######## block 1 ########
==> block_1/clock_nets.png <==
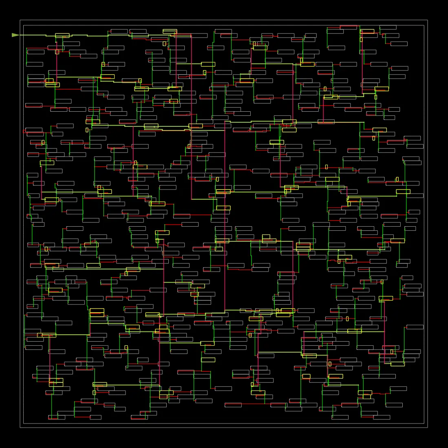

==> src/rtl/board_io_if.sv <==
// Board I/O bundle between raw FPGA pins and the conditioned core-facing signals.
//   master : board/test side, drives raw pins and event clears, observes results
//   slave  : board_io_conditioner side
// Optional macro BOARD_IO_RELEASE_EVT_EN adds o_btn_release.
interface board_io_if #(
  parameter int N_SW  = 18,
  parameter int N_BTN = 4
);
  logic [N_SW-1:0]  i_sw;
  logic [N_BTN-1:0] i_btn;
  logic [N_BTN-1:0] i_evt_clr;
  logic [N_SW-1:0]  o_sw;
  logic [N_BTN-1:0] o_btn;
  logic [N_BTN-1:0] o_btn_press;
  logic [N_BTN-1:0] o_btn_evt;
  logic             o_core_rst_n;
  logic             o_core_run;
`ifdef BOARD_IO_RELEASE_EVT_EN
  logic [N_BTN-1:0] o_btn_release;
`endif

  modport master (
`ifdef BOARD_IO_RELEASE_EVT_EN
    input  o_btn_release,
`endif
    output i_sw, i_btn, i_evt_clr,
    input  o_sw, o_btn, o_btn_press, o_btn_evt, o_core_rst_n, o_core_run
  );

  modport slave (
`ifdef BOARD_IO_RELEASE_EVT_EN
    output o_btn_release,
`endif
    input  i_sw, i_btn, i_evt_clr,
    output o_sw, o_btn, o_btn_press, o_btn_evt, o_core_rst_n, o_core_run
  );
endinterface

==> src/rtl/board_io_conditioner.sv <==
// Board I/O front end: synchronises and debounces slide switches and push
// buttons, produces press pulses and sticky press flags, and derives a
// stretched active-low core reset from a debounced run switch.
// Ports:
//   i_clk  : system clock
//   i_rst  : synchronous active-high reset
//   io     : board_io_if.slave (raw i_sw/i_btn/i_evt_clr in; o_sw, o_btn,
//            o_btn_press, o_btn_evt, o_core_rst_n, o_core_run out)
// Optional macro BOARD_IO_RELEASE_EVT_EN: adds o_btn_release pulse on 1->0.
module board_io_conditioner #(
  parameter int N_SW            = 18,
  parameter int N_BTN           = 4,
  parameter int SYNC_STAGES     = 2,
  parameter int DEBOUNCE_CYCLES = 500000,
  parameter int BTN_ACTIVE_LOW  = 1,
  parameter int RUN_SW_IDX      = 17,
  parameter int RST_HOLD_CYCLES = 16
) (
  input logic       i_clk,
  input logic       i_rst,
  board_io_if.slave io
);

  localparam int N_CH = N_SW + N_BTN;
  localparam int CW   = $clog2(DEBOUNCE_CYCLES + 1);
  localparam int HW   = (RST_HOLD_CYCLES > 1) ? $clog2(RST_HOLD_CYCLES) : 1;

  typedef enum logic [1:0] {RST_ASSERT, RST_HOLD, RUN} state_t;

  // Buttons are normalised to 1 = pressed before synchronisation, so the
  // all-zero reset value of the chain is the not-pressed level.
  logic [N_BTN-1:0] btn_in;
  assign btn_in = (BTN_ACTIVE_LOW != 0) ? ~io.i_btn : io.i_btn;

  // Switches occupy [N_SW-1:0], buttons [N_CH-1:N_SW] of every channel vector.
  logic [N_CH-1:0] sync_q [SYNC_STAGES];
  logic [N_CH-1:0] synced;
  logic [N_CH-1:0] deb;
  logic [N_CH-1:0] deb_next;
  logic [N_CH-1:0] flip;
  logic [CW-1:0]   cnt [N_CH];

  always_ff @(posedge i_clk) begin
    if (i_rst) begin
      for (int unsigned k = 0; k < SYNC_STAGES; k++) sync_q[k] <= '0;
    end else begin
      sync_q[0] <= {btn_in, io.i_sw};
      for (int unsigned k = 1; k < SYNC_STAGES; k++) sync_q[k] <= sync_q[k-1];
    end
  end

  assign synced = sync_q[SYNC_STAGES-1];

  always_comb begin
    flip = '0;
    for (int unsigned i = 0; i < N_CH; i++)
      flip[i] = (synced[i] != deb[i]) && (cnt[i] == CW'(DEBOUNCE_CYCLES - 1));
  end

  assign deb_next = deb ^ flip;

  // Counter tops out at DEBOUNCE_CYCLES-1, where a mismatch flips the level
  // and clears it, so it never wraps.
  always_ff @(posedge i_clk) begin
    if (i_rst) begin
      deb <= '0;
      for (int unsigned i = 0; i < N_CH; i++) cnt[i] <= '0;
    end else begin
      deb <= deb_next;
      for (int unsigned i = 0; i < N_CH; i++) begin
        if ((synced[i] == deb[i]) || flip[i]) cnt[i] <= '0;
        else                                  cnt[i] <= cnt[i] + 1'b1;
      end
    end
  end

  logic [N_BTN-1:0] btn_deb;
  logic [N_BTN-1:0] btn_next;
  logic [N_BTN-1:0] press;
  logic [N_BTN-1:0] evt;
  assign btn_deb  = deb[N_CH-1:N_SW];
  assign btn_next = deb_next[N_CH-1:N_SW];

  // Edge terms use the level being registered this cycle, so the pulse is
  // high in the same cycle the debounced level first shows the new value.
  always_ff @(posedge i_clk) begin
    if (i_rst) begin
      press <= '0;
      evt   <= '0;
    end else begin
      press <= btn_next & ~btn_deb;
      evt   <= press | (evt & ~io.i_evt_clr);
    end
  end

`ifdef BOARD_IO_RELEASE_EVT_EN
  logic [N_BTN-1:0] release_q;
  always_ff @(posedge i_clk) begin
    if (i_rst) release_q <= '0;
    else       release_q <= btn_deb & ~btn_next;
  end
  assign io.o_btn_release = release_q;
`endif

  // The FSM follows the run-switch level as it is being registered, so its
  // transitions land on the same edge that o_sw[RUN_SW_IDX] changes.
  state_t        state;
  logic [HW-1:0] hold_cnt;
  logic          core_rst_n;
  logic          core_run;
  logic          run_sw;
  assign run_sw = deb_next[RUN_SW_IDX];

  always_ff @(posedge i_clk) begin
    if (i_rst) begin
      state      <= RST_ASSERT;
      hold_cnt   <= '0;
      core_rst_n <= 1'b0;
      core_run   <= 1'b0;
    end else begin
      case (state)
        RST_ASSERT: begin
          if (run_sw) begin
            state    <= RST_HOLD;
            hold_cnt <= '0;
          end
        end
        RST_HOLD: begin
          if (!run_sw) begin
            state <= RST_ASSERT;
          end else if (hold_cnt == HW'(RST_HOLD_CYCLES - 1)) begin
            state      <= RUN;
            core_rst_n <= 1'b1;
            core_run   <= 1'b1;
          end else begin
            hold_cnt <= hold_cnt + 1'b1;
          end
        end
        RUN: begin
          if (!run_sw) begin
            state      <= RST_ASSERT;
            core_rst_n <= 1'b0;
            core_run   <= 1'b0;
          end
        end
        default: begin
          state      <= RST_ASSERT;
          core_rst_n <= 1'b0;
          core_run   <= 1'b0;
        end
      endcase
    end
  end

  assign io.o_sw         = deb[N_SW-1:0];
  assign io.o_btn        = btn_deb;
  assign io.o_btn_press  = press;
  assign io.o_btn_evt    = evt;
  assign io.o_core_rst_n = core_rst_n;
  assign io.o_core_run   = core_run;

endmodule
==> src/flat_wrapper.sv <==
// flat-port wrapper written by rule: the top's interface ports become plain ports
module board_io_conditioner_flat 
#(
  parameter int N_SW            = 18,
  parameter int N_BTN           = 4,
  parameter int SYNC_STAGES     = 2,
  parameter int DEBOUNCE_CYCLES = 500000,
  parameter int BTN_ACTIVE_LOW  = 1,
  parameter int RUN_SW_IDX      = 17,
  parameter int RST_HOLD_CYCLES = 16
)
  (i_clk, i_rst, io_i_sw, io_i_btn, io_i_evt_clr, io_o_sw, io_o_btn, io_o_btn_press, io_o_btn_evt, io_o_core_rst_n, io_o_core_run);
  board_io_if #(.N_SW(N_SW), .N_BTN(N_BTN)) io_i ();
  input logic i_clk;
  input logic i_rst;
  input wire logic [$bits(io_i.i_sw)-1:0] io_i_sw;
  input wire logic [$bits(io_i.i_btn)-1:0] io_i_btn;
  input wire logic [$bits(io_i.i_evt_clr)-1:0] io_i_evt_clr;
  output wire logic [$bits(io_i.o_sw)-1:0] io_o_sw;
  output wire logic [$bits(io_i.o_btn)-1:0] io_o_btn;
  output wire logic [$bits(io_i.o_btn_press)-1:0] io_o_btn_press;
  output wire logic [$bits(io_i.o_btn_evt)-1:0] io_o_btn_evt;
  output wire logic [$bits(io_i.o_core_rst_n)-1:0] io_o_core_rst_n;
  output wire logic [$bits(io_i.o_core_run)-1:0] io_o_core_run;
  assign io_i.i_sw = io_i_sw;
  assign io_i.i_btn = io_i_btn;
  assign io_i.i_evt_clr = io_i_evt_clr;
  assign io_o_sw = io_i.o_sw;
  assign io_o_btn = io_i.o_btn;
  assign io_o_btn_press = io_i.o_btn_press;
  assign io_o_btn_evt = io_i.o_btn_evt;
  assign io_o_core_rst_n = io_i.o_core_rst_n;
  assign io_o_core_run = io_i.o_core_run;
  board_io_conditioner #(.N_SW(N_SW), .N_BTN(N_BTN), .SYNC_STAGES(SYNC_STAGES), .DEBOUNCE_CYCLES(DEBOUNCE_CYCLES), .BTN_ACTIVE_LOW(BTN_ACTIVE_LOW), .RUN_SW_IDX(RUN_SW_IDX), .RST_HOLD_CYCLES(RST_HOLD_CYCLES)) u_core (.i_clk(i_clk), .i_rst(i_rst), .io(io_i));
endmodule
==> config.mk <==
export PLATFORM = sky130hd
export DESIGN_NAME = board_io_conditioner_flat
export DESIGN_NICKNAME = d
export VERILOG_FILES = /design/src/rtl/board_io_if.sv /design/src/rtl/board_io_conditioner.sv /design/src/flat_wrapper.sv
export SDC_FILE = /design/constraint.sdc
export NUM_CORES = 1
export LEC_CHECK = 0
export ABC_CLOCK_PERIOD_IN_PS = 2800
export CAP_MARGIN = 20
export CORE_MARGIN = 2
export CORE_UTILIZATION = 35
export CTS_CLUSTER_SIZE = 12
export DETAILED_ROUTE_END_ITERATION = 8
export PLACE_DENSITY_LB_ADDON = 0.05
export SLEW_MARGIN = 20
export SYNTH_ARGS = -nofsm -noshare
export SYNTH_HDL_FRONTEND = slang
export SYNTH_SLANG_ARGS = --single-unit
==> constraint.sdc <==
create_clock -name i_clk -period 2.8 [get_ports i_clk]
set_input_delay 0.42 -clock i_clk [delete_from_list [all_inputs] [get_ports i_clk]]
set_output_delay 0.42 -clock i_clk [all_outputs]
set_load 0.05 [all_outputs]
######## block 2 ########
**src/rtl/dac_pkg.sv**
```systemverilog
// Shared types and constants for the DAC update scheduler.
// Optional macro DAC_SYNC_LDAC_EN adds the LDAC state.
package dac_pkg;

  localparam int CH_W     = 2;
  localparam int MODE_W   = 2;
  localparam int SAMPLE_W = 12;
  localparam int CMD_W    = CH_W + MODE_W + SAMPLE_W;

  localparam logic [MODE_W-1:0] CMD_MODE = 2'b01;

  localparam int DEF_GAP_CYCLES  = 2;
  localparam int DEF_ACK_TIMEOUT = 8;

`ifdef DAC_SYNC_LDAC_EN
  typedef enum logic [2:0] {
    S_IDLE, S_START, S_WAIT_ACK, S_WAIT_DONE, S_GUARD, S_LDAC
  } state_t;
`else
  typedef enum logic [2:0] {
    S_IDLE, S_START, S_WAIT_ACK, S_WAIT_DONE, S_GUARD
  } state_t;
`endif

  function automatic logic [CMD_W-1:0] make_cmd(input logic [CH_W-1:0]     ch,
                                                 input logic [SAMPLE_W-1:0] sample);
    return {ch, CMD_MODE, sample};
  endfunction

endpackage

```
**src/rtl/dac_update_scheduler_rr_arbiter.sv**
```systemverilog
// Round-robin arbiter: search starts one past the last granted requester.
// The pointer moves only when the grant is actually taken.
module rr_arbiter #(
  parameter int N = 4
) (
  input  logic         clk,
  input  logic         resetn,
  input  logic [N-1:0] req,
  input  logic         advance,
  output logic [N-1:0] grant,
  output logic [1:0]   grant_idx
);

  logic [1:0] ptr_reg;
  logic [2:0] cand;
  logic       found;

  always_comb begin
    grant     = '0;
    grant_idx = 2'd0;
    found     = 1'b0;
    cand      = 3'd0;
    for (int off = 0; off < N; off++) begin
      cand = {1'b0, ptr_reg} + 3'(off);
      if (cand >= 3'(N)) cand = cand - 3'(N);
      if (!found && req[cand[1:0]]) begin
        found             = 1'b1;
        grant[cand[1:0]]  = 1'b1;
        grant_idx         = cand[1:0];
      end
    end
  end

  always_ff @(posedge clk or negedge resetn) begin
    if (!resetn) begin
      ptr_reg <= 2'd0;
    end else if (advance && found) begin
      ptr_reg <= (grant_idx == 2'(N-1)) ? 2'd0 : grant_idx + 2'd1;
    end
  end

endmodule

```
**src/rtl/dac_update_scheduler.sv**
```systemverilog
// Schedules per-channel DAC sample updates onto one SPI DAC master.
// Define DAC_SYNC_LDAC_EN to add ldac_n, pulsed low after a burst of updates.
module dac_update_scheduler
  import dac_pkg::*;
#(
  parameter int NUM_CH      = 4,
  parameter int GAP_CYCLES  = DEF_GAP_CYCLES,
  parameter int ACK_TIMEOUT = DEF_ACK_TIMEOUT
) (
  input  logic                       clk,
  input  logic                       resetn,
  input  logic [NUM_CH-1:0]          ch_wr,
  input  logic [NUM_CH*SAMPLE_W-1:0] ch_data,
  input  logic                       ovr_clr,
  output logic                       spi_start,
  output logic [CMD_W-1:0]           spi_data,
  input  logic                       spi_busy,
  output logic [NUM_CH-1:0]          pending,
  output logic [NUM_CH-1:0]          overrun,
  output logic                       timeout_err,
  output logic                       idle
`ifdef DAC_SYNC_LDAC_EN
  ,
  output logic                       ldac_n
`endif
);

  localparam int CNT_MAX = (ACK_TIMEOUT > GAP_CYCLES) ? ACK_TIMEOUT : GAP_CYCLES;
  localparam int CNT_W   = $clog2(CNT_MAX + 2);

  state_t                     state_reg, state_next;
  logic [CNT_W-1:0]           cnt_reg;
  logic [CMD_W-1:0]           spi_data_reg;
  logic                       timeout_reg;
  logic                       grant_fire;
  logic                       timeout_hit;
  logic [NUM_CH-1:0]          grant;
  logic [1:0]                 grant_idx;
  logic [NUM_CH*SAMPLE_W-1:0] hold_flat;
  logic [SAMPLE_W-1:0]        win_sample;

  rr_arbiter #(.N(NUM_CH)) u_arb (
    .clk       (clk),
    .resetn    (resetn),
    .req       (pending),
    .advance   (grant_fire),
    .grant     (grant),
    .grant_idx (grant_idx)
  );

  for (genvar gi = 0; gi < NUM_CH; gi++) begin : g_ch
    logic [SAMPLE_W-1:0] hold_reg;
    logic                pend_reg;
    logic                ovr_reg;
    logic                take;

    assign take = grant_fire & grant[gi];

    // A write racing its own grant is a fresh request, not a coalesce.
    always_ff @(posedge clk or negedge resetn) begin
      if (!resetn) begin
        hold_reg <= '0;
        pend_reg <= 1'b0;
        ovr_reg  <= 1'b0;
      end else begin
        if (ch_wr[gi]) hold_reg <= ch_data[gi*SAMPLE_W +: SAMPLE_W];
        if (ch_wr[gi])  pend_reg <= 1'b1;
        else if (take)  pend_reg <= 1'b0;
        if (ch_wr[gi] && pend_reg && !take) ovr_reg <= 1'b1;
        else if (ovr_clr)                   ovr_reg <= 1'b0;
      end
    end

    assign pending[gi]                          = pend_reg;
    assign overrun[gi]                          = ovr_reg;
    assign hold_flat[gi*SAMPLE_W +: SAMPLE_W]   = hold_reg;
  end

  always_comb begin
    win_sample = '0;
    for (int i = 0; i < NUM_CH; i++) begin
      if (grant[i]) win_sample = hold_flat[i*SAMPLE_W +: SAMPLE_W];
    end
  end

  // cnt_reg restarts on every state change; START counts toward the ack window.
  always_comb begin
    state_next  = state_reg;
    grant_fire  = 1'b0;
    timeout_hit = 1'b0;
    unique case (state_reg)
      S_IDLE: begin
        if (|pending) begin
          grant_fire = 1'b1;
          state_next = S_START;
        end
      end
      S_START:     state_next = S_WAIT_ACK;
      S_WAIT_ACK: begin
        if (spi_busy) begin
          state_next = S_WAIT_DONE;
        end else if (cnt_reg == CNT_W'(ACK_TIMEOUT - 2)) begin
          timeout_hit = 1'b1;
          state_next  = S_IDLE;
        end
      end
      S_WAIT_DONE: if (!spi_busy) state_next = S_GUARD;
      S_GUARD: begin
        if (cnt_reg == CNT_W'(GAP_CYCLES - 1)) begin
`ifdef DAC_SYNC_LDAC_EN
          state_next = (|pending) ? S_IDLE : S_LDAC;
`else
          state_next = S_IDLE;
`endif
        end
      end
`ifdef DAC_SYNC_LDAC_EN
      S_LDAC:      if (cnt_reg == CNT_W'(1)) state_next = S_IDLE;
`endif
      default:     state_next = S_IDLE;
    endcase
  end

  always_ff @(posedge clk or negedge resetn) begin
    if (!resetn) begin
      state_reg    <= S_IDLE;
      cnt_reg      <= '0;
      spi_data_reg <= '0;
      timeout_reg  <= 1'b0;
    end else begin
      state_reg <= state_next;
      cnt_reg   <= (state_next != state_reg) ? '0 : cnt_reg + CNT_W'(1);
      if (grant_fire)  spi_data_reg <= make_cmd(grant_idx, win_sample);
      if (timeout_hit) timeout_reg  <= 1'b1;
    end
  end

  assign spi_start   = (state_reg == S_START);
  assign spi_data    = spi_data_reg;
  assign timeout_err = timeout_reg;
  assign idle        = (state_reg == S_IDLE) && !(|pending);
`ifdef DAC_SYNC_LDAC_EN
  assign ldac_n      = (state_reg != S_LDAC);
`endif

endmodule

```
**config.mk**
```make
export PLATFORM = sky130hd
export DESIGN_NAME = dac_update_scheduler
export DESIGN_NICKNAME = d
export VERILOG_FILES = /design/src/rtl/dac_pkg.sv /design/src/rtl/dac_update_scheduler_rr_arbiter.sv /design/src/rtl/dac_update_scheduler.sv
export SDC_FILE = /design/constraint.sdc
export NUM_CORES = 1
export LEC_CHECK = 0
export ABC_AREA = 1
export CAP_MARGIN = 15
export CORE_MARGIN = 4
export CORE_UTILIZATION = 56
export CTS_CLUSTER_DIAMETER = 50
export DETAILED_ROUTE_END_ITERATION = 10
export GPL_TIMING_DRIVEN = 0
export PLACE_DENSITY = 0.86
export SLEW_MARGIN = 20
export SYNTH_ARGS = -nofsm -noshare
export SYNTH_HDL_FRONTEND = slang
export SYNTH_SLANG_ARGS = --single-unit
```
**constraint.sdc**
```tcl
create_clock -name clk -period 3.8 [get_ports clk]
set_input_delay 0.95 -clock clk [delete_from_list [all_inputs] [get_ports clk]]
set_output_delay 0.95 -clock clk [all_outputs]
set_load 0.02 [all_outputs]
```
######## block 3 ########
[config.mk]
export PLATFORM = sky130hd
export DESIGN_NAME = spi_ram
export DESIGN_NICKNAME = d
export VERILOG_FILES = /design/src/rtl/spi_pkg.sv /design/src/rtl/spi_ram_array.sv /design/src/rtl/spi_ram.sv
export SDC_FILE = /design/constraint.sdc
export NUM_CORES = 2
export LEC_CHECK = 0
export CAP_MARGIN = 20
export CELL_PAD_IN_SITES_DETAIL_PLACEMENT = 1
export CELL_PAD_IN_SITES_GLOBAL_PLACEMENT = 1
export CORE_ASPECT_RATIO = 1.5
export CORE_MARGIN = 2
export CORE_UTILIZATION = 45
export CTS_CLUSTER_DIAMETER = 100
export CTS_CLUSTER_SIZE = 20
export DETAILED_ROUTE_END_ITERATION = 6
export MAX_ROUTING_LAYER = met4
export PLACE_DENSITY = 0.76
export SLEW_MARGIN = 10
export SYNTH_ARGS = -nofsm -noshare
export SYNTH_HDL_FRONTEND = slang
export SYNTH_HIERARCHICAL = 1
export SYNTH_SLANG_ARGS = --single-unit
[constraint.sdc]
create_clock -name clk -period 3.04 [get_ports clk]
set_clock_uncertainty 0.15 [all_clocks]
set_input_delay 0.304 -clock clk [delete_from_list [all_inputs] [get_ports clk]]
set_output_delay 0.304 -clock clk [all_outputs]
set_load 0.005 [all_outputs]
[src/rtl/spi_pkg.sv]
// Shared SPI definitions: frame layout, command encodings, default RAM geometry.
package spi_pkg;

    localparam int FRAME_W   = 10;
    localparam int DATA_W    = 8;
    localparam int ADDR_SIZE = 8;
    localparam int MEM_DEPTH = 256;

    typedef enum logic [1:0] {
        CMD_WR_ADDR = 2'b00,
        CMD_WR_DATA = 2'b01,
        CMD_RD_ADDR = 2'b10,
        CMD_RD_DATA = 2'b11
    } cmd_e;

endpackage

[src/rtl/spi_ram_array.sv]
// Byte storage behind spi_ram: one write port and one registered read port.
// Memory contents are never reset; only the read register is.
module spi_ram_array
    import spi_pkg::*;
#(
    parameter int ADDR_SIZE = spi_pkg::ADDR_SIZE,
    parameter int MEM_DEPTH = spi_pkg::MEM_DEPTH
) (
    input  logic                 clk,
    input  logic                 rst,
    input  logic                 we,
    input  logic [ADDR_SIZE-1:0] waddr,
    input  logic [DATA_W-1:0]    wdata,
    input  logic                 re,
    input  logic [ADDR_SIZE-1:0] raddr,
    output logic [DATA_W-1:0]    rdata
);

    logic [DATA_W-1:0] mem [MEM_DEPTH];

    always_ff @(posedge clk) begin
        if (we) begin
            mem[waddr] <= wdata;
        end
    end

    // rdata holds between reads; it doubles as the slave's tx_data.
    always_ff @(posedge clk or negedge rst) begin
        if (!rst) begin
            rdata <= '0;
        end else if (re) begin
            rdata <= mem[raddr];
        end
    end

endmodule

[src/rtl/spi_ram.sv]
// Command decoder for the SPI slave RAM: address latches, flags, handshakes.
// Define SPI_RAM_AUTOINC_EN to post-increment addresses on accepted data frames.
module spi_ram
    import spi_pkg::*;
#(
    parameter int MEM_DEPTH = spi_pkg::MEM_DEPTH,
    parameter int ADDR_SIZE = spi_pkg::ADDR_SIZE
) (
    input  logic               clk,
    input  logic               rst,
    input  logic [FRAME_W-1:0] rx_data,
    input  logic               rx_valid,
    output logic [DATA_W-1:0]  tx_data,
    output logic               tx_valid,
    output logic               seq_err
);

    cmd_e                 cmd;
    logic [ADDR_SIZE-1:0] payload;
    logic [ADDR_SIZE-1:0] wr_addr;
    logic [ADDR_SIZE-1:0] rd_addr;
    logic                 wr_addr_ok;
    logic                 rd_addr_ok;
    logic                 wr_fire;
    logic                 rd_fire;
    logic                 bad_cmd;

    assign cmd     = cmd_e'(rx_data[FRAME_W-1:FRAME_W-2]);
    assign payload = rx_data[ADDR_SIZE-1:0];
    assign wr_fire = rx_valid && (cmd == CMD_WR_DATA) && wr_addr_ok;
    assign rd_fire = rx_valid && (cmd == CMD_RD_DATA) && rd_addr_ok;
    assign bad_cmd = rx_valid
                  && (((cmd == CMD_WR_DATA) && !wr_addr_ok)
                   || ((cmd == CMD_RD_DATA) && !rd_addr_ok));

    always_ff @(posedge clk or negedge rst) begin
        if (!rst) begin
            wr_addr    <= '0;
            rd_addr    <= '0;
            wr_addr_ok <= 1'b0;
            rd_addr_ok <= 1'b0;
            tx_valid   <= 1'b0;
            seq_err    <= 1'b0;
        end else begin
            tx_valid <= rd_fire;
            seq_err  <= bad_cmd;
            if (rx_valid) begin
                unique case (cmd)
                    CMD_WR_ADDR: begin
                        wr_addr    <= payload;
                        wr_addr_ok <= 1'b1;
                    end
                    CMD_RD_ADDR: begin
                        rd_addr    <= payload;
                        rd_addr_ok <= 1'b1;
                    end
`ifdef SPI_RAM_AUTOINC_EN
                    CMD_WR_DATA: begin
                        if (wr_addr_ok) begin
                            wr_addr <= wr_addr + ADDR_SIZE'(1);
                        end
                    end
                    CMD_RD_DATA: begin
                        if (rd_addr_ok) begin
                            rd_addr <= rd_addr + ADDR_SIZE'(1);
                        end
                    end
`else
                    CMD_WR_DATA: begin
                    end
                    CMD_RD_DATA: begin
                    end
`endif
                endcase
            end
        end
    end

    spi_ram_array #(
        .ADDR_SIZE (ADDR_SIZE),
        .MEM_DEPTH (MEM_DEPTH)
    ) u_array (
        .clk   (clk),
        .rst   (rst),
        .we    (wr_fire),
        .waddr (wr_addr),
        .wdata (rx_data[DATA_W-1:0]),
        .re    (rd_fire),
        .raddr (rd_addr),
        .rdata (tx_data)
    );

endmodule

==> layout pictures side by side <==
Signal wires by layer.
panel A
(1 px per um)
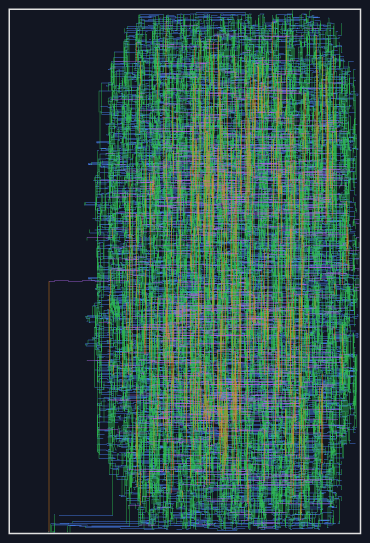
panel B
(4 px per um)
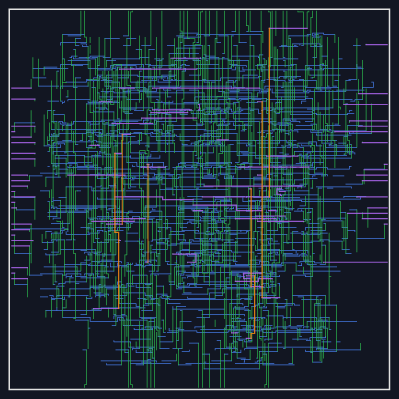
panel C
(1.5 px per um)
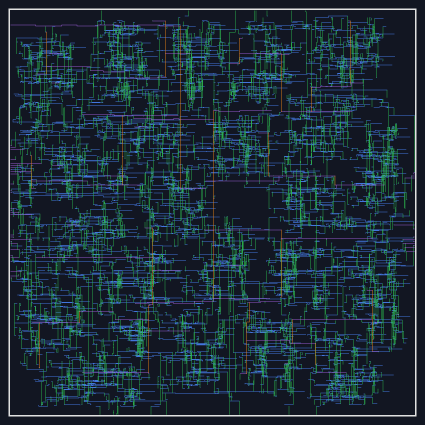
- smallest die: panel B
- largest die: panel A
block 3: panel A
block 1: panel C
block 2: panel B

==> block_2/gates.png <==
(3 px per um)
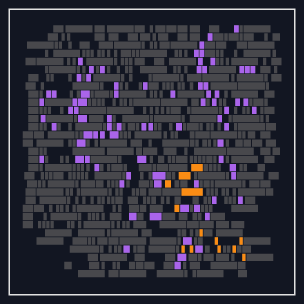
color	family	cells	most used
orange	nor cells	13	nor2_1
purple	aoi and oai cells	81	a21oi_1

==> flow.log, block 2 <==
[flow] summary of implementation run
[metrics] CTS tree: done
[metrics] status: completed
[metrics] Area Growth Syn to Fin: 28.2%
[metrics] routability-driven placement congestion ratio: approximately 0.86
[metrics] final-report hold violation count: 0
[metrics] cell type of the slowest stage on the worst timing path: sky130_fd_sc_hd__clkdlybuf4s50_1
[metrics] Detail Route Antenna Nets: 0
[metrics] net switching share of the total power: 46.1%
[metrics] reported leakage power: between 2 and 3 nW
[metrics] Top cell area share: 48.2%
[metrics] global routing usage on met1: 31.1%
[metrics] number of cells produced by synthesis: 529
[metrics] min cycle time layout: 3.65 ns
[metrics] GRT met3 Usage: 3.43%
[metrics] initial antenna violation count: 0
[metrics] H-tree levels: 3
[metrics] top routing layer used: met4
[metrics] capturing element type of the critical path: output pin
[metrics] per-cell via count in the routed design: 5.18
[metrics] total of hold buffers inserted after clock tree synthesis: 0
[metrics] Total Routing Usage GR: 24.7%
[block 2: metrics by stage]
stage / utilization [%] / setup TNS, ns
after CTS: 74.0 / 0
after global routing: 74.0 / 0
after global placement: 70.5 / -76.01
after floorplan: - / 0
final: 74.0 / 0
after detailed placement: 70.9 / 0
[block 2: kinds of logic after synthesis]
logic type | count (synthesis)
AND-OR/OR-AND | 81
AND/OR/NAND/NOR | 272
buffers and inverters | 81
XOR/XNOR | 4
adder cells (fa/ha/maj) | 9
other | 1
flip-flops | 81
[block 2: layout make-up]
cell class | count | area, sq um | area share, %
inverter | 53 | 201 | 3.73
tap | 99 | 124 | 2.30
sequential | 81 | 2030 | 37.6
clock inverter | 6 | 88.8 | 1.65
timing repair buffer | 82 | 836 | 15.5
multi-input combinational | 367 | 1790 | 33.2
buffer | 28 | 190 | 3.53
clock buffer | 10 | 138 | 2.55
[block 2: power groups by stage]
stage | sequential (mW) | combinational (mW) | clock, mW
after floorplan | 1.25 | 1.71 | 0
after global placement | 1.20 | 2.45 | 0
after detailed placement | 1.21 | 2.53 | 0
after CTS | 1.19 | 2.56 | 0.719
after global routing | 1.21 | 2.85 | 0.759
final | 1.19 | 2.57 | 0.714
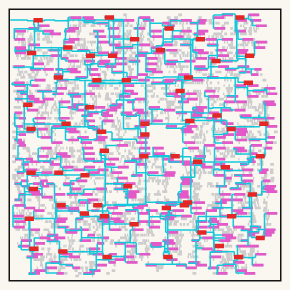
(block_1/clock_wires.png)
(1 px per um)
[red] clock-net drivers | count: 60
[cyan] clock wires | length: 7,610 um
[magenta] flip-flops | count: 499
routed clock nets	61

Notes on block_1/clock_nets.png above:
number of CTS-inserted buffers: 60
clock tree sinks: 499

==> flow.log, block 1 <==
[flow] summary of implementation run
[metrics] final-report hold violation count: 0
[metrics] Sequential Power Share: 51.6%
[metrics] wire length of the first global-routing pass: ~76,000 um
[metrics] Clock Skews: 0.00849 ns
[metrics] Synth async-reset ratio: 0%
[metrics] clock network power share: 44.9%
[metrics] routing layer with the top usage in global route: met2
[metrics] status: completed
[metrics] Slew headroom: 54.4%
[metrics] average cell area after synthesis: 10.7 sq um
[metrics] CTS root buf: sky130_fd_sc_hd__clkbuf_16
[metrics] initial antenna violation count: 1
[metrics] Top cell area share: 50.7%
[metrics] Post-CTS Repair Setup Buffers: 0
[metrics] tally of buffers added on design ports: 59
[metrics] startpoint kind of the worst setup timing path: flip-flop
## block 1: stage by stage
stage	instances	hold WS [ns]	cell area [sq um]	utilization, %	power (mW)
2_1_floorplan	2742	0.414	26300	-	9.17
3_3_place_gp	3697	0.419	28000	40.0	9.36
3_5_place_dp	3697	0.423	28000	40.0	9.37
4_1_cts	3808	0.221	29900	42.7	17.1
5_1_grt	3808	0.236	29900	42.7	17.5
6_report	3808	0.255	29900	42.7	16.7
## block 1: sequential cells by signal (all words and copies together), names as in the netlist, named ones only
| signal | flops |
|---|---|
| u_core.cnt | 418 |
| u_core.sync_q | 44 |
| u_core.deb | 5 |
| u_core.hold_cnt | 4 |
| u_core.io.o_btn_evt | 4 |
| u_core.io.o_btn_press | 4 |
| u_core.state | 2 |
| u_core.io.o_core_rst_n | 1 |
## block 1: power groups by stage
| stage | registers (mW) | clock network (mW) | logic, mW |
|---|---|---|---|
| global route | 8.68 | 8.14 | 0.698 |
| floorplan | 8.70 | 0 | 0.471 |
| finish | 8.63 | 7.51 | 0.590 |
| CTS | 8.63 | 7.86 | 0.587 |
| detailed placement | 8.79 | 0 | 0.581 |
| global placement | 8.78 | 0 | 0.582 |
==> block_3/clock_nets.png <==
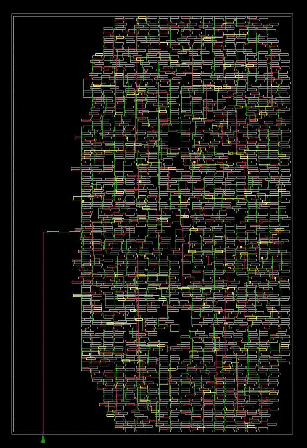
clock buf count: 151
count of sequential standard cells: 2,076
clk ins delay skew pair: 0.79 ns
clock tree sinks: 2,076
number of CTS-inserted buffers: 113

==> block_3/clock_wires.png <==
(1 px per um)
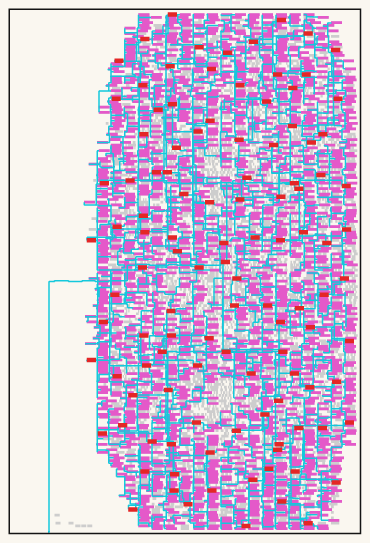
[magenta] flip-flops | count: 2,076
[cyan] clock wires | length: 20.9 mm
[red] clock-net drivers | count: 113
routed clock nets	114
Clock Power: 15.8 mW
clock network power share: 26.8%

==> flow.log, block 3 <==
[flow] summary of implementation run
[metrics] total number of vias: 44,300
[metrics] Plain + repair buffers: about 840
[metrics] Hold Path Class: primary input to flip-flop
[metrics] Detail Route Antenna Nets: 0
[metrics] tap cell count: 2,400
[metrics] cells along the critical path: buf_12, buf_4, buf_12, nor2b_1, buf_4, a221oi_4, nor2_1, o21ai_1, o311ai_2, and4bb_1, a211o_1
[metrics] sequential standard cell area: 62,200 sq um
[metrics] required time worst endpoint: roughly 3.5 ns
[metrics] IO Count: 23
[metrics] worst setup margin: -0.142 ns
[metrics] end-of-flow core utilization: 52.6%
[metrics] min cycle time layout: about 3.2 ns
[metrics] CTS tree: done
[metrics] status: finished with violations
[metrics] Worst R2R Setup Slack: -0.14 ns
[metrics] leading cell types in the layout, fill and taps excluded: 2,048 x sky130_fd_sc_hd__edfxtp_1, 687 x sky130_fd_sc_hd__buf_4, 443 x sky130_fd_sc_hd__mux4_2
[metrics] cell kind with the greatest summed area: registers
[metrics] post-synthesis cell type with the largest instance count: sky130_fd_sc_hd__edfxtp_1
[metrics] final hold slack: -0.00141 ns
[metrics] die height: 523 um
[metrics] share of synthesized area occupied by flip-flops and latches: 77.1%
[metrics] violations in the final reports: negative hold slack, negative setup slack
[metrics] worst reg-to-reg path cell count: 11
[metrics] Total Power: 59.2 mW
[metrics] capturing element type of the critical path: flip-flop
[metrics] endpoint of the most critical register-to-register path: u_array/rdata[4]$_DFFE_PN0P_
[metrics] RSZ-0062 raised after global routing: true
[metrics] final-report hold violation count: 2
[metrics] tool warnings: 33
[metrics] final setup violation count: 8
[metrics] Area Growth Syn to Fin: 16.3%
==> block 3: repair_timing <==
| action | CTS | global route |
|---|---|---|
| hold buffers | 3 | 0 |
| pin swaps | 19 | 19 |
| gates cloned | 3 | 3 |
| resized | 97 | 66 |
| setup buffers | 26 | 20 |
| setup endpoints to repair | 8 | 8 |
| endpoints found under the hold margin | 70 | 0 |
==> block 3: kinds of logic after synthesis <==
group                  Yosys count  share of synthesized area, %
AOI/OAI and AO/OA              341                          3.01
buffers and inverters          242                          1.92
DFF                           2076                          77.1
muxes                          646                          15.0
and+or+nand+nor                557                          3.06
==> block 3: where the power goes <==
part           switching, mW  internal, mW
combinational           6.59          5.04
sequential             0.240          31.5
clock                   8.90          6.95
==> block 3: state kept, by name, summed over array words and instances, names as in the netlist <==
signal and cells:
seq_err 1, wr_addr_ok 1, rd_addr_ok 1, u_array/rdata 8, tx_valid 1, rd_addr 8, wr_addr 8, u_array/mem 2048
==> block 3: routing by layer <==
layer  up-vias  global-route usage (%)  part of all wire [%]
met3       722                    3.95                   8.2
li1      17400                       -                     -
met4         0                    15.9                   7.0
met2      2685                    46.8                    51
met5         -                       -                     0
met1     23500                    31.6                    33

######## block 4 ########
==> block_4/clock_nets.png <==
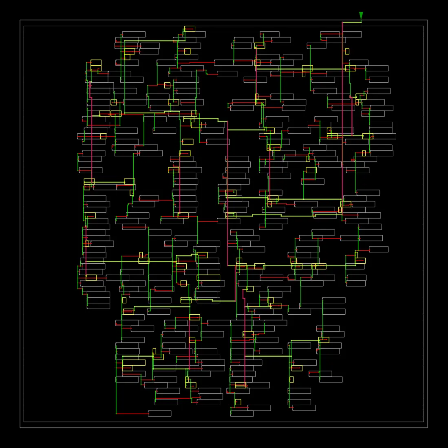

==> src/rtl/systolic_result_collector.sv <==
// systolic_result_collector: double-buffered capture of systolic array results, one frame of N samples.
// Rev 1.0
`default_nettype none

module systolic_result_collector #(
  parameter int N       = 8,
  parameter int LATENCY = 2
) (
  input  logic                 clk30x,
  input  logic                 rst,
  input  logic                 donext,
  input  logic [15:0]          yout,
  input  logic                 rd_en,
  input  logic [$clog2(N)-1:0] rd_addr,
  output logic [31:0]          rd_data,
  output logic                 rd_valid,
  output logic                 frame_ready,
  input  logic                 frame_ack,
  output logic                 overrun
);

  localparam int AW = $clog2(N);
  localparam logic [AW-1:0] WR_INIT  = AW'((N - LATENCY) % N);
  localparam logic [AW-1:0] CNT_LAST = AW'(N - 1);

  typedef enum logic {FILL = 1'b0, SWAP = 1'b1} state_t;

  logic [31:0]   bank0 [N];
  logic [31:0]   bank1 [N];
  logic          donext_q;
  logic          fill_sel;
  logic          ovr_pend;
  logic [AW-1:0] wr_ptr;
  logic [AW-1:0] cnt;
  state_t        state;

  logic strobe;
  logic comp;
  logic wsel;

  assign strobe = donext & ~donext_q;
  assign comp   = strobe && (state == FILL) && (cnt == CNT_LAST);
  // During the exchange cycle the incoming sample belongs to the bank about to become the fill bank.
  assign wsel   = (state == SWAP) ? ~fill_sel : fill_sel;

  always_ff @(posedge clk30x) begin
    if (strobe) begin
      if (wsel) bank1[wr_ptr] <= {{16{yout[15]}}, yout};
      else      bank0[wr_ptr] <= {{16{yout[15]}}, yout};
    end
  end

  always_ff @(posedge clk30x or posedge rst) begin
    if (rst) begin
      donext_q    <= 1'b0;
      wr_ptr      <= WR_INIT;
      cnt         <= '0;
      state       <= FILL;
      fill_sel    <= 1'b0;
      ovr_pend    <= 1'b0;
      frame_ready <= 1'b0;
      overrun     <= 1'b0;
      rd_valid    <= 1'b0;
      rd_data     <= '0;
    end else begin
      donext_q <= donext;
      if (strobe) begin
        wr_ptr <= wr_ptr + 1'b1;
        cnt    <= cnt + 1'b1;
      end

      case (state)
        FILL: begin
          if (comp) begin
            // An ack coinciding with completion releases the old frame, so no overrun.
            state    <= SWAP;
            ovr_pend <= frame_ready & ~frame_ack;
          end else if (frame_ack) begin
            frame_ready <= 1'b0;
          end
        end
        SWAP: begin
          fill_sel    <= ~fill_sel;
          frame_ready <= 1'b1;
          if (ovr_pend && !frame_ack) overrun <= 1'b1;
          state       <= FILL;
        end
        default: state <= FILL;
      endcase

      if (rd_en && frame_ready) begin
        rd_valid <= 1'b1;
        rd_data  <= fill_sel ? bank0[rd_addr] : bank1[rd_addr];
      end else begin
        rd_valid <= 1'b0;
      end
    end
  end

endmodule

`default_nettype wire

==> config.mk <==
export PLATFORM = sky130hd
export DESIGN_NAME = systolic_result_collector
export DESIGN_NICKNAME = d
export VERILOG_FILES = /design/src/rtl/systolic_result_collector.sv
export SDC_FILE = /design/constraint.sdc
export NUM_CORES = 1
export LEC_CHECK = 0
export CORE_MARGIN = 1.5
export CORE_UTILIZATION = 30
export CTS_BUF_LIST = sky130_fd_sc_hd__clkbuf_2 sky130_fd_sc_hd__clkbuf_4 sky130_fd_sc_hd__clkbuf_8
export CTS_CLUSTER_DIAMETER = 150
export DETAILED_ROUTE_END_ITERATION = 8
export PLACE_DENSITY = 0.45
export SYNTH_ARGS = -nofsm -noshare
export SYNTH_HDL_FRONTEND = slang
export SYNTH_SLANG_ARGS = --single-unit
==> constraint.sdc <==
create_clock -name clk30x -period 2.5 [get_ports clk30x]
set_clock_uncertainty 0.2 [all_clocks]
set_input_delay 0.625 -clock clk30x [delete_from_list [all_inputs] [get_ports clk30x]]
set_output_delay 0.625 -clock clk30x [all_outputs]
set_load 0.02 [all_outputs]
######## block 5 ########
File: config.mk
export PLATFORM = sky130hd
export DESIGN_NAME = vector_reader_flat
export DESIGN_NICKNAME = d
export VERILOG_FILES = /design/src/rtl/vector_reader_pkg.sv /design/src/rtl/vector_reader_if.sv /design/src/rtl/vector_reader_skid_fifo.sv /design/src/rtl/vector_reader.sv /design/src/flat_wrapper.sv
export SDC_FILE = /design/constraint.sdc
export NUM_CORES = 1
export LEC_CHECK = 0
export CAP_MARGIN = 20
export CELL_PAD_IN_SITES_DETAIL_PLACEMENT = 0
export CELL_PAD_IN_SITES_GLOBAL_PLACEMENT = 1
export CORE_MARGIN = 3
export CORE_UTILIZATION = 44
export DETAILED_ROUTE_END_ITERATION = 8
export GPL_TIMING_DRIVEN = 1
export HOLD_SLACK_MARGIN = 0.1
export PLACE_DENSITY_LB_ADDON = 0.1
export SLEW_MARGIN = 20
export SYNTH_ARGS = -nofsm -noshare
export SYNTH_HDL_FRONTEND = slang
export SYNTH_HIERARCHICAL = 1
export SYNTH_SLANG_ARGS = --single-unit
File: constraint.sdc
create_clock -name clk -period 6.7 [get_ports clk]
set_clock_uncertainty 0.1 [all_clocks]
set_input_delay 0.67 -clock clk [delete_from_list [all_inputs] [get_ports clk]]
set_output_delay 0.67 -clock clk [all_outputs]
set_load 0.005 [all_outputs]
File: src/rtl/vector_reader_pkg.sv
// rtl/vector_reader_pkg.sv - shared FSM states and width helpers for vector_reader
// Contents:
//   state_t       reader FSM encoding
//   index_width   bits of a per-lane element index
//   len_width     bits of a vector length (0..VECTOR_LENGTH)
//   keep_width    bits of the highest-valid-lane field
package vector_reader_pkg;

    typedef enum logic [1:0] {
        ST_IDLE  = 2'd0,
        ST_RUN   = 2'd1,
        ST_DRAIN = 2'd2
    } state_t;

    function automatic int index_width(input int vector_length);
        return (vector_length > 1) ? $clog2(vector_length) : 1;
    endfunction

    function automatic int len_width(input int vector_length);
        return $clog2(vector_length + 1);
    endfunction

    function automatic int keep_width(input int numbers);
        return (numbers > 1) ? $clog2(numbers) : 1;
    endfunction

endpackage

File: src/rtl/vector_reader_if.sv
// rtl/vector_reader_if.sv - command, RAM read and beat stream bundle of vector_reader
// Signals:
//   cmd_valid/cmd_ready/cmd_base/cmd_len   vector command handshake
//   busy                                   command in progress
//   rd_en/rd_addr/rd_data                  synchronous-read RAM port (1-cycle latency)
//   out_valid/out_ready/out_data/
//   out_index/out_last/out_keep            beat stream
// Modports: master = reader side, slave = command source / RAM / consumer side.
interface vector_reader_if #(
    parameter int NUMBERS       = 1,
    parameter int NUMBER_WIDTH  = 32,
    parameter int VECTOR_LENGTH = 32,
    parameter int ADDR_WIDTH    = 16
);
    localparam int IW = vector_reader_pkg::index_width(VECTOR_LENGTH);
    localparam int LW = vector_reader_pkg::len_width(VECTOR_LENGTH);
    localparam int KW = vector_reader_pkg::keep_width(NUMBERS);
    localparam int DW = NUMBER_WIDTH * NUMBERS;

    logic                    cmd_valid;
    logic                    cmd_ready;
    logic [ADDR_WIDTH-1:0]   cmd_base;
    logic [LW-1:0]           cmd_len;
    logic                    busy;
    logic                    rd_en;
    logic [ADDR_WIDTH-1:0]   rd_addr;
    logic [DW-1:0]           rd_data;
    logic                    out_ready;
    logic                    out_valid;
    logic [DW-1:0]           out_data;
    logic [IW*NUMBERS-1:0]   out_index;
    logic                    out_last;
    logic [KW-1:0]           out_keep;

    modport master (
        input  cmd_valid, cmd_base, cmd_len, rd_data, out_ready,
        output cmd_ready, busy, rd_en, rd_addr,
        output out_valid, out_data, out_index, out_last, out_keep
    );

    modport slave (
        output cmd_valid, cmd_base, cmd_len, rd_data, out_ready,
        input  cmd_ready, busy, rd_en, rd_addr,
        input  out_valid, out_data, out_index, out_last, out_keep
    );

endinterface

File: src/rtl/vector_reader_skid_fifo.sv
// rtl/vector_reader_skid_fifo.sv - 2-entry beat FIFO with registered head
// Ports:
//   clk, res     clock, asynchronous active-high reset
//   push         write push_data (caller never pushes into a full FIFO without popping)
//   push_data    beat to store
//   pop          drop the head (caller never pops an empty FIFO)
//   head         oldest entry, straight from a register
//   count        occupancy 0..2
module vector_reader_skid_fifo #(
    parameter int WIDTH = 8
) (
    input  logic             clk,
    input  logic             res,
    input  logic             push,
    input  logic [WIDTH-1:0] push_data,
    input  logic             pop,
    output logic [WIDTH-1:0] head,
    output logic [1:0]       count
);
    logic [WIDTH-1:0] entry0_q;
    logic [WIDTH-1:0] entry1_q;
    logic [1:0]       count_q;

    // entry0_q is always the head, so a pop shifts entry1_q down.
    always_ff @(posedge clk or posedge res) begin
        if (res) begin
            entry0_q <= '0;
            entry1_q <= '0;
            count_q  <= 2'd0;
        end else begin
            case ({push, pop})
                2'b10: begin
                    if (count_q == 2'd0) entry0_q <= push_data;
                    else                 entry1_q <= push_data;
                    count_q <= count_q + 2'd1;
                end
                2'b01: begin
                    entry0_q <= entry1_q;
                    count_q  <= count_q - 2'd1;
                end
                2'b11: begin
                    if (count_q == 2'd1) begin
                        entry0_q <= push_data;
                    end else begin
                        entry0_q <= entry1_q;
                        entry1_q <= push_data;
                    end
                end
                default: ;
            endcase
        end
    end

    assign head  = entry0_q;
    assign count = count_q;

endmodule

File: src/rtl/vector_reader.sv
// rtl/vector_reader.sv - reads a vector from synchronous RAM and streams it as beats
// Ports:
//   clk    clock
//   res    asynchronous active-high reset
//   bus    vector_reader_if.master: command in, RAM read port, beat stream out
// One beat per cycle when out_ready stays high; reads stall under backpressure so
// that queued beats plus the read in flight never exceed the 2-entry FIFO.
module vector_reader
    import vector_reader_pkg::*;
#(
    parameter int NUMBERS       = 1,
    parameter int NUMBER_WIDTH  = 32,
    parameter int VECTOR_LENGTH = 32,
    parameter int ADDR_WIDTH    = 16
) (
    input  logic            clk,
    input  logic            res,
    vector_reader_if.master bus
);
    localparam int IW = index_width(VECTOR_LENGTH);
    localparam int LW = len_width(VECTOR_LENGTH);
    localparam int KW = keep_width(NUMBERS);
    localparam int DW = NUMBER_WIDTH * NUMBERS;
    localparam int BW = DW + IW * NUMBERS + 1 + KW;

    typedef struct packed {
        logic [DW-1:0]         data;
        logic [IW*NUMBERS-1:0] index;
        logic                  last;
        logic [KW-1:0]         keep;
    } beat_t;

    state_t                state_q, state_d;
    logic [ADDR_WIDTH-1:0] base_q;
    logic [LW-1:0]         len_q;
    logic [LW-1:0]         beats_q;
    logic [LW-1:0]         issued_q;
    logic [LW-1:0]         recv_q;
    logic                  inflight_q;
    logic                  rd_en;
    logic                  start;
    logic                  valid;
    logic                  pop;
    logic                  credit;
    logic [2:0]            occupancy;
    logic [1:0]            fifo_count;
    logic [BW-1:0]         head_bits;
    beat_t                 head_beat;
    beat_t                 push_beat;

    assign head_beat = head_bits;
    assign valid     = (fifo_count != 2'd0);
    assign pop       = valid && bus.out_ready;
    assign start     = (state_q == ST_IDLE) && bus.cmd_valid && (bus.cmd_len != '0);

    // Counting the beat leaving this cycle lets a new read issue while the head
    // drains, which is what keeps the stream bubble-free with only 2 entries.
    assign occupancy = {1'b0, fifo_count} - {2'b00, pop} + {2'b00, inflight_q};
    assign credit    = (occupancy < 3'd2);

    always_comb begin
        state_d = state_q;
        rd_en   = 1'b0;
        case (state_q)
            ST_IDLE: begin
                if (start) state_d = ST_RUN;
            end
            ST_RUN: begin
                if (credit) begin
                    rd_en = 1'b1;
                    if (issued_q == beats_q - LW'(1)) state_d = ST_DRAIN;
                end
            end
            ST_DRAIN: begin
                if (pop && head_beat.last) state_d = ST_IDLE;
            end
            default: state_d = ST_IDLE;
        endcase
    end

    always_ff @(posedge clk or posedge res) begin
        if (res) begin
            state_q    <= ST_IDLE;
            base_q     <= '0;
            len_q      <= '0;
            beats_q    <= '0;
            issued_q   <= '0;
            recv_q     <= '0;
            inflight_q <= 1'b0;
        end else begin
            state_q    <= state_d;
            inflight_q <= rd_en;
            if (start) begin
                base_q   <= bus.cmd_base;
                len_q    <= bus.cmd_len;
                beats_q  <= LW'((int'(bus.cmd_len) + NUMBERS - 1) / NUMBERS);
                issued_q <= '0;
                recv_q   <= '0;
            end else begin
                if (rd_en)      issued_q <= issued_q + LW'(1);
                if (inflight_q) recv_q   <= recv_q + LW'(1);
            end
        end
    end

    // Beat metadata is attached as the RAM word arrives; lanes past the vector
    // end keep zero data and index.
    always_comb begin
        push_beat      = '0;
        push_beat.last = (recv_q == beats_q - LW'(1));
        push_beat.keep = push_beat.last ? KW'((int'(len_q) - 1) % NUMBERS)
                                        : KW'(NUMBERS - 1);
        for (int i = 0; i < NUMBERS; i++) begin
            if (int'(recv_q) * NUMBERS + i < int'(len_q)) begin
                push_beat.data[i*NUMBER_WIDTH +: NUMBER_WIDTH] =
                    bus.rd_data[i*NUMBER_WIDTH +: NUMBER_WIDTH];
                push_beat.index[i*IW +: IW] = IW'(int'(recv_q) * NUMBERS + i);
            end
        end
    end

    vector_reader_skid_fifo #(
        .WIDTH (BW)
    ) u_fifo (
        .clk       (clk),
        .res       (res),
        .push      (inflight_q),
        .push_data (push_beat),
        .pop       (pop),
        .head      (head_bits),
        .count     (fifo_count)
    );

    assign bus.cmd_ready = (state_q == ST_IDLE);
    assign bus.busy      = (state_q != ST_IDLE);
    assign bus.rd_en     = rd_en;
    assign bus.rd_addr   = base_q + ADDR_WIDTH'(issued_q);
    assign bus.out_valid = valid;
    assign bus.out_data  = valid ? head_beat.data  : '0;
    assign bus.out_index = valid ? head_beat.index : '0;
    assign bus.out_last  = valid ? head_beat.last  : 1'b0;
    assign bus.out_keep  = valid ? head_beat.keep  : '0;

endmodule

File: src/flat_wrapper.sv
// flat-port wrapper written by rule: the top's interface ports become plain ports
module vector_reader_flat import vector_reader_pkg::*;
#(
    parameter int NUMBERS       = 1,
    parameter int NUMBER_WIDTH  = 32,
    parameter int VECTOR_LENGTH = 32,
    parameter int ADDR_WIDTH    = 16
)
  (clk, res, bus_cmd_valid, bus_cmd_base, bus_cmd_len, bus_rd_data, bus_out_ready, bus_cmd_ready, bus_busy, bus_rd_en, bus_rd_addr, bus_out_valid, bus_out_data, bus_out_index, bus_out_last, bus_out_keep);
  vector_reader_if #(.NUMBERS(NUMBERS), .NUMBER_WIDTH(NUMBER_WIDTH), .VECTOR_LENGTH(VECTOR_LENGTH), .ADDR_WIDTH(ADDR_WIDTH)) bus_i ();
  input  logic clk;
  input  logic res;
  input wire logic [$bits(bus_i.cmd_valid)-1:0] bus_cmd_valid;
  input wire logic [$bits(bus_i.cmd_base)-1:0] bus_cmd_base;
  input wire logic [$bits(bus_i.cmd_len)-1:0] bus_cmd_len;
  input wire logic [$bits(bus_i.rd_data)-1:0] bus_rd_data;
  input wire logic [$bits(bus_i.out_ready)-1:0] bus_out_ready;
  output wire logic [$bits(bus_i.cmd_ready)-1:0] bus_cmd_ready;
  output wire logic [$bits(bus_i.busy)-1:0] bus_busy;
  output wire logic [$bits(bus_i.rd_en)-1:0] bus_rd_en;
  output wire logic [$bits(bus_i.rd_addr)-1:0] bus_rd_addr;
  output wire logic [$bits(bus_i.out_valid)-1:0] bus_out_valid;
  output wire logic [$bits(bus_i.out_data)-1:0] bus_out_data;
  output wire logic [$bits(bus_i.out_index)-1:0] bus_out_index;
  output wire logic [$bits(bus_i.out_last)-1:0] bus_out_last;
  output wire logic [$bits(bus_i.out_keep)-1:0] bus_out_keep;
  assign bus_i.cmd_valid = bus_cmd_valid;
  assign bus_i.cmd_base = bus_cmd_base;
  assign bus_i.cmd_len = bus_cmd_len;
  assign bus_i.rd_data = bus_rd_data;
  assign bus_i.out_ready = bus_out_ready;
  assign bus_cmd_ready = bus_i.cmd_ready;
  assign bus_busy = bus_i.busy;
  assign bus_rd_en = bus_i.rd_en;
  assign bus_rd_addr = bus_i.rd_addr;
  assign bus_out_valid = bus_i.out_valid;
  assign bus_out_data = bus_i.out_data;
  assign bus_out_index = bus_i.out_index;
  assign bus_out_last = bus_i.out_last;
  assign bus_out_keep = bus_i.out_keep;
  vector_reader #(.NUMBERS(NUMBERS), .NUMBER_WIDTH(NUMBER_WIDTH), .VECTOR_LENGTH(VECTOR_LENGTH), .ADDR_WIDTH(ADDR_WIDTH)) u_core (.clk(clk), .res(res), .bus(bus_i));
endmodule
######## block 6 ########
**src/rtl/dmem_bus_bridge_pkg.sv**
```systemverilog
// rtl/dmem_bus_bridge_pkg.sv - shared types for the data-memory bus bridge
package mem_types;

  typedef enum logic [2:0] {
    SZ_B  = 3'b000,
    SZ_H  = 3'b001,
    SZ_W  = 3'b010,
    SZ_BU = 3'b100,
    SZ_HU = 3'b101
  } mem_size_t;

  typedef enum logic [1:0] {
    FC_NONE    = 2'b00,
    FC_ALIGN   = 2'b01,
    FC_BUS     = 2'b10,
    FC_TIMEOUT = 2'b11
  } fault_cause_t;

  typedef enum logic [1:0] {
    ST_IDLE = 2'b00,
    ST_REQ  = 2'b01,
    ST_RESP = 2'b10
  } bridge_state_t;

endpackage

```
**src/rtl/dmem_lane_align.sv**
```systemverilog
// rtl/dmem_lane_align.sv - size/alignment check, byte enables, write lane steering, load right-align
module dmem_lane_align
  import mem_types::*;
(
  input  logic [1:0]  i_req_addr_lo,
  input  logic [2:0]  i_req_mode,
  input  logic        i_req_we,
  input  logic [31:0] i_req_wdata,
  output logic        o_req_legal,
  output logic [3:0]  o_req_be,
  output logic [31:0] o_req_wdata,
  input  logic [1:0]  i_rsp_addr_lo,
  input  logic [2:0]  i_rsp_mode,
  input  logic [31:0] i_rsp_rdata,
  output logic [31:0] o_rsp_data
);

  logic [31:0] w_byte_shift;
  logic [31:0] w_half_shift;

  assign w_byte_shift = i_rsp_rdata >> {i_rsp_addr_lo, 3'b000};
  assign w_half_shift = i_rsp_rdata >> {i_rsp_addr_lo[1], 4'b0000};

  // Stores only know B/H/W; the unsigned codes are load-only.
  always_comb begin
    o_req_legal = 1'b0;
    o_req_be    = 4'b0000;
    o_req_wdata = 32'h0;
    case (i_req_mode)
      SZ_B: begin
        o_req_legal = 1'b1;
        o_req_be    = 4'b0001 << i_req_addr_lo;
        o_req_wdata = {4{i_req_wdata[7:0]}};
      end
      SZ_H: begin
        o_req_legal = ~i_req_addr_lo[0];
        o_req_be    = 4'b0011 << i_req_addr_lo;
        o_req_wdata = {2{i_req_wdata[15:0]}};
      end
      SZ_W: begin
        o_req_legal = (i_req_addr_lo == 2'b00);
        o_req_be    = 4'b1111;
        o_req_wdata = i_req_wdata;
      end
      SZ_BU: begin
        o_req_legal = ~i_req_we;
        o_req_be    = 4'b0001 << i_req_addr_lo;
      end
      SZ_HU: begin
        o_req_legal = ~i_req_we & ~i_req_addr_lo[0];
        o_req_be    = 4'b0011 << i_req_addr_lo;
      end
      default: o_req_legal = 1'b0;
    endcase
  end

  always_comb begin
    o_rsp_data = 32'h0;
    case (i_rsp_mode)
      SZ_B, SZ_BU: o_rsp_data = {24'h0, w_byte_shift[7:0]};
      SZ_H, SZ_HU: o_rsp_data = {16'h0, w_half_shift[15:0]};
      SZ_W:        o_rsp_data = i_rsp_rdata;
      default:     o_rsp_data = 32'h0;
    endcase
  end

endmodule

```
**src/rtl/dmem_bus_bridge.sv**
```systemverilog
// rtl/dmem_bus_bridge.sv - core dmem port to req/gnt/rvalid bus bridge with fault reporting
module dmem_bus_bridge
  import mem_types::*;
#(
  parameter int TIMEOUT_CYCLES = 256
) (
  input  logic        clk,
  input  logic        reset_n,
  input  logic [31:0] dmem_address,
  input  logic        dmem_enable,
  input  logic [31:0] dmem_write_data,
  input  logic        dmem_write_enable,
  input  logic [2:0]  dmem_write_mode,
  input  logic        dmem_read_enable,
  input  logic [2:0]  dmem_read_mode,
  output logic [31:0] dmem_read_data,
  output logic        dmem_wait,
  output logic        dmem_fault,
  output logic [1:0]  dmem_fault_cause,
  output logic        bus_req,
  output logic [31:0] bus_addr,
  output logic        bus_we,
  output logic [3:0]  bus_be,
  output logic [31:0] bus_wdata,
  input  logic        bus_gnt,
  input  logic        bus_rvalid,
  input  logic [31:0] bus_rdata,
  input  logic        bus_err
);

  localparam int CW = (TIMEOUT_CYCLES > 1) ? $clog2(TIMEOUT_CYCLES) : 1;
  localparam logic [CW-1:0] LIMIT = CW'((TIMEOUT_CYCLES > 0) ? TIMEOUT_CYCLES - 1 : 0);

  bridge_state_t r_state;
  fault_cause_t  r_cause;
  logic [31:0]   r_addr;
  logic          r_we;
  logic [2:0]    r_mode;
  logic [3:0]    r_be;
  logic [31:0]   r_wdata;
  logic [CW-1:0] r_cnt;
  logic          r_fault;
  logic [31:0]   r_rdata;

  logic [2:0]  w_mode;
  logic        w_accept;
  logic        w_legal;
  logic [3:0]  w_be;
  logic [31:0] w_wdata;
  logic [31:0] w_rsp_data;
  logic        w_timeout;

  assign w_mode    = dmem_write_enable ? dmem_write_mode : dmem_read_mode;
  assign w_accept  = (r_state == ST_IDLE) & dmem_enable & (dmem_write_enable | dmem_read_enable);
  assign w_timeout = (TIMEOUT_CYCLES != 0) && (r_cnt == LIMIT);

  dmem_lane_align u_align (
    .i_req_addr_lo (dmem_address[1:0]),
    .i_req_mode    (w_mode),
    .i_req_we      (dmem_write_enable),
    .i_req_wdata   (dmem_write_data),
    .o_req_legal   (w_legal),
    .o_req_be      (w_be),
    .o_req_wdata   (w_wdata),
    .i_rsp_addr_lo (r_addr[1:0]),
    .i_rsp_mode    (r_mode),
    .i_rsp_rdata   (bus_rdata),
    .o_rsp_data    (w_rsp_data)
  );

  always_ff @(posedge clk) begin
    if (!reset_n) begin
      r_state <= ST_IDLE;
      r_cause <= FC_NONE;
      r_addr  <= 32'h0;
      r_we    <= 1'b0;
      r_mode  <= 3'b000;
      r_be    <= 4'b0000;
      r_wdata <= 32'h0;
      r_cnt   <= '0;
      r_fault <= 1'b0;
      r_rdata <= 32'h0;
    end else begin
      r_fault <= 1'b0;
      case (r_state)
        ST_IDLE: begin
          r_cnt <= '0;
          if (w_accept) begin
            if (w_legal) begin
              r_state <= ST_REQ;
              r_addr  <= dmem_address;
              r_we    <= dmem_write_enable;
              r_mode  <= w_mode;
              r_be    <= w_be;
              r_wdata <= w_wdata;
            end else begin
              r_fault <= 1'b1;
              r_cause <= FC_ALIGN;
              r_rdata <= 32'h0;
            end
          end
        end
        // A response arriving before the grant is a protocol violation and is dropped.
        ST_REQ: begin
          if (w_timeout) begin
            r_state <= ST_IDLE;
            r_fault <= 1'b1;
            r_cause <= FC_TIMEOUT;
          end else begin
            r_cnt <= r_cnt + 1'b1;
            if (bus_gnt) r_state <= ST_RESP;
          end
        end
        ST_RESP: begin
          if (bus_rvalid) begin
            r_state <= ST_IDLE;
            if (bus_err) begin
              r_fault <= 1'b1;
              r_cause <= FC_BUS;
              r_rdata <= 32'h0;
            end else if (!r_we) begin
              r_rdata <= w_rsp_data;
            end
          end else if (w_timeout) begin
            r_state <= ST_IDLE;
            r_fault <= 1'b1;
            r_cause <= FC_TIMEOUT;
          end else begin
            r_cnt <= r_cnt + 1'b1;
          end
        end
        default: r_state <= ST_IDLE;
      endcase
    end
  end

  assign dmem_wait        = (r_state != ST_IDLE);
  assign bus_req          = (r_state == ST_REQ);
  assign bus_addr         = {r_addr[31:2], 2'b00};
  assign bus_we           = r_we;
  assign bus_be           = r_be;
  assign bus_wdata        = r_wdata;
  assign dmem_read_data   = r_rdata;
  assign dmem_fault       = r_fault;
  assign dmem_fault_cause = r_cause;

endmodule

```
**config.mk**
```make
export PLATFORM = sky130hd
export DESIGN_NAME = dmem_bus_bridge
export DESIGN_NICKNAME = d
export VERILOG_FILES = /design/src/rtl/dmem_bus_bridge_pkg.sv /design/src/rtl/dmem_lane_align.sv /design/src/rtl/dmem_bus_bridge.sv
export SDC_FILE = /design/constraint.sdc
export NUM_CORES = 1
export LEC_CHECK = 0
export ABC_AREA = 1
export CAP_MARGIN = 20
export CORE_ASPECT_RATIO = 2
export CORE_MARGIN = 1
export CORE_UTILIZATION = 41
export DETAILED_ROUTE_END_ITERATION = 10
export PLACE_DENSITY = 0.87
export SYNTH_ARGS = -nofsm -noshare
export SYNTH_HDL_FRONTEND = slang
export SYNTH_SLANG_ARGS = --single-unit
```
**constraint.sdc**
```tcl
create_clock -name clk -period 1.7 [get_ports clk]
set_input_delay 0.51 -clock clk [delete_from_list [all_inputs] [get_ports clk]]
set_output_delay 0.51 -clock clk [all_outputs]
set_load 0.03 [all_outputs]
```
######## block 7 ########
[config.mk]
export PLATFORM = sky130hd
export DESIGN_NAME = wb_mem_bist
export DESIGN_NICKNAME = d
export VERILOG_FILES = /design/src/rtl/wb_mem_bist.sv
export SDC_FILE = /design/constraint.sdc
export NUM_CORES = 1
export LEC_CHECK = 0
export CORE_ASPECT_RATIO = 0.75
export CORE_MARGIN = 2
export CORE_UTILIZATION = 35
export DETAILED_ROUTE_END_ITERATION = 6
export GPL_TIMING_DRIVEN = 0
export PLACE_DENSITY = 0.6
export SYNTH_ARGS = -nofsm -noshare
export SYNTH_HDL_FRONTEND = slang
export SYNTH_SLANG_ARGS = --single-unit
[constraint.sdc]
create_clock -name wb_clk_i -period 4.8 [get_ports wb_clk_i]
set_input_delay 0.96 -clock wb_clk_i [delete_from_list [all_inputs] [get_ports wb_clk_i]]
set_output_delay 0.96 -clock wb_clk_i [all_outputs]
set_load 0.02 [all_outputs]
[src/rtl/wb_mem_bist.sv]
// Wishbone classic master that writes, reads back and checks a pattern in SDRAM.
// Optional BIST_INVERT_PASS_EN adds a second write/read pass with the inverted pattern.
module wb_mem_bist #(
    parameter logic [31:0] BASE_ADDR      = 32'h0000_0000,
    parameter int unsigned WORD_COUNT     = 1024,
    parameter logic [31:0] SEED           = 32'hA5A5_5A5A,
    parameter int unsigned TIMEOUT_CYCLES = 256
) (
    input  logic        wb_clk_i,
    input  logic        wb_rst_i,
    input  logic        start_i,
    input  logic        init_done_i,
    output logic [31:0] wb_adr_o,
    output logic [31:0] wb_dat_o,
    input  logic [31:0] wb_dat_i,
    output logic [3:0]  wb_sel_o,
    output logic        wb_we_o,
    output logic        wb_cyc_o,
    output logic        wb_stb_o,
    input  logic        wb_ack_i,
    output logic        busy_o,
    output logic        done_o,
    output logic        pass_o,
    output logic        timeout_o,
    output logic [15:0] err_count_o,
    output logic [31:0] first_err_addr_o
);

    typedef enum logic [2:0] {
        S_IDLE,
        S_WAIT_INIT,
        S_WR_REQ,
        S_WR_GAP,
        S_RD_REQ,
        S_RD_CHK,
        S_DONE
    } state_e;

    localparam logic [15:0] LAST_IDX = 16'(WORD_COUNT - 1);
    localparam logic [31:0] TMO_LAST = 32'(TIMEOUT_CYCLES - 1);
`ifdef BIST_INVERT_PASS_EN
    localparam logic INV_EN = 1'b1;
`else
    localparam logic INV_EN = 1'b0;
`endif

    state_e      state_q;
    logic [15:0] idx_q;
    logic [31:0] tmo_q;
    logic [31:0] rdat_q;
    logic        inv_q;
    logic        cyc_q, stb_q, we_q;
    logic [3:0]  sel_q;
    logic [31:0] adr_q, dat_q;
    logic        busy_q, done_q, pass_q, tmo_flag_q;
    logic [15:0] err_q;
    logic [31:0] first_q;

    logic [15:0] idx_d;
    logic        mismatch_d;
    logic [15:0] err_inc_d;
    logic [15:0] err_d;

    function automatic logic [31:0] pat(input logic [15:0] n, input logic inv);
        logic [31:0] p;
        p = SEED ^ {n, ~n};
        return inv ? ~p : p;
    endfunction

    function automatic logic [31:0] addr(input logic [15:0] n);
        return BASE_ADDR + {14'd0, n, 2'b00};
    endfunction

    always_comb begin
        idx_d      = idx_q + 16'd1;
        mismatch_d = (rdat_q != pat(idx_q, inv_q));
        err_inc_d  = (err_q == 16'hFFFF) ? err_q : err_q + 16'd1;
        err_d      = mismatch_d ? err_inc_d : err_q;
    end

    always_ff @(posedge wb_clk_i) begin
        if (wb_rst_i) begin
            state_q    <= S_IDLE;
            idx_q      <= '0;
            tmo_q      <= '0;
            rdat_q     <= '0;
            inv_q      <= 1'b0;
            cyc_q      <= 1'b0;
            stb_q      <= 1'b0;
            we_q       <= 1'b0;
            sel_q      <= '0;
            adr_q      <= '0;
            dat_q      <= '0;
            busy_q     <= 1'b0;
            done_q     <= 1'b0;
            pass_q     <= 1'b0;
            tmo_flag_q <= 1'b0;
            err_q      <= '0;
            first_q    <= '0;
        end else begin
            unique case (state_q)
                S_IDLE, S_DONE: begin
                    if (start_i) begin
                        err_q      <= '0;
                        first_q    <= '0;
                        tmo_flag_q <= 1'b0;
                        pass_q     <= 1'b0;
                        done_q     <= 1'b0;
                        busy_q     <= 1'b1;
                        inv_q      <= 1'b0;
                        state_q    <= S_WAIT_INIT;
                    end
                end
                S_WAIT_INIT: begin
                    if (init_done_i) begin
                        idx_q   <= '0;
                        tmo_q   <= '0;
                        cyc_q   <= 1'b1;
                        stb_q   <= 1'b1;
                        we_q    <= 1'b1;
                        sel_q   <= 4'hF;
                        adr_q   <= addr(16'd0);
                        dat_q   <= pat(16'd0, 1'b0);
                        state_q <= S_WR_REQ;
                    end
                end
                S_WR_REQ, S_RD_REQ: begin
                    if (wb_ack_i) begin
                        cyc_q <= 1'b0;
                        stb_q <= 1'b0;
                        we_q  <= 1'b0;
                        sel_q <= '0;
                        if (state_q == S_RD_REQ) begin
                            rdat_q  <= wb_dat_i;
                            state_q <= S_RD_CHK;
                        end else begin
                            state_q <= S_WR_GAP;
                        end
                    end else if (tmo_q == TMO_LAST) begin
                        // Abandon the transfer; a late ack lands in DONE and is ignored.
                        cyc_q      <= 1'b0;
                        stb_q      <= 1'b0;
                        we_q       <= 1'b0;
                        sel_q      <= '0;
                        tmo_flag_q <= 1'b1;
                        busy_q     <= 1'b0;
                        done_q     <= 1'b1;
                        pass_q     <= 1'b0;
                        state_q    <= S_DONE;
                    end else begin
                        tmo_q <= tmo_q + 32'd1;
                    end
                end
                S_WR_GAP: begin
                    tmo_q <= '0;
                    cyc_q <= 1'b1;
                    stb_q <= 1'b1;
                    sel_q <= 4'hF;
                    if (idx_q == LAST_IDX) begin
                        idx_q   <= '0;
                        we_q    <= 1'b0;
                        adr_q   <= addr(16'd0);
                        state_q <= S_RD_REQ;
                    end else begin
                        idx_q   <= idx_d;
                        we_q    <= 1'b1;
                        adr_q   <= addr(idx_d);
                        dat_q   <= pat(idx_d, inv_q);
                        state_q <= S_WR_REQ;
                    end
                end
                S_RD_CHK: begin
                    err_q <= err_d;
                    if (mismatch_d && err_q == 16'd0) begin
                        first_q <= addr(idx_q);
                    end
                    if (idx_q != LAST_IDX) begin
                        idx_q   <= idx_d;
                        tmo_q   <= '0;
                        cyc_q   <= 1'b1;
                        stb_q   <= 1'b1;
                        sel_q   <= 4'hF;
                        we_q    <= 1'b0;
                        adr_q   <= addr(idx_d);
                        state_q <= S_RD_REQ;
                    end else if (INV_EN && !inv_q) begin
                        inv_q   <= 1'b1;
                        idx_q   <= '0;
                        tmo_q   <= '0;
                        cyc_q   <= 1'b1;
                        stb_q   <= 1'b1;
                        sel_q   <= 4'hF;
                        we_q    <= 1'b1;
                        adr_q   <= addr(16'd0);
                        dat_q   <= pat(16'd0, 1'b1);
                        state_q <= S_WR_REQ;
                    end else begin
                        busy_q  <= 1'b0;
                        done_q  <= 1'b1;
                        pass_q  <= (err_d == 16'd0) && !tmo_flag_q;
                        state_q <= S_DONE;
                    end
                end
                default: state_q <= S_IDLE;
            endcase
        end
    end

    assign wb_adr_o         = adr_q;
    assign wb_dat_o         = dat_q;
    assign wb_sel_o         = sel_q;
    assign wb_we_o          = we_q;
    assign wb_cyc_o         = cyc_q;
    assign wb_stb_o         = stb_q;
    assign busy_o           = busy_q;
    assign done_o           = done_q;
    assign pass_o           = pass_q;
    assign timeout_o        = tmo_flag_q;
    assign err_count_o      = err_q;
    assign first_err_addr_o = first_q;

endmodule

==> block_4/gates.png <==
(1.5 px per um)
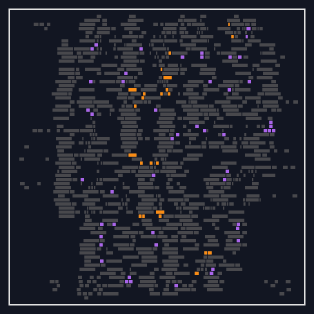
color	family	cells	most used
orange	nor cells	23	nor2_2
purple	aoi and oai cells	50	a22oi_1

==> block_4/floorplan.png <==
(2 px per um) Pins as bars on the die edge.
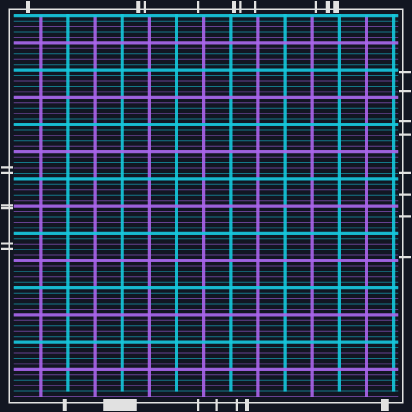
color	net
cyan	VDD
purple	VSS
met5 straps	14
signal pins	59
rows	70
met1 rails	71
met4 straps	14
die x size: 196 um
IR drop worst, VDD: 0.313 mV
area of the core: 36,600 sq um
die height: 196 um

About block_4/clock_nets.png:
clock tree sinks: 285
number of CTS-inserted buffers: 47
clk ins delay skew pair: 0.57 ns

==> flow.log, block 4 <==
[flow] summary of implementation run
[metrics] status: completed
[metrics] cell type of the slowest stage on the worst timing path: sky130_fd_sc_hd__clkdlybuf4s50_1
[metrics] peak per-stage delay on the critical path: 0.63 ns
[metrics] most used flip-flop cell after synthesis: sky130_fd_sc_hd__edfxtp_1
[metrics] internal power of the cells: 8.61 mW
[metrics] Synth flops: 285
[metrics] transition time at the pin with the least slew margin: roughly 0.48 ns
[metrics] clock buf count: 63
[metrics] final wirelength: 30,100 um
[metrics] average cell area after synthesis: 16.6 sq um
[metrics] Top area cell types: sky130_fd_sc_hd__edfxtp_1 69%, sky130_fd_sc_hd__mux2i_1 11%, sky130_fd_sc_hd__dfrtp_1 6.0%, sky130_fd_sc_hd__a22oi_1 3.2%, sky130_fd_sc_hd__nand2_1 2.2%
[metrics] Chip Area, Yosys: 11,200 sq um
[metrics] Levels on crit path: 1
[metrics] number of enable flip-flop cells: 256
[metrics] CTS tree: done
[metrics] worst slack after detailed placement: -0.101 ns
[metrics] sum of buffers and inverters on the critical path: 1
[metrics] Hold Path Class: primary input to asynchronous set/reset pin
[metrics] maximum number of pins on one net before global-route repair: 33
[metrics] post-synth top area cell: sky130_fd_sc_hd__edfxtp_1
[metrics] net switching component of the power: 3.20 mW
[metrics] initial antenna violation count: 0
[metrics] grt ovf: 0
[metrics] worst-path maximum fanout: 2
[metrics] IO Count: 59
[metrics] initial core utilization: about 31%
[block 4: power groups by stage]
| stage | clock, mW | combinational [mW] | sequential, mW |
|---|---|---|---|
| after detailed placement | 0 | 2.03 | 5.95 |
| final | 4.07 | 1.91 | 5.84 |
| after global routing | 4.39 | 2.05 | 5.89 |
| after global placement | 0 | 2.01 | 5.94 |
| after CTS | 4.19 | 1.95 | 5.85 |
| after floorplan | 0 | 0.907 | 6.01 |
[block 4: routing by layer]
metal | global-route usage [%] | vias up | routed length [um]
li1 | - | 2838 | -
met1 | 21.1 | 3165 | 13200
met2 | 27.5 | 140 | 15300
met3 | 2.61 | 32 | 1100
met4 | 4.30 | 0 | 503
met5 | 0 | - | 0
[block 4: registers in the layout (all words and copies together) (netlist names)]
name         cells
bank0          128
bank1          128
cnt              3
donext_q         1
fill_sel         1
frame_ready      1
overrun          1
ovr_pend         1
rd_data         16
rd_valid         1
state            1
wr_ptr           3
[block 4: what timing repair did]
item | in CTS | in global routing
gates resized | 18 | 0
hold buffers | 0 | 0
endpoints found under the setup margin | 17 | 0
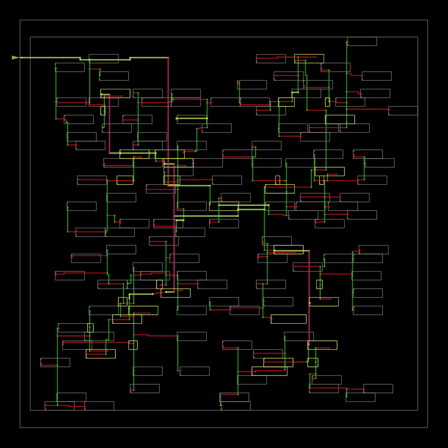
(block_5/clock_nets.png)
clk ins delay skew pair: 0.40 ns
clock buf count: 24
count of sequential standard cells: 117
Clock Power: 0.891 mW

==> block_5/clock_wires.png <==
(2 px per um)
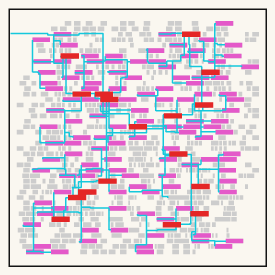
[cyan] clock wires | length: 1,600 um
[red] clock-net drivers | count: 17
[magenta] flip-flops | count: 117
flops lie	spread over the die

==> flow.log, block 5 <==
[flow] summary of implementation run
[metrics] status: completed
[metrics] routed length on met3: 778 um
[metrics] number of cells produced by synthesis: 638
[metrics] number of CTS-inserted buffers: 17
[metrics] Synth async-reset ratio: 100%
[metrics] startpoint kind of the worst setup timing path: primary input
[metrics] final wirelength: 16,500 um
[metrics] Yosys Instances: 638
[metrics] Post-CTS Repair Setup Buffers: 0
[metrics] post-placement cell area: 7760 sq um
[metrics] yosys adder share: 4.45%
[metrics] Finished Cell Area: around 8300 sq um
[metrics] FILL cells: 1,251
[metrics] grt ovf: 0
[metrics] Sequential Power Share: slightly above 30%
[metrics] end-of-flow core utilization: about 60%
[metrics] share of synthesized cell area in and-or and or-and compound cells: 9.92%
[metrics] proportion of synthesized area in mux cells: between 10% and 20%
[metrics] H-tree levels: 4
[metrics] IO Count: 117
[metrics] die x size: roughly 130 um
[metrics] number of enable flip-flop cells: 0
[metrics] total number of vias: 5,118
[metrics] crit-path leading delay family: buffers and inverters
## block 5: cell type report
class	count	share of cell area, %
Sequential cell	117	35.1
Inverter	18	0.825
Timing Repair Buffer	125	14.8
Tap cell	180	2.70
Clock buffer	24	5.77
Multi-Input combinational cell	455	39.7
Clock inverter	8	1.18
## block 5: flip-flops by register name, summed over array words and instances, names as in the netlist
name                    count
u_core/u_fifo/entry1_q     39
u_core/recv_q               6
u_core/len_q                6
u_core/u_fifo/head         39
u_core/state_q              2
u_core/issued_q             6
u_core/inflight_q           1
u_core/u_fifo/count         2
u_core/base_q              16
## block 5: layer usage
layer	vias up	global-route usage [%]
met5	-	0
met4	0	7.12
met3	14	4.29
met2	145	31.6
met1	2519	29.5
li1	2440	-
## block 5: power by group through the flow
stage                     combinational [mW]  clock [mW]  sequential, mW
after CTS                               1.96       0.904            1.27
after global routing                    2.14       0.941            1.31
after global placement                  1.91           0            1.26
after detailed placement                1.94           0            1.28
after floorplan                         1.25           0            1.20
final                                   1.94       0.891            1.27
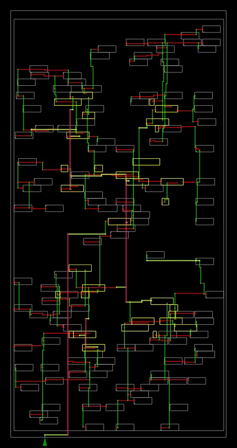
(block_6/clock_nets.png)
Clock Power: 3.70 mW
clock tree sinks: 117

==> block_6/floorplan.png <==
(3 px per um) Pins as bars on the die edge.
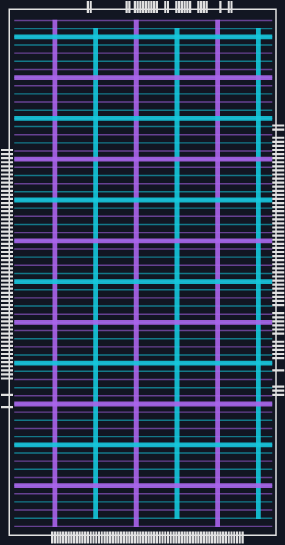
color	net
cyan	VDD
purple	VSS
met5 straps	12
met1 rails	63
IR drop worst, VDD: 0.787 mV
die height: 175 um
die x size: 88.4 um

==> flow.log, block 6 <==
[flow] summary of implementation run
[metrics] status: finished with violations
[metrics] violations in the final reports: negative setup slack
[metrics] number of global-route vias before repair: approximately 6,800
[metrics] Area Growth Syn to Fin: 64.0%
[metrics] total of hold buffers inserted after clock tree synthesis: 0
[metrics] RSZ-0062 raised after global routing: true
[metrics] cell type of the slowest stage on the worst timing path: sky130_fd_sc_hd__nor2_1
[metrics] number of distinct library cells after synthesis: 33
[metrics] count of inverters not on the clock network in the layout: 73
[metrics] Max power group: combinational cells
[metrics] Longest Clk Path Bufs: 2
[metrics] Clock Skews: 0.00793 ns
[metrics] Post-CTS Repair Setup Buffers: 8
[metrics] Detailed Place HPWL: between 15,000 and 20,000 um
[metrics] sum of buffers and inverters on the critical path: 4
[metrics] most common cell after layout, fill and taps aside: sky130_fd_sc_hd__nand2_1
[metrics] crit-path leading delay family: buffers and inverters
[metrics] number of CTS-inserted buffers: 17
[metrics] final wirelength: 23,400 um
[metrics] Detail Route Antenna Nets: 0
[metrics] reported combinational group power: 7.94 mW
[metrics] Seq/total area: 23.4%
[metrics] post-synth top area cell: sky130_fd_sc_hd__dfxtp_1
[metrics] Signal buf overhead: 33.0%
[metrics] Synth async-reset ratio: 0%
[metrics] clk ins delay skew pair: between 0.4 and 0.5 ns
[metrics] highest clock frequency the design can meet: 0.534 GHz
[metrics] worst setup margin: -0.171 ns
[metrics] post-placement cell area: about 9000 sq um
[metrics] antenna diode instance count: 0
[metrics] Warnings, synthesis: 0
[metrics] capturing element type of the critical path: flip-flop
[metrics] maximum number of pins on one net before global-route repair: between 40 and 50
[metrics] clock transition at the register clock pins on the worst setup and hold paths after CTS: 0.06 ns
[metrics] final setup violation count: 19
[metrics] per-cell via count in the routed design: 5.22
[metrics] number of enable flip-flop cells: 0
[metrics] Hold Path Class: flip-flop to flip-flop
block 6: metal layers:
layer | GRT usage, % | wire length (um) | vias to the layer above
li1 | - | - | 3469
met1 | 26.4 | 7640 | 3282
met2 | 51.8 | 12800 | 403
met3 | 4.58 | 1440 | 122
met4 | 20.0 | 1590 | 0
met5 | 0 | 0 | -
block 6: cells by family after synthesis:
logic type,Yosys count,synth area share (%)
adders and majority gates,5,1.02
and+or+nand+nor,486,32.5
AOI/OAI and AO/OA,171,14.6
xor gates and xnor gates,2,0.286
other,1,0.0612
DFF,117,38.2
buffers and inverters,155,13.3
block 6: worst register-to-register path, cell delays in order (launching register included):
cell and delay, ns:
sky130_fd_sc_hd__dfxtp_2 0.34, sky130_fd_sc_hd__inv_2 0.05, sky130_fd_sc_hd__ha_4 0.17, sky130_fd_sc_hd__nand2_2 0.09, sky130_fd_sc_hd__nor2_4 0.05, sky130_fd_sc_hd__inv_1 0.13
sky130_fd_sc_hd__a21oi_4 0.06, sky130_fd_sc_hd__buf_4 0.15, sky130_fd_sc_hd__bufbuf_16 0.28, sky130_fd_sc_hd__nor2_1 0.29, sky130_fd_sc_hd__nor2_1 0.10
==> block_7/gates.png <==
(1.5 px per um)
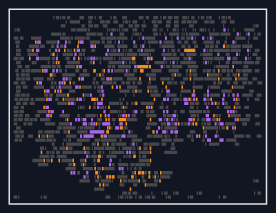
color	family	cells	most used
orange	nor cells	154	nor2_1
purple	aoi and oai cells	165	a21oi_1

==> flow.log, block 7 <==
[flow] summary of implementation run
[metrics] final setup violation count: 0
[metrics] layout multi-input combinational cell count: 682
[metrics] worst-path maximum fanout: 10
[metrics] Seq/total area: 28.4%
[metrics] Warnings, synthesis: 0
[metrics] Post-CTS Resized: 0
[metrics] most repeated library cell on the critical path: sky130_fd_sc_hd__nor2_1
[metrics] Synth flops: 137
[metrics] logic gate share of total power: 10.4%
[metrics] area of the core: 20,300 sq um
[metrics] CTS tree: done
[metrics] startpoint kind of the worst setup timing path: primary input
[metrics] initial antenna violation count: 0
[metrics] status: completed
[metrics] routed length on met3: slightly below 2000 um
[metrics] Detailed Place HPWL: 16,100 um
[metrics] Area Growth Syn to Fin: 32.7%
[metrics] most used flip-flop cell after synthesis: sky130_fd_sc_hd__dfxtp_1
[metrics] Logic area: about 3900 sq um
[metrics] Slew headroom: 44.4%
[metrics] Chip Area, Yosys: 7280 sq um
[metrics] Longest Clk Path Bufs: 2
[metrics] clock network power share: 49.8%
[metrics] antenna diode instance count: 0
[metrics] most common cell after layout, fill and taps aside: sky130_fd_sc_hd__dfxtp_1
[metrics] start-to-end type of the worst setup path: primary input to flip-flop
[metrics] RSZ-0062 raised after global routing: false
[metrics] WHS Endpoint: rdat_q[2]$_SDFFE_PP0P_
[metrics] critical path startpoint: start_i
[metrics] sum of buffers and inverters on the critical path: 2
[metrics] worst reg-to-reg path cell count: 10
[metrics] post-synth top area cell: sky130_fd_sc_hd__dfxtp_1
[metrics] required time worst endpoint: 5.09 ns
## block 7: kinds of logic after synthesis
group                      synth area share [%]
AOI/OAI and AO/OA                          14.9
xor gates and xnor gates                   7.80
adders and majority gates                 0.688
buffers and inverters                      10.0
DFF                                        37.7
muxes                                      3.06
other                                    0.0515
and+or+nand+nor                            25.8
## block 7: metrics by stage
| step | area (sq um) | hold slack, ns | cells | total power, mW | setup WS, ns |
|---|---|---|---|---|---|
| floorplan | 7400 | 0.445 | 942 | 1.38 | 2.27 |
| global route | 9660 | 0.494 | 1382 | 3.03 | 1.50 |
| detailed placement | 9010 | 0.460 | 1350 | 1.50 | 1.25 |
| CTS | 9660 | 0.468 | 1382 | 2.95 | 1.68 |
| finish | 9660 | 0.465 | 1382 | 2.93 | 1.73 |
| global placement | 9010 | 0.454 | 1350 | 1.49 | 1.25 |
## block 7: power by group through the flow
stage | registers (mW) | clock network, mW | logic, mW
after CTS | 1.17 | 1.48 | 0.305
after detailed placement | 1.19 | 0 | 0.302
after global placement | 1.19 | 0 | 0.301
final | 1.17 | 1.46 | 0.305
after global routing | 1.17 | 1.53 | 0.330
after floorplan | 1.20 | 0 | 0.182

######## block 8 ########
[config.mk]
export PLATFORM = sky130hd
export DESIGN_NAME = branch_resolver
export DESIGN_NICKNAME = d
export VERILOG_FILES = /design/src/rtl/branch_resolver.sv
export SDC_FILE = /design/constraint.sdc
export NUM_CORES = 1
export LEC_CHECK = 0
export ABC_AREA = 1
export CAP_MARGIN = 10
export CORE_AREA = 2 2 113 71
export CTS_BUF_LIST = sky130_fd_sc_hd__clkbuf_16
export DETAILED_ROUTE_END_ITERATION = 10
export DIE_AREA = 0 0 115 73
export GPL_TIMING_DRIVEN = 0
export PLACE_DENSITY_LB_ADDON = 0.1
export SETUP_SLACK_MARGIN = 0.4
export SLEW_MARGIN = 20
export SYNTH_ARGS = -nofsm -noshare
export SYNTH_HDL_FRONTEND = slang
export SYNTH_SLANG_ARGS = --single-unit
[constraint.sdc]
create_clock -name clk -period 2.45 [get_ports clk]
set_clock_uncertainty 0.15 [all_clocks]
set_input_delay 0.245 -clock clk [delete_from_list [all_inputs] [get_ports clk]]
set_output_delay 0.245 -clock clk [all_outputs]
set_load 0.01 [all_outputs]
[src/rtl/branch_resolver.sv]
// Execute-stage branch resolver: checks always-taken predictions against live PSW flags,
// issues a one-cycle redirect/PSW restore on a miss and keeps saturating debug counters.
module branch_resolver (
  input  logic        clk,
  input  logic        rst,
  input  logic        ex_valid,
  input  logic        ex_stall,
  input  logic        ex_is_bl,
  input  logic        ex_is_cond,
  input  logic [2:0]  ex_cond,
  input  logic [3:0]  psw_flags,
  input  logic [15:0] lbpc,
  input  logic [15:0] lbpsw,
  input  logic        cnt_clr,
  input  logic [1:0]  led_sel,
  output logic        redirect_valid,
  output logic [15:0] redirect_pc,
  output logic        psw_restore_en,
  output logic [15:0] psw_restore,
  output logic        flush_fetch,
  output logic        flush_decode,
  output logic        busy,
  output logic [15:0] branch_cnt,
  output logic [15:0] mispredict_cnt,
  output logic [7:0]  led
);

  typedef enum logic [1:0] {
    IDLE   = 2'b00,
    FLUSH1 = 2'b01,
    FLUSH2 = 2'b10
  } state_t;

  state_t      state, state_next;
  logic        cond_true;
  logic        resolve;
  logic        mispredict;
  logic        flag_v, flag_n, flag_z, flag_c;
  logic [15:0] branch_cnt_q, mispredict_cnt_q;
  logic [15:0] redirect_pc_q, psw_restore_q;

  assign {flag_v, flag_n, flag_z, flag_c} = psw_flags;

  always_comb begin
    cond_true = 1'b1;
    case (ex_cond)
      3'b000:  cond_true = flag_z;
      3'b001:  cond_true = ~flag_z;
      3'b010:  cond_true = flag_c;
      3'b011:  cond_true = ~flag_c;
      3'b100:  cond_true = flag_n;
      3'b101:  cond_true = ~(flag_n ^ flag_v);
      3'b110:  cond_true = flag_n ^ flag_v;
      default: cond_true = 1'b1;
    endcase
  end

  // BL takes precedence over a conditional decode, and wrong-path slots never resolve
  assign resolve    = ex_valid & ~ex_stall & ex_is_cond & ~ex_is_bl & (state == IDLE);
  assign mispredict = resolve & ~cond_true;

  always_comb begin
    state_next = state;
    case (state)
      IDLE:    if (mispredict) state_next = FLUSH1;
      FLUSH1:  state_next = FLUSH2;
      FLUSH2:  state_next = IDLE;
      default: state_next = IDLE;
    endcase
  end

  always_ff @(posedge clk) begin
    if (rst) state <= IDLE;
    else     state <= state_next;
  end

  always_ff @(posedge clk) begin
    if (rst) begin
      redirect_pc_q <= 16'h0000;
      psw_restore_q <= 16'h0000;
    end else if (mispredict) begin
      redirect_pc_q <= lbpc;
      psw_restore_q <= lbpsw;
    end
  end

  // Counters stick at all-ones; a clear beats a same-cycle increment
  always_ff @(posedge clk) begin
    if (rst || cnt_clr) begin
      branch_cnt_q     <= 16'h0000;
      mispredict_cnt_q <= 16'h0000;
    end else begin
      if (resolve && branch_cnt_q != 16'hFFFF)
        branch_cnt_q <= branch_cnt_q + 16'd1;
      if (mispredict && mispredict_cnt_q != 16'hFFFF)
        mispredict_cnt_q <= mispredict_cnt_q + 16'd1;
    end
  end

  assign redirect_valid = (state == FLUSH1);
  assign psw_restore_en = (state == FLUSH1);
  assign flush_fetch    = (state != IDLE);
  assign flush_decode   = (state != IDLE);
  assign busy           = (state != IDLE);
  assign redirect_pc    = redirect_pc_q;
  assign psw_restore    = psw_restore_q;
  assign branch_cnt     = branch_cnt_q;
  assign mispredict_cnt = mispredict_cnt_q;

  always_comb begin
    led = 8'h00;
    case (led_sel)
      2'b00:   led = mispredict_cnt_q[7:0];
      2'b01:   led = branch_cnt_q[7:0];
      2'b10:   led = {5'b00000, state, redirect_valid};
      default: led = 8'h00;
    endcase
  end

endmodule

######## block 9 ########
**src/rtl/serial_add_pkg.sv**
```systemverilog
// Shared types for the serial adder sequencing controller.
package serial_add_pkg;

    typedef enum logic [1:0] {
        IDLE  = 2'd0,
        SHIFT = 2'd1,
        CARRY = 2'd2,
        DONE  = 2'd3
    } state_t;

    // Bit-counter width; a 1-bit operand still gets a 1-bit counter.
    function automatic int cw_of(input int w);
        return (w > 1) ? $clog2(w) : 1;
    endfunction

endpackage

```
**src/rtl/serial_add_ctrl.sv**
```systemverilog
// Feeds W-bit operand pairs LSB-first to an external 1-bit carry-state adder
// cell, collects the sum bits and final carry, and hands back the result.
module serial_add_ctrl
    import serial_add_pkg::*;
#(
    parameter int W = 8
) (
    input  logic         clk,
    input  logic         rstn,
    input  logic         in_valid,
    output logic         in_ready,
    input  logic [W-1:0] a,
    input  logic [W-1:0] b,
    output logic         out_valid,
    input  logic         out_ready,
    output logic [W-1:0] sum,
    output logic         cout,
    output logic         busy,
    output logic         add_in1,
    output logic         add_in2,
    output logic         add_rstn,
    input  logic         add_s,
    input  logic         add_c
);

    localparam int CW = cw_of(W);

    state_t        state, state_nxt;
    logic [W-1:0]  a_sh, b_sh, sum_sh;
    logic [CW-1:0] cnt;
    logic          last;

    assign last = (cnt == CW'(W - 1));

    always_ff @(posedge clk) begin
        if (!rstn) begin
            state  <= IDLE;
            a_sh   <= '0;
            b_sh   <= '0;
            sum_sh <= '0;
            cnt    <= '0;
            sum    <= '0;
            cout   <= 1'b0;
        end else begin
            state <= state_nxt;
            unique case (state)
                IDLE: begin
                    if (in_valid) begin
                        a_sh   <= a;
                        b_sh   <= b;
                        sum_sh <= '0;
                        cnt    <= '0;
                    end
                end
                SHIFT: begin
                    // Sum bits enter at the MSB so the LSB lands at bit 0 after W shifts.
                    sum_sh <= (sum_sh >> 1) | (W'(add_s) << (W - 1));
                    a_sh   <= a_sh >> 1;
                    b_sh   <= b_sh >> 1;
                    if (!last) cnt <= cnt + 1'b1;
                end
                CARRY: begin
                    cout <= add_c;
                    sum  <= sum_sh;
                end
                DONE: ;
            endcase
        end
    end

    always_comb begin
        state_nxt = state;
        in_ready  = 1'b0;
        out_valid = 1'b0;
        unique case (state)
            IDLE: begin
                in_ready = 1'b1;
                if (in_valid) state_nxt = SHIFT;
            end
            SHIFT: if (last) state_nxt = CARRY;
            CARRY: state_nxt = DONE;
            DONE: begin
                out_valid = 1'b1;
                if (out_ready) state_nxt = IDLE;
            end
        endcase
    end

    // The cell carry only runs during SHIFT; it is held clear everywhere else,
    // including CARRY, where it clears on the same edge that samples it.
    assign add_rstn = rstn && (state == SHIFT);
    assign add_in1  = (state == SHIFT) ? a_sh[0] : 1'b0;
    assign add_in2  = (state == SHIFT) ? b_sh[0] : 1'b0;
    assign busy     = (state != IDLE);

endmodule

```
**config.mk**
```make
export PLATFORM = sky130hd
export DESIGN_NAME = serial_add_ctrl
export DESIGN_NICKNAME = d
export VERILOG_FILES = /design/src/rtl/serial_add_pkg.sv /design/src/rtl/serial_add_ctrl.sv
export SDC_FILE = /design/constraint.sdc
export NUM_CORES = 1
export LEC_CHECK = 0
export ABC_CLOCK_PERIOD_IN_PS = 1300
export CORE_UTILIZATION = 35
export DETAILED_ROUTE_END_ITERATION = 16
export PLACE_DENSITY = 0.65
export SLEW_MARGIN = 20
export SYNTH_ARGS = -nofsm -noshare
export SYNTH_HDL_FRONTEND = slang
export SYNTH_SLANG_ARGS = --single-unit
```
**constraint.sdc**
```tcl
create_clock -name clk -period 1.3 [get_ports clk]
set_input_delay 0.195 -clock clk [delete_from_list [all_inputs] [get_ports clk]]
set_output_delay 0.195 -clock clk [all_outputs]
set_load 0.01 [all_outputs]
```
==> block_8/clock_nets.png <==
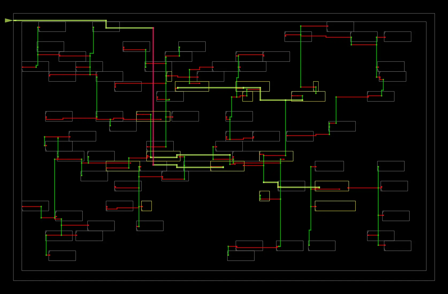
number of CTS-inserted buffers: 9
Clock Power: 1.24 mW
count of sequential standard cells: 66
clock buf count: 9
clock tree sinks: 66

==> block_8/layers.png <==
(4 px per um)
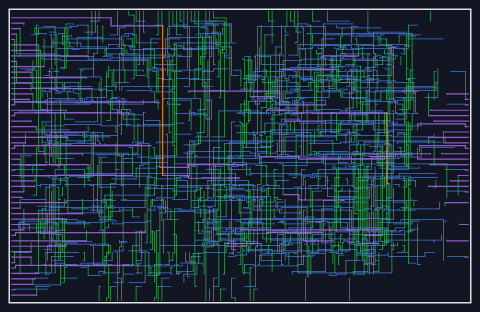
color	layer	wire length
purple	M3	1,040 um
blue	M1	4,470 um
green	M2	4,600 um
orange	M4	55.1 um
routed wire length per instance: 14.1 um
total number of vias: 3,649
Total Routing Usage GR: 24.3%
final wirelength: 10,200 um

==> flow.log, block 8 <==
[flow] summary of implementation run
[metrics] total number of nets in the final design: 674
[metrics] layout multi-input combinational cell count: 366
[metrics] total of hold buffers inserted after clock tree synthesis: 0
[metrics] share of synthesized area occupied by flip-flops and latches: 37.6%
[metrics] average cell area after synthesis: roughly 7.2 sq um
[metrics] number of placed instances, taps included: 707
[metrics] routability-driven placement congestion ratio: just under 0.9
[metrics] simple-gate area share of the yosys netlist: between 30% and 40%
[metrics] post-detailed-route DRC marker count: 0
[metrics] end of the critical path: flush_decode
[metrics] Detailed Place HPWL: 7710 um
[metrics] sequential standard cell area: 1320 sq um
[metrics] Signal buf overhead: 26.9%
[metrics] Plain + repair buffers: about 140
[metrics] most used flip-flop cell after synthesis: sky130_fd_sc_hd__dfxtp_1
[metrics] die x size: 115 um
[metrics] Synth flops: roughly 66
[metrics] WHS Endpoint: psw_restore[15]$_SDFFE_PP0P_
[metrics] first-pass iteration count of the detailed router: 4
[metrics] 1st-iter DRT viols: 172
[metrics] Chip Area, Yosys: 3520 sq um
[metrics] Worst R2R Setup Slack: 0.53 ns
[metrics] Seq/total area: between 20% and 30%
[metrics] reported leakage power: between 1.5 and 2 nW
[metrics] initial antenna violation count: 0
[metrics] number of cells on the worst hold path: 2
[metrics] status: completed
[metrics] hold path startpoint: rst
-- block 8: per-layer routing --
layer / part of all wire [%] / track usage, % / vias to the layer above
met3: 10 / 10.2 / 4
li1: - / - / 1848
met1: 44 / 31.1 / 1671
met5: 0 / 0 / -
met4: 0.54 / 5.49 / 0
met2: 45 / 38.5 / 126
-- block 8: critical path, stage by stage, from the launching register on --
cell and delay (ns):
sky130_fd_sc_hd__dfxtp_1 0.31, sky130_fd_sc_hd__inv_1 0.09, sky130_fd_sc_hd__nand2_1 0.17, sky130_fd_sc_hd__buf_4 0.13
sky130_fd_sc_hd__clkdlybuf4s50_1 0.55
-- block 8: power by group --
part           internal, mW  total, mW  switching, mW
clock network         0.774       1.24          0.470
logic                 0.106      0.200         0.0944
registers              1.08       1.09        0.00412
total                  1.96       2.53          0.569
-- block 8: flip-flops by register name, indices dropped and copies added, names as in the netlist --
name	count
branch_cnt	16
mispredict_cnt	16
psw_restore	16
redirect_pc	16
state	2
-- block 8: kinds of logic after synthesis --
family / after synthesis
adders and majority gates: 2
and+or+nand+nor: 272
AOI/OAI and AO/OA: 77
DFF: 66
buffers and inverters: 58
xor gates and xnor gates: 15
==> block_9/floorplan.png <==
(4 px per um) Pins as bars on the die edge.
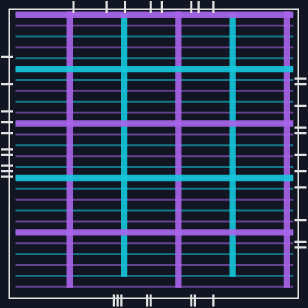
color	net
purple	VSS
cyan	VDD
met5 straps	5
rows	25
signal pins	37
met1 rails	26

==> block_9/gates.png <==
(4 px per um)
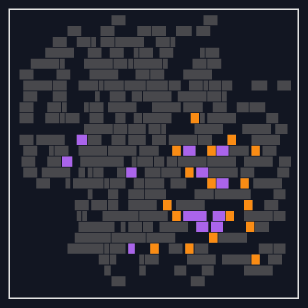
color	family	cells	most used
orange	nor cells	17	nor2b_1
purple	aoi and oai cells	12	a32oi_1

==> flow.log, block 9 <==
[flow] summary of implementation run
[metrics] die x size: 71.9 um
[metrics] H-tree levels: 2
[metrics] fraction of layout cells with a size suffix above 1: 25.2%
[metrics] status: finished with violations
[metrics] final setup violation count: 34
[metrics] Worst R2R Setup Slack: -0.13 ns
[metrics] met2 track utilization from global routing: 24.4%
[metrics] data arrival time of the critical path: 1.65 ns
[metrics] required time worst endpoint: 1.53 ns
[metrics] Final Slew Violations: 0
[metrics] initial core utilization: 36.2%
[metrics] number of distinct library cells after synthesis: 24
[metrics] total of hold buffers inserted after clock tree synthesis: 0
[metrics] FF-to-FF Start: state[1]$_SDFFE_PN0P_
[metrics] 1st-iter DRT viols: 129
[metrics] cells along the critical path: inv_2, buf_6, ha_4, mux2_4, nand2_1, o211a_1
[metrics] routing layer with the top usage in global route: met2
[metrics] worst setup margin: -0.125 ns
[metrics] FILL cells: 427
[metrics] Post-Layout Cell Count: 285
[metrics] capturing element type of the critical path: flip-flop
[metrics] wire length on met2: 1780 um
[metrics] top routing layer used: met4
[metrics] number of placed instances, taps included: 272
[metrics] critical path startpoint: state[1]$_SDFFE_PN0P_
[metrics] Logic area: approximately 990 sq um
[metrics] worst slack after detailed placement: -0.318 ns
[metrics] worst reg-to-reg path cell count: 6
[metrics] sum of buffers and inverters on the critical path: 2
[metrics] post-placement cell area: 2250 sq um
[metrics] number of cells on the worst hold path: 2
[metrics] post-synthesis cell type with the largest instance count: sky130_fd_sc_hd__dfxtp_1
[metrics] violations in the final reports: negative setup slack
## block 9: logic make-up after synthesis
kind of cell               Yosys count  share of synthesized area [%]
and+or+nand+nor                     45                           13.6
DFF                                 38                           44.5
AOI/OAI and AO/OA                   30                           16.2
buffers and inverters               18                           5.19
muxes                               27                           16.1
adders and majority gates            6                           4.39
## block 9: final cells by class
| cell class | instances | area share [%] |
|---|---|---|
| clock buffer | 7 | 3.04 |
| sequential | 38 | 30.5 |
| clock inverter | 1 | 1.20 |
| inverter | 6 | 0.997 |
| tap | 67 | 3.34 |
| multi-input combinational | 110 | 39.3 |
| timing repair buffer | 56 | 21.7 |
## block 9: state kept, by name (all words and copies together), names as in the netlist
register	flops
b_sh	8
cout	1
cnt	3
a_sh	8
state	2
sum	8
sum_sh	8
## block 9: timing repair
item	CTS	global route
setup buffers	1	2
pin swaps	3	7
cloned	2	1
resized	45	20
setup endpoints to repair	44	42
hold endpoints to repair	0	0
## block 9: power breakdown
group          switching, mW  internal (mW)
clock network          0.387          0.574
logic                   1.06           1.24
registers              0.131           1.40
total                   1.57           3.22

######## block 10 ########
==> block_10/gates.png <==
(2 px per um)
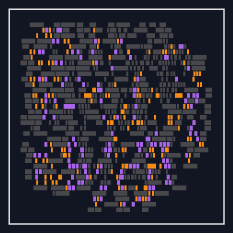

File: config.mk
export PLATFORM = sky130hd
export DESIGN_NAME = ro_scan_ctrl
export DESIGN_NICKNAME = d
export VERILOG_FILES = /design/src/rtl/ro_tile_pkg.sv /design/src/rtl/ro_prio_find.sv /design/src/rtl/ro_scan_ctrl.sv
export SDC_FILE = /design/constraint.sdc
export NUM_CORES = 1
export LEC_CHECK = 0
export ABC_AREA = 1
export CORE_MARGIN = 5
export CORE_UTILIZATION = 44
export CTS_BUF_LIST = sky130_fd_sc_hd__clkbuf_8
export DETAILED_ROUTE_END_ITERATION = 6
export GPL_TIMING_DRIVEN = 0
export HOLD_SLACK_MARGIN = 0.06
export PLACE_DENSITY = 0.68
export SKIP_LAST_GASP = 1
export SLEW_MARGIN = 20
export SYNTH_ARGS = -nofsm -noshare
export SYNTH_HDL_FRONTEND = slang
export SYNTH_SLANG_ARGS = --single-unit
File: constraint.sdc
create_clock -name clk -period 3.5 [get_ports clk]
set_input_delay 0.525 -clock clk [delete_from_list [all_inputs] [get_ports clk]]
set_output_delay 0.525 -clock clk [all_outputs]
set_load 0.005 [all_outputs]
File: src/rtl/ro_tile_pkg.sv
// Shared types and constants for the ring-oscillator TDC tile: sequencer
// state encoding plus channel, count and byte widths.
package ro_tile_pkg;

    localparam int NCH    = 8;
    localparam int CNT_W  = 19;
    localparam int SEL_W  = 3;
    localparam int BYTE_W = 8;

    typedef enum logic [3:0] {
        IDLE,
        FIND,
        PREP,
        RUN,
        HOLD,
        CAP,
        TX0,
        TX1,
        TX2,
        DONE
    } ro_state_e;

endpackage

File: src/rtl/ro_prio_find.sv
// Combinational finder: lowest set bit of mask at or above base.
// found=0 when no enabled channel exists in [base, NCH-1].
module ro_prio_find
    import ro_tile_pkg::*;
(
    input  logic [NCH-1:0]   mask,
    input  logic [SEL_W-1:0] base,
    output logic             found,
    output logic [SEL_W-1:0] idx
);

    always_comb begin
        found = 1'b0;
        idx   = '0;
        // Walk downward so the lowest qualifying channel is the last write.
        for (int i = NCH - 1; i >= 0; i--) begin
            if (mask[i] && (SEL_W'(i) >= base)) begin
                found = 1'b1;
                idx   = SEL_W'(i);
            end
        end
    end

endmodule

File: src/rtl/ro_scan_ctrl.sv
// Ring-oscillator scan sequencer: gates each enabled RO channel in turn,
// captures its count and streams it out as three bytes.
module ro_scan_ctrl
    import ro_tile_pkg::*;
#(
    parameter int GATE_W = 16,
    parameter int SETTLE = 4
) (
    input  logic              clk,
    input  logic              rst,
    input  logic              start,
    input  logic              abort,
    input  logic [NCH-1:0]    ch_mask,
    input  logic [GATE_W-1:0] gate_len,
    output logic              ro_activate,
    output logic              ro_deactivate,
    output logic [SEL_W-1:0]  ro_sel,
    input  logic [CNT_W-1:0]  ro_count,
    output logic [BYTE_W-1:0] out_data,
    output logic              out_valid,
    input  logic              out_ready,
    output logic              out_last,
    output logic              busy,
    output logic              done,
    output ro_state_e         state_dbg
);

    ro_state_e         state, ns;
    logic [NCH-1:0]    mask_q;
    logic [GATE_W-1:0] gate_q, tmr_q;
    logic [SEL_W-1:0]  idx_q, idx_d, idx_inc, fa_idx, fb_idx;
    logic [CNT_W-1:0]  cnt_q;
    logic [BYTE_W-1:0] data_d;
    logic [2:0]        cnt_hi;
    logic              fa_found, fb_found, more, start_ok, xfer;

    assign state_dbg = state;
    assign idx_inc   = idx_q + SEL_W'(1);
    assign start_ok  = (state == IDLE) && start && !abort;
    // Byte handshake: a byte moves on any cycle with out_valid & out_ready;
    // while stalled, out_data/out_last/out_valid hold their values.
    assign xfer      = out_valid && out_ready;
    // The top channel has nothing above it; idx_inc would wrap to 0.
    assign more      = fb_found && (idx_q != SEL_W'(NCH - 1));

    ro_prio_find u_find_cur (
        .mask  (mask_q),
        .base  (idx_q),
        .found (fa_found),
        .idx   (fa_idx)
    );

    ro_prio_find u_find_next (
        .mask  (mask_q),
        .base  (idx_inc),
        .found (fb_found),
        .idx   (fb_idx)
    );

    always_comb begin
        ns    = state;
        idx_d = idx_q;
        case (state)
            IDLE: if (start_ok) begin ns = FIND; idx_d = '0; end
            FIND: if (fa_found) begin ns = PREP; idx_d = fa_idx; end
                  else ns = DONE;
            PREP: ns = RUN;
            RUN:  if (tmr_q <= GATE_W'(1)) ns = HOLD;
            HOLD: if (tmr_q <= GATE_W'(1)) ns = CAP;
            CAP:  ns = TX0;
            TX0:  if (xfer) ns = TX1;
            TX1:  if (xfer) ns = TX2;
            TX2:  if (xfer) begin
                      if (more) begin ns = FIND; idx_d = idx_inc; end
                      else ns = DONE;
                  end
            DONE: ns = IDLE;
            default: ns = IDLE;
        endcase
        if (abort && (state != IDLE) && (state != DONE)) begin
            ns    = DONE;
            idx_d = idx_q;
        end
    end

    // The first byte leaves in the same edge that latches the count.
    assign cnt_hi = (state == CAP) ? ro_count[CNT_W-1:16] : cnt_q[CNT_W-1:16];

    always_comb begin
        data_d = '0;
        case (ns)
            TX0:     data_d = {idx_d, 2'b00, cnt_hi};
            TX1:     data_d = cnt_q[15:8];
            TX2:     data_d = cnt_q[7:0];
            default: data_d = '0;
        endcase
    end

    always_ff @(posedge clk) begin
        if (rst) begin
            state  <= IDLE;
            idx_q  <= '0;
            mask_q <= '0;
            gate_q <= '0;
            tmr_q  <= '0;
            cnt_q  <= '0;
        end else begin
            state <= ns;
            idx_q <= idx_d;
            if (start_ok) begin
                mask_q <= ch_mask;
                gate_q <= gate_len;
            end
            // One timer serves the gate window and then the settle window.
            case (state)
                PREP: tmr_q <= (gate_q == '0) ? GATE_W'(1) : gate_q;
                RUN:  tmr_q <= (tmr_q <= GATE_W'(1)) ? GATE_W'(SETTLE) : tmr_q - GATE_W'(1);
                HOLD: tmr_q <= tmr_q - GATE_W'(1);
                default: tmr_q <= tmr_q;
            endcase
            if (state == CAP) cnt_q <= ro_count;
        end
    end

    // Outputs decode the next state so every output is a flop.
    always_ff @(posedge clk) begin
        if (rst) begin
            ro_activate   <= 1'b0;
            ro_deactivate <= 1'b1;
            ro_sel        <= '0;
            out_data      <= '0;
            out_valid     <= 1'b0;
            out_last      <= 1'b0;
            busy          <= 1'b0;
            done          <= 1'b0;
        end else begin
            ro_activate   <= (ns == RUN);
            ro_deactivate <= (ns != RUN);
            ro_sel        <= idx_d;
            out_data      <= data_d;
            out_valid     <= (ns == TX0) || (ns == TX1) || (ns == TX2);
            out_last      <= (ns == TX2) && !more;
            busy          <= (ns != IDLE);
            done          <= (ns == DONE);
        end
    end

endmodule

######## block 11 ########
**config.mk**
```make
export PLATFORM = sky130hd
export DESIGN_NAME = mem_bus_ctrl_flat
export DESIGN_NICKNAME = d
export VERILOG_FILES = /design/src/rtl/mem_bus_ctrl_if.sv /design/src/rtl/mem_bus_ctrl.sv /design/src/flat_wrapper.sv
export SDC_FILE = /design/constraint.sdc
export NUM_CORES = 1
export LEC_CHECK = 0
export CAP_MARGIN = 20
export CORE_AREA = 2 2 139 87
export CTS_BUF_LIST = sky130_fd_sc_hd__clkbuf_8
export CTS_CLUSTER_DIAMETER = 50
export DETAILED_ROUTE_END_ITERATION = 10
export DIE_AREA = 0 0 141 89
export MAX_ROUTING_LAYER = met4
export PLACE_DENSITY = 0.82
export SLEW_MARGIN = 20
export SYNTH_ARGS = -nofsm -noshare
export SYNTH_HDL_FRONTEND = slang
export SYNTH_SLANG_ARGS = --single-unit
```
**constraint.sdc**
```tcl
create_clock -name clk -period 3.67 [get_ports clk]
set_input_delay 0.367 -clock clk [delete_from_list [all_inputs] [get_ports clk]]
set_output_delay 0.367 -clock clk [all_outputs]
set_load 0.005 [all_outputs]
```
**src/rtl/mem_bus_ctrl_if.sv**
```systemverilog
// Bus between the core's memory port, the memory controller and its SRAM/IO side.
// The master modport is the core-plus-SRAM environment; the slave modport is the controller.
interface mem_bus_ctrl_if #(
    parameter int ADDR_W = 10
);
    logic [31:0]       cpu_addr;
    logic [31:0]       cpu_wdata;
    logic              cpu_rd;
    logic              cpu_wr;
    logic [31:0]       cpu_rdata;
    logic              cpu_ready;
    logic              bus_err;
    logic              busy;
    logic              sram_en;
    logic              sram_we;
    logic [ADDR_W-1:0] sram_addr;
    logic [31:0]       sram_wdata;
    logic [31:0]       sram_rdata;
    logic [31:0]       io_out;

    modport master (
        output cpu_addr, cpu_wdata, cpu_rd, cpu_wr, sram_rdata,
        input  cpu_rdata, cpu_ready, bus_err, busy,
        input  sram_en, sram_we, sram_addr, sram_wdata, io_out
    );

    modport slave (
        input  cpu_addr, cpu_wdata, cpu_rd, cpu_wr, sram_rdata,
        output cpu_rdata, cpu_ready, bus_err, busy,
        output sram_en, sram_we, sram_addr, sram_wdata, io_out
    );
endinterface

```
**src/rtl/mem_bus_ctrl.sv**
```systemverilog
// Memory-side controller for the multicycle MIPS core: latches one word request, runs it against
// a synchronous SRAM with programmable wait states or a single IO register, and reports errors.
module mem_bus_ctrl #(
    parameter int          ADDR_W      = 10,
    parameter int          WAIT_STATES = 1,
    parameter logic [31:0] IO_ADDR     = 32'hFFFF_0000
) (
    input logic           clk,
    input logic           reset,
    mem_bus_ctrl_if.slave bus
);

    typedef enum logic [1:0] {
        IDLE,
        ACCESS,
        DONE,
        ERR
    } state_e;

    localparam logic [3:0] WaitLoad = 4'(WAIT_STATES);

    state_e            state_q, state_d;
    logic [ADDR_W-1:0] sramAddr_q, sramAddr_d;
    logic [31:0]       wdata_q, wdata_d;
    logic              isWrite_q, isWrite_d;
    logic              isIo_q, isIo_d;
    logic [3:0]        waitCnt_q, waitCnt_d;
    logic [31:0]       cpuRdata_q, cpuRdata_d;
    logic [31:0]       ioOut_q, ioOut_d;

    logic reqValid;
    logic reqIo;
    logic reqSram;
    logic reqErr;
    logic sramEn;

    // Request decode is only acted upon in IDLE; anything neither SRAM nor the IO word is unmapped.
    assign reqValid = bus.cpu_rd | bus.cpu_wr;
    assign reqIo    = (bus.cpu_addr == IO_ADDR);
    assign reqSram  = (bus.cpu_addr[31:ADDR_W+2] == '0);
    assign reqErr   = (bus.cpu_rd & bus.cpu_wr) | (bus.cpu_addr[1:0] != 2'b00) | (!reqSram && !reqIo);

    always_ff @(posedge clk or posedge reset) begin
        if (reset) begin
            state_q    <= IDLE;
            sramAddr_q <= '0;
            wdata_q    <= '0;
            isWrite_q  <= 1'b0;
            isIo_q     <= 1'b0;
            waitCnt_q  <= '0;
            cpuRdata_q <= '0;
            ioOut_q    <= '0;
        end else begin
            state_q    <= state_d;
            sramAddr_q <= sramAddr_d;
            wdata_q    <= wdata_d;
            isWrite_q  <= isWrite_d;
            isIo_q     <= isIo_d;
            waitCnt_q  <= waitCnt_d;
            cpuRdata_q <= cpuRdata_d;
            ioOut_q    <= ioOut_d;
        end
    end

    always_comb begin
        state_d    = state_q;
        sramAddr_d = sramAddr_q;
        wdata_d    = wdata_q;
        isWrite_d  = isWrite_q;
        isIo_d     = isIo_q;
        waitCnt_d  = waitCnt_q;
        cpuRdata_d = cpuRdata_q;
        ioOut_d    = ioOut_q;

        case (state_q)
            IDLE: begin
                if (reqValid) begin
                    sramAddr_d = bus.cpu_addr[ADDR_W+1:2];
                    wdata_d    = bus.cpu_wdata;
                    isWrite_d  = bus.cpu_wr;
                    isIo_d     = reqIo;
                    if (reqErr) begin
                        state_d = ERR;
                    end else begin
                        state_d   = ACCESS;
                        waitCnt_d = reqIo ? 4'd0 : WaitLoad;
                    end
                end
            end
            ACCESS: begin
                if (isIo_q) begin
                    state_d = DONE;
                    if (isWrite_q) begin
                        ioOut_d = wdata_q;
                    end else begin
                        cpuRdata_d = ioOut_q;
                    end
                end else if (waitCnt_q == 4'd0) begin
                    state_d = DONE;
                    if (!isWrite_q) begin
                        cpuRdata_d = bus.sram_rdata;
                    end
                end else begin
                    waitCnt_d = waitCnt_q - 4'd1;
                end
            end
            DONE: begin
                state_d = IDLE;
            end
            ERR: begin
                state_d = IDLE;
            end
            default: begin
                state_d = IDLE;
            end
        endcase
    end

    // The counter still holds its load value only in the first ACCESS cycle, which gates the write strobe.
    assign sramEn         = (state_q == ACCESS) && !isIo_q;
    assign bus.sram_en    = sramEn;
    assign bus.sram_we    = sramEn && isWrite_q && (waitCnt_q == WaitLoad);
    assign bus.sram_addr  = sramAddr_q;
    assign bus.sram_wdata = wdata_q;
    assign bus.cpu_rdata  = cpuRdata_q;
    assign bus.cpu_ready  = (state_q == DONE) || (state_q == ERR);
    assign bus.bus_err    = (state_q == ERR);
    assign bus.busy       = (state_q != IDLE);
    assign bus.io_out     = ioOut_q;

endmodule

```
**src/flat_wrapper.sv**
```systemverilog
// flat-port wrapper written by rule: the top's interface ports become plain ports
module mem_bus_ctrl_flat 
#(
    parameter int          ADDR_W      = 10,
    parameter int          WAIT_STATES = 1,
    parameter logic [31:0] IO_ADDR     = 32'hFFFF_0000
)
  (clk, reset, bus_cpu_addr, bus_cpu_wdata, bus_cpu_rd, bus_cpu_wr, bus_sram_rdata, bus_cpu_rdata, bus_cpu_ready, bus_bus_err, bus_busy, bus_sram_en, bus_sram_we, bus_sram_addr, bus_sram_wdata, bus_io_out);
  mem_bus_ctrl_if #(.ADDR_W(ADDR_W)) bus_i ();
  input logic clk;
  input logic reset;
  input wire logic [$bits(bus_i.cpu_addr)-1:0] bus_cpu_addr;
  input wire logic [$bits(bus_i.cpu_wdata)-1:0] bus_cpu_wdata;
  input wire logic [$bits(bus_i.cpu_rd)-1:0] bus_cpu_rd;
  input wire logic [$bits(bus_i.cpu_wr)-1:0] bus_cpu_wr;
  input wire logic [$bits(bus_i.sram_rdata)-1:0] bus_sram_rdata;
  output wire logic [$bits(bus_i.cpu_rdata)-1:0] bus_cpu_rdata;
  output wire logic [$bits(bus_i.cpu_ready)-1:0] bus_cpu_ready;
  output wire logic [$bits(bus_i.bus_err)-1:0] bus_bus_err;
  output wire logic [$bits(bus_i.busy)-1:0] bus_busy;
  output wire logic [$bits(bus_i.sram_en)-1:0] bus_sram_en;
  output wire logic [$bits(bus_i.sram_we)-1:0] bus_sram_we;
  output wire logic [$bits(bus_i.sram_addr)-1:0] bus_sram_addr;
  output wire logic [$bits(bus_i.sram_wdata)-1:0] bus_sram_wdata;
  output wire logic [$bits(bus_i.io_out)-1:0] bus_io_out;
  assign bus_i.cpu_addr = bus_cpu_addr;
  assign bus_i.cpu_wdata = bus_cpu_wdata;
  assign bus_i.cpu_rd = bus_cpu_rd;
  assign bus_i.cpu_wr = bus_cpu_wr;
  assign bus_i.sram_rdata = bus_sram_rdata;
  assign bus_cpu_rdata = bus_i.cpu_rdata;
  assign bus_cpu_ready = bus_i.cpu_ready;
  assign bus_bus_err = bus_i.bus_err;
  assign bus_busy = bus_i.busy;
  assign bus_sram_en = bus_i.sram_en;
  assign bus_sram_we = bus_i.sram_we;
  assign bus_sram_addr = bus_i.sram_addr;
  assign bus_sram_wdata = bus_i.sram_wdata;
  assign bus_io_out = bus_i.io_out;
  mem_bus_ctrl #(.ADDR_W(ADDR_W), .WAIT_STATES(WAIT_STATES), .IO_ADDR(IO_ADDR)) u_core (.clk(clk), .reset(reset), .bus(bus_i));
endmodule
```
==> block_10/floorplan.png <==
(4 px per um) Pins as bars on the die edge.
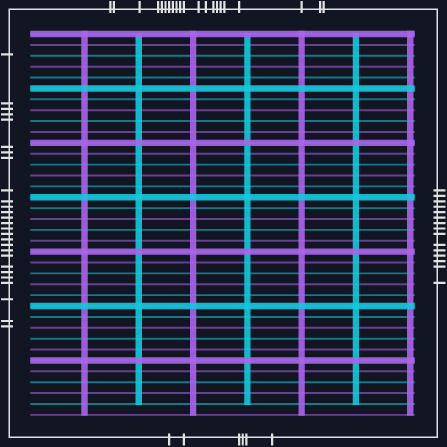
color	net
purple	VSS
cyan	VDD
rows	35
met4 straps	7
met5 straps	7
met1 rails	36
signal pins	69
area of the core: 9150 sq um
die height: 107 um
IR drop worst, VDD: 0.322 mV
die x size: 107 um

Notes on block_10/gates.png above:
color	family	cells	most used	where
purple	aoi and oai cells	128	o21ai_0	spread over the die
orange	nor cells	139	nor2_1	spread over the die
most common cell after layout, fill and taps aside: sky130_fd_sc_hd__nor2_1
Post-Layout Cell Count: 813
logic gate fraction of the total cell area: 42.4%

==> flow.log, block 10 <==
[flow] summary of implementation run
[metrics] status: completed
[metrics] number of cells on the worst hold path: 2
[metrics] count of inverters not on the clock network in the layout: approximately 67
[metrics] average cell area after synthesis: 6.64 sq um
[metrics] share of synthesized area occupied by flip-flops and latches: roughly 40%
[metrics] post-placement cell area: 4920 sq um
[metrics] Chip Area, Yosys: 4110 sq um
[metrics] initial core utilization: 44.9%
[metrics] wire length on met2: approximately 4700 um
[metrics] capturing element type of the critical path: flip-flop
[metrics] required time worst endpoint: 3.75 ns
[metrics] global routing usage on met1: a little over a quarter
[metrics] transition time at the pin with the least slew margin: 0.583 ns
[metrics] Worst R2R Setup Slack: 0.92 ns
[metrics] wire length of the first global-routing pass: 18,200 um
[metrics] FF-to-FF Start: ro_sel[0]$_SDFF_PP0_
[metrics] clock buf count: 9
[metrics] net switching component of the power: roughly 1.7 mW
[metrics] Warnings, synthesis: 0
[metrics] worst setup margin: 0.918 ns
[metrics] Net Count, Synth: between 600 and 700
[metrics] end-of-flow core utilization: between 50% and 60%
[metrics] net switching share of the total power: 44.3%
block 10: tightest hold or removal path, stage by stage, from the launching register on:
cell and delay [ns]:
sky130_fd_sc_hd__dfxtp_1 0.31, sky130_fd_sc_hd__inv_1 0.06, sky130_fd_sc_hd__a21oi_1 0.06
block 10: power groups by stage:
stage               sequential (mW)  clock [mW]  combinational, mW
floorplan                      1.22           0               1.42
global placement               1.25           0               1.83
detailed placement             1.26           0               1.87
CTS                            1.24       0.728               1.88
global route                   1.27       0.773               2.18
finish                         1.24       0.714               1.88
block 10: logic make-up (layout without fill, tap and decap cells):
family | after synthesis | in the layout | synth area share (%)
compound gates | 128 | 128 | 16.4
xor+xnor | 4 | 4 | 0.853
fa+ha+maj | 9 | 9 | 2.74
buf+inv | 88 | 171 | 8.16
flops | 80 | 80 | 39.0
simple gates | 310 | 310 | 32.8
block 10: state kept, by name, indices dropped and copies added (netlist names):
signal / count
cnt_q: 19
gate_q: 16
tmr_q: 16
mask_q: 8
out_data: 8
state_dbg: 4
ro_sel: 3
busy: 1
done: 1
out_last: 1
out_valid: 1
ro_activate: 1
ro_deactivate: 1
==> block_11/clock_wires.png <==
(2 px per um)
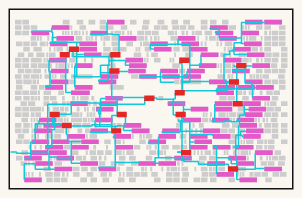
[cyan] clock wires | length: 1,410 um
[red] clock-net drivers | count: 17
[magenta] flip-flops | count: 114
routed clock nets	18
flops lie	spread over the die

==> flow.log, block 11 <==
[flow] summary of implementation run
[metrics] average cell area after synthesis: roughly 11 sq um
[metrics] Synth flops: 114
[metrics] share of synthesized area occupied by flip-flops and latches: around three fifths
[metrics] grt ovf: 0
[metrics] sum of buffers and inverters on the critical path: 1
[metrics] logic gate share of total power: 38.5%
[metrics] global routing usage on met1: 29.0%
[metrics] antenna diode instance count: 0
[metrics] dominant non-sequential cell family after synthesis: simple AND/OR/NAND/NOR gates
[metrics] total of hold buffers inserted after clock tree synthesis: 0
[metrics] clock network power share: 22.5%
[metrics] sequential group power: approximately 2.0 mW
[metrics] Total Power: 5.14 mW
[metrics] number of placed instances, taps included: between 700 and 800
[metrics] number of standard-cell rows in the floorplan: 30
[metrics] Clock Skews: 0.0114 ns
[metrics] end-of-flow core utilization: 67.5%
[metrics] Worst R2R Setup Slack: 1.31 ns
[metrics] transition time at the pin with the least slew margin: 1.05 ns
[metrics] GRT met3 Usage: under 10%
[metrics] H-tree levels: 4
[metrics] status: completed
[block 11: registers in the layout, indices dropped and copies added, names as in the netlist]
name / flops
u_core.waitCnt_q: 4
u_core.bus.cpu_rdata: 32
u_core.isWrite_q: 1
u_core.bus.sram_addr: 10
u_core.bus.sram_wdata: 32
u_core.state_q: 2
u_core.isIo_q: 1
u_core.bus.io_out: 32
[block 11: layout make-up]
| type | count | area (sq um) | share of cell area [%] |
|---|---|---|---|
| multi-input cells | 317 | 1940 | 25.7 |
| repair buffers | 214 | 2140 | 28.5 |
| well taps | 144 | 180 | 2.39 |
| flip-flops and latches | 114 | 2850 | 37.9 |
| clock buffers | 19 | 262 | 3.47 |
| clock inverters | 13 | 136 | 1.81 |
| inverters | 4 | 17.5 | 0.233 |
[block 11: synth_stat cells (all sizes together)]
library cell    n
or4             2
nor2b           1
nor3b           1
nor4b           2
buf             5
a22o            1
o21ai          43
o41ai           1
nand4bb         1
nand4           3
mux2           32
clkbuf         17
ha              3
a211o           1
nand2         164
nand2b          3
o31a            1
and2            1
and4            2
nor2            9
o31ai           1
mux2i          32
or2             1
nor4            5
inv             4
a21oi           2
o22ai           1
dfrtp         114
or3             1
nor3            2
nand3           1

==> layout pictures side by side <==
Clock routing.
image #1
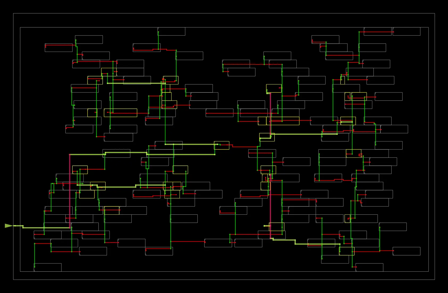
image #2
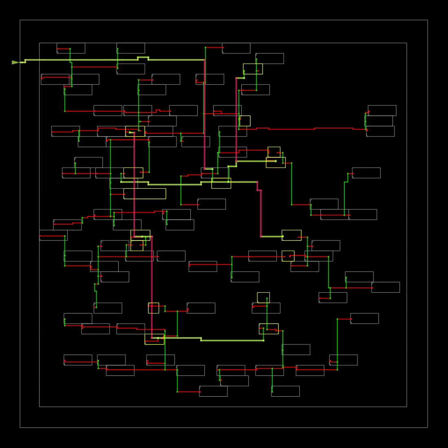
| from | picture |
|---|---|
| block 10 | image #2 |
| block 11 | image #1 |



==> layout pictures side by side <==
Clock distribution.
Plate I
(2 px per um)
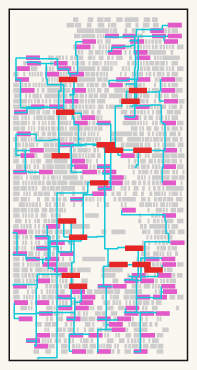
Plate II
(1.5 px per um)
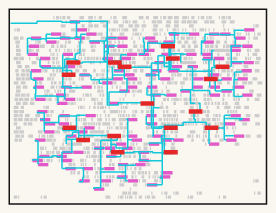
Plate III
(4 px per um)
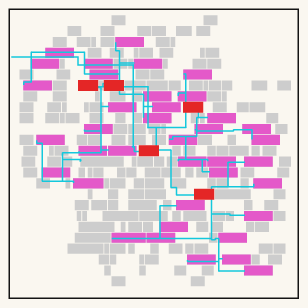
Plate IV
(3 px per um)
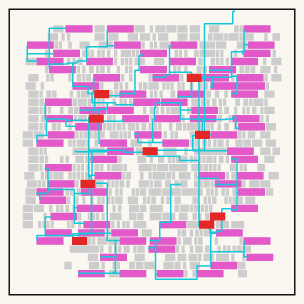
Plate V
(2 px per um)
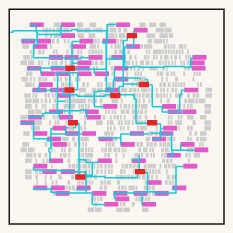
Plate VI
(1.5 px per um)
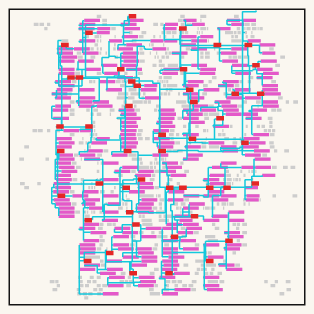
- most sequential cells: Plate VI
Plate V is block 10.
Plate VI is block 4.
Plate IV is block 2.
Plate III is block 9.
Plate I is block 6.
Plate II is block 7.


==> screenshots <==
PDN straps and rails.
(a)
(4 px per um) Pins as bars on the die edge.
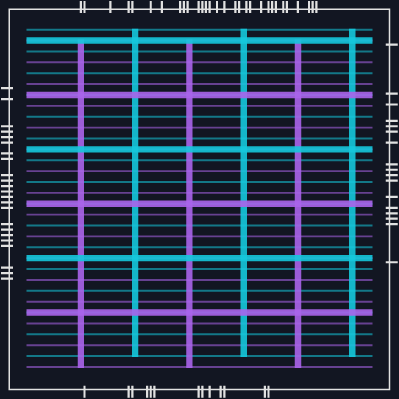
(b)
(3 px per um) Pins as bars on the die edge.
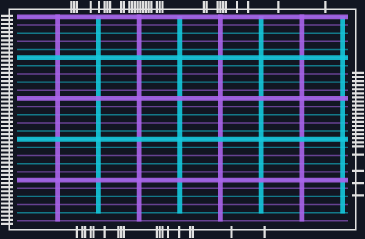
(c)
Pins as bars on the die edge.
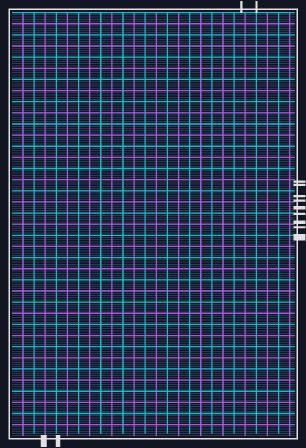
(d)
(1.5 px per um) Pins as bars on the die edge.
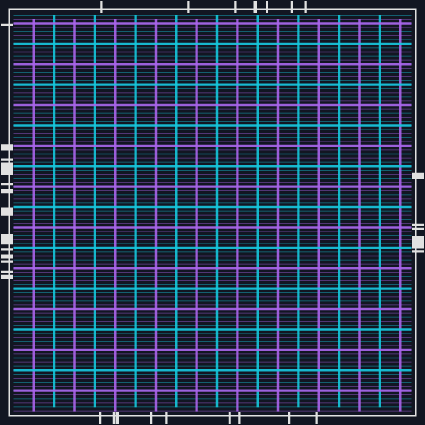
(e)
(3 px per um) Pins as bars on the die edge.
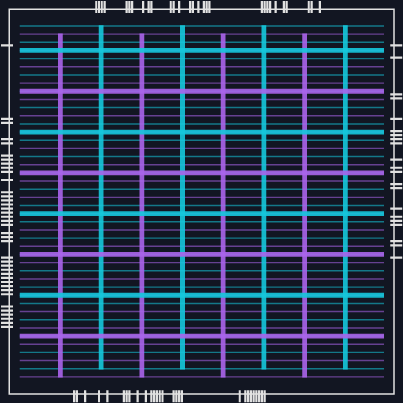
(f)
(2 px per um) Pins as bars on the die edge.
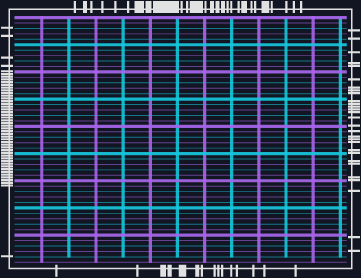
- largest die: (c)
- most pins: (f)
Block 3 is (c).
Block 8 is (b).
Block 1 is (d).
Block 5 is (e).
Block 2 is (a).
Block 7 is (f).

Key to (b):
color	net
purple	VSS
cyan	VDD
met1 rails	26
signal pins	125
rows	25
met5 straps	5
met4 straps	8

No activity file was given, so power comes from the tool's default toggle rates.
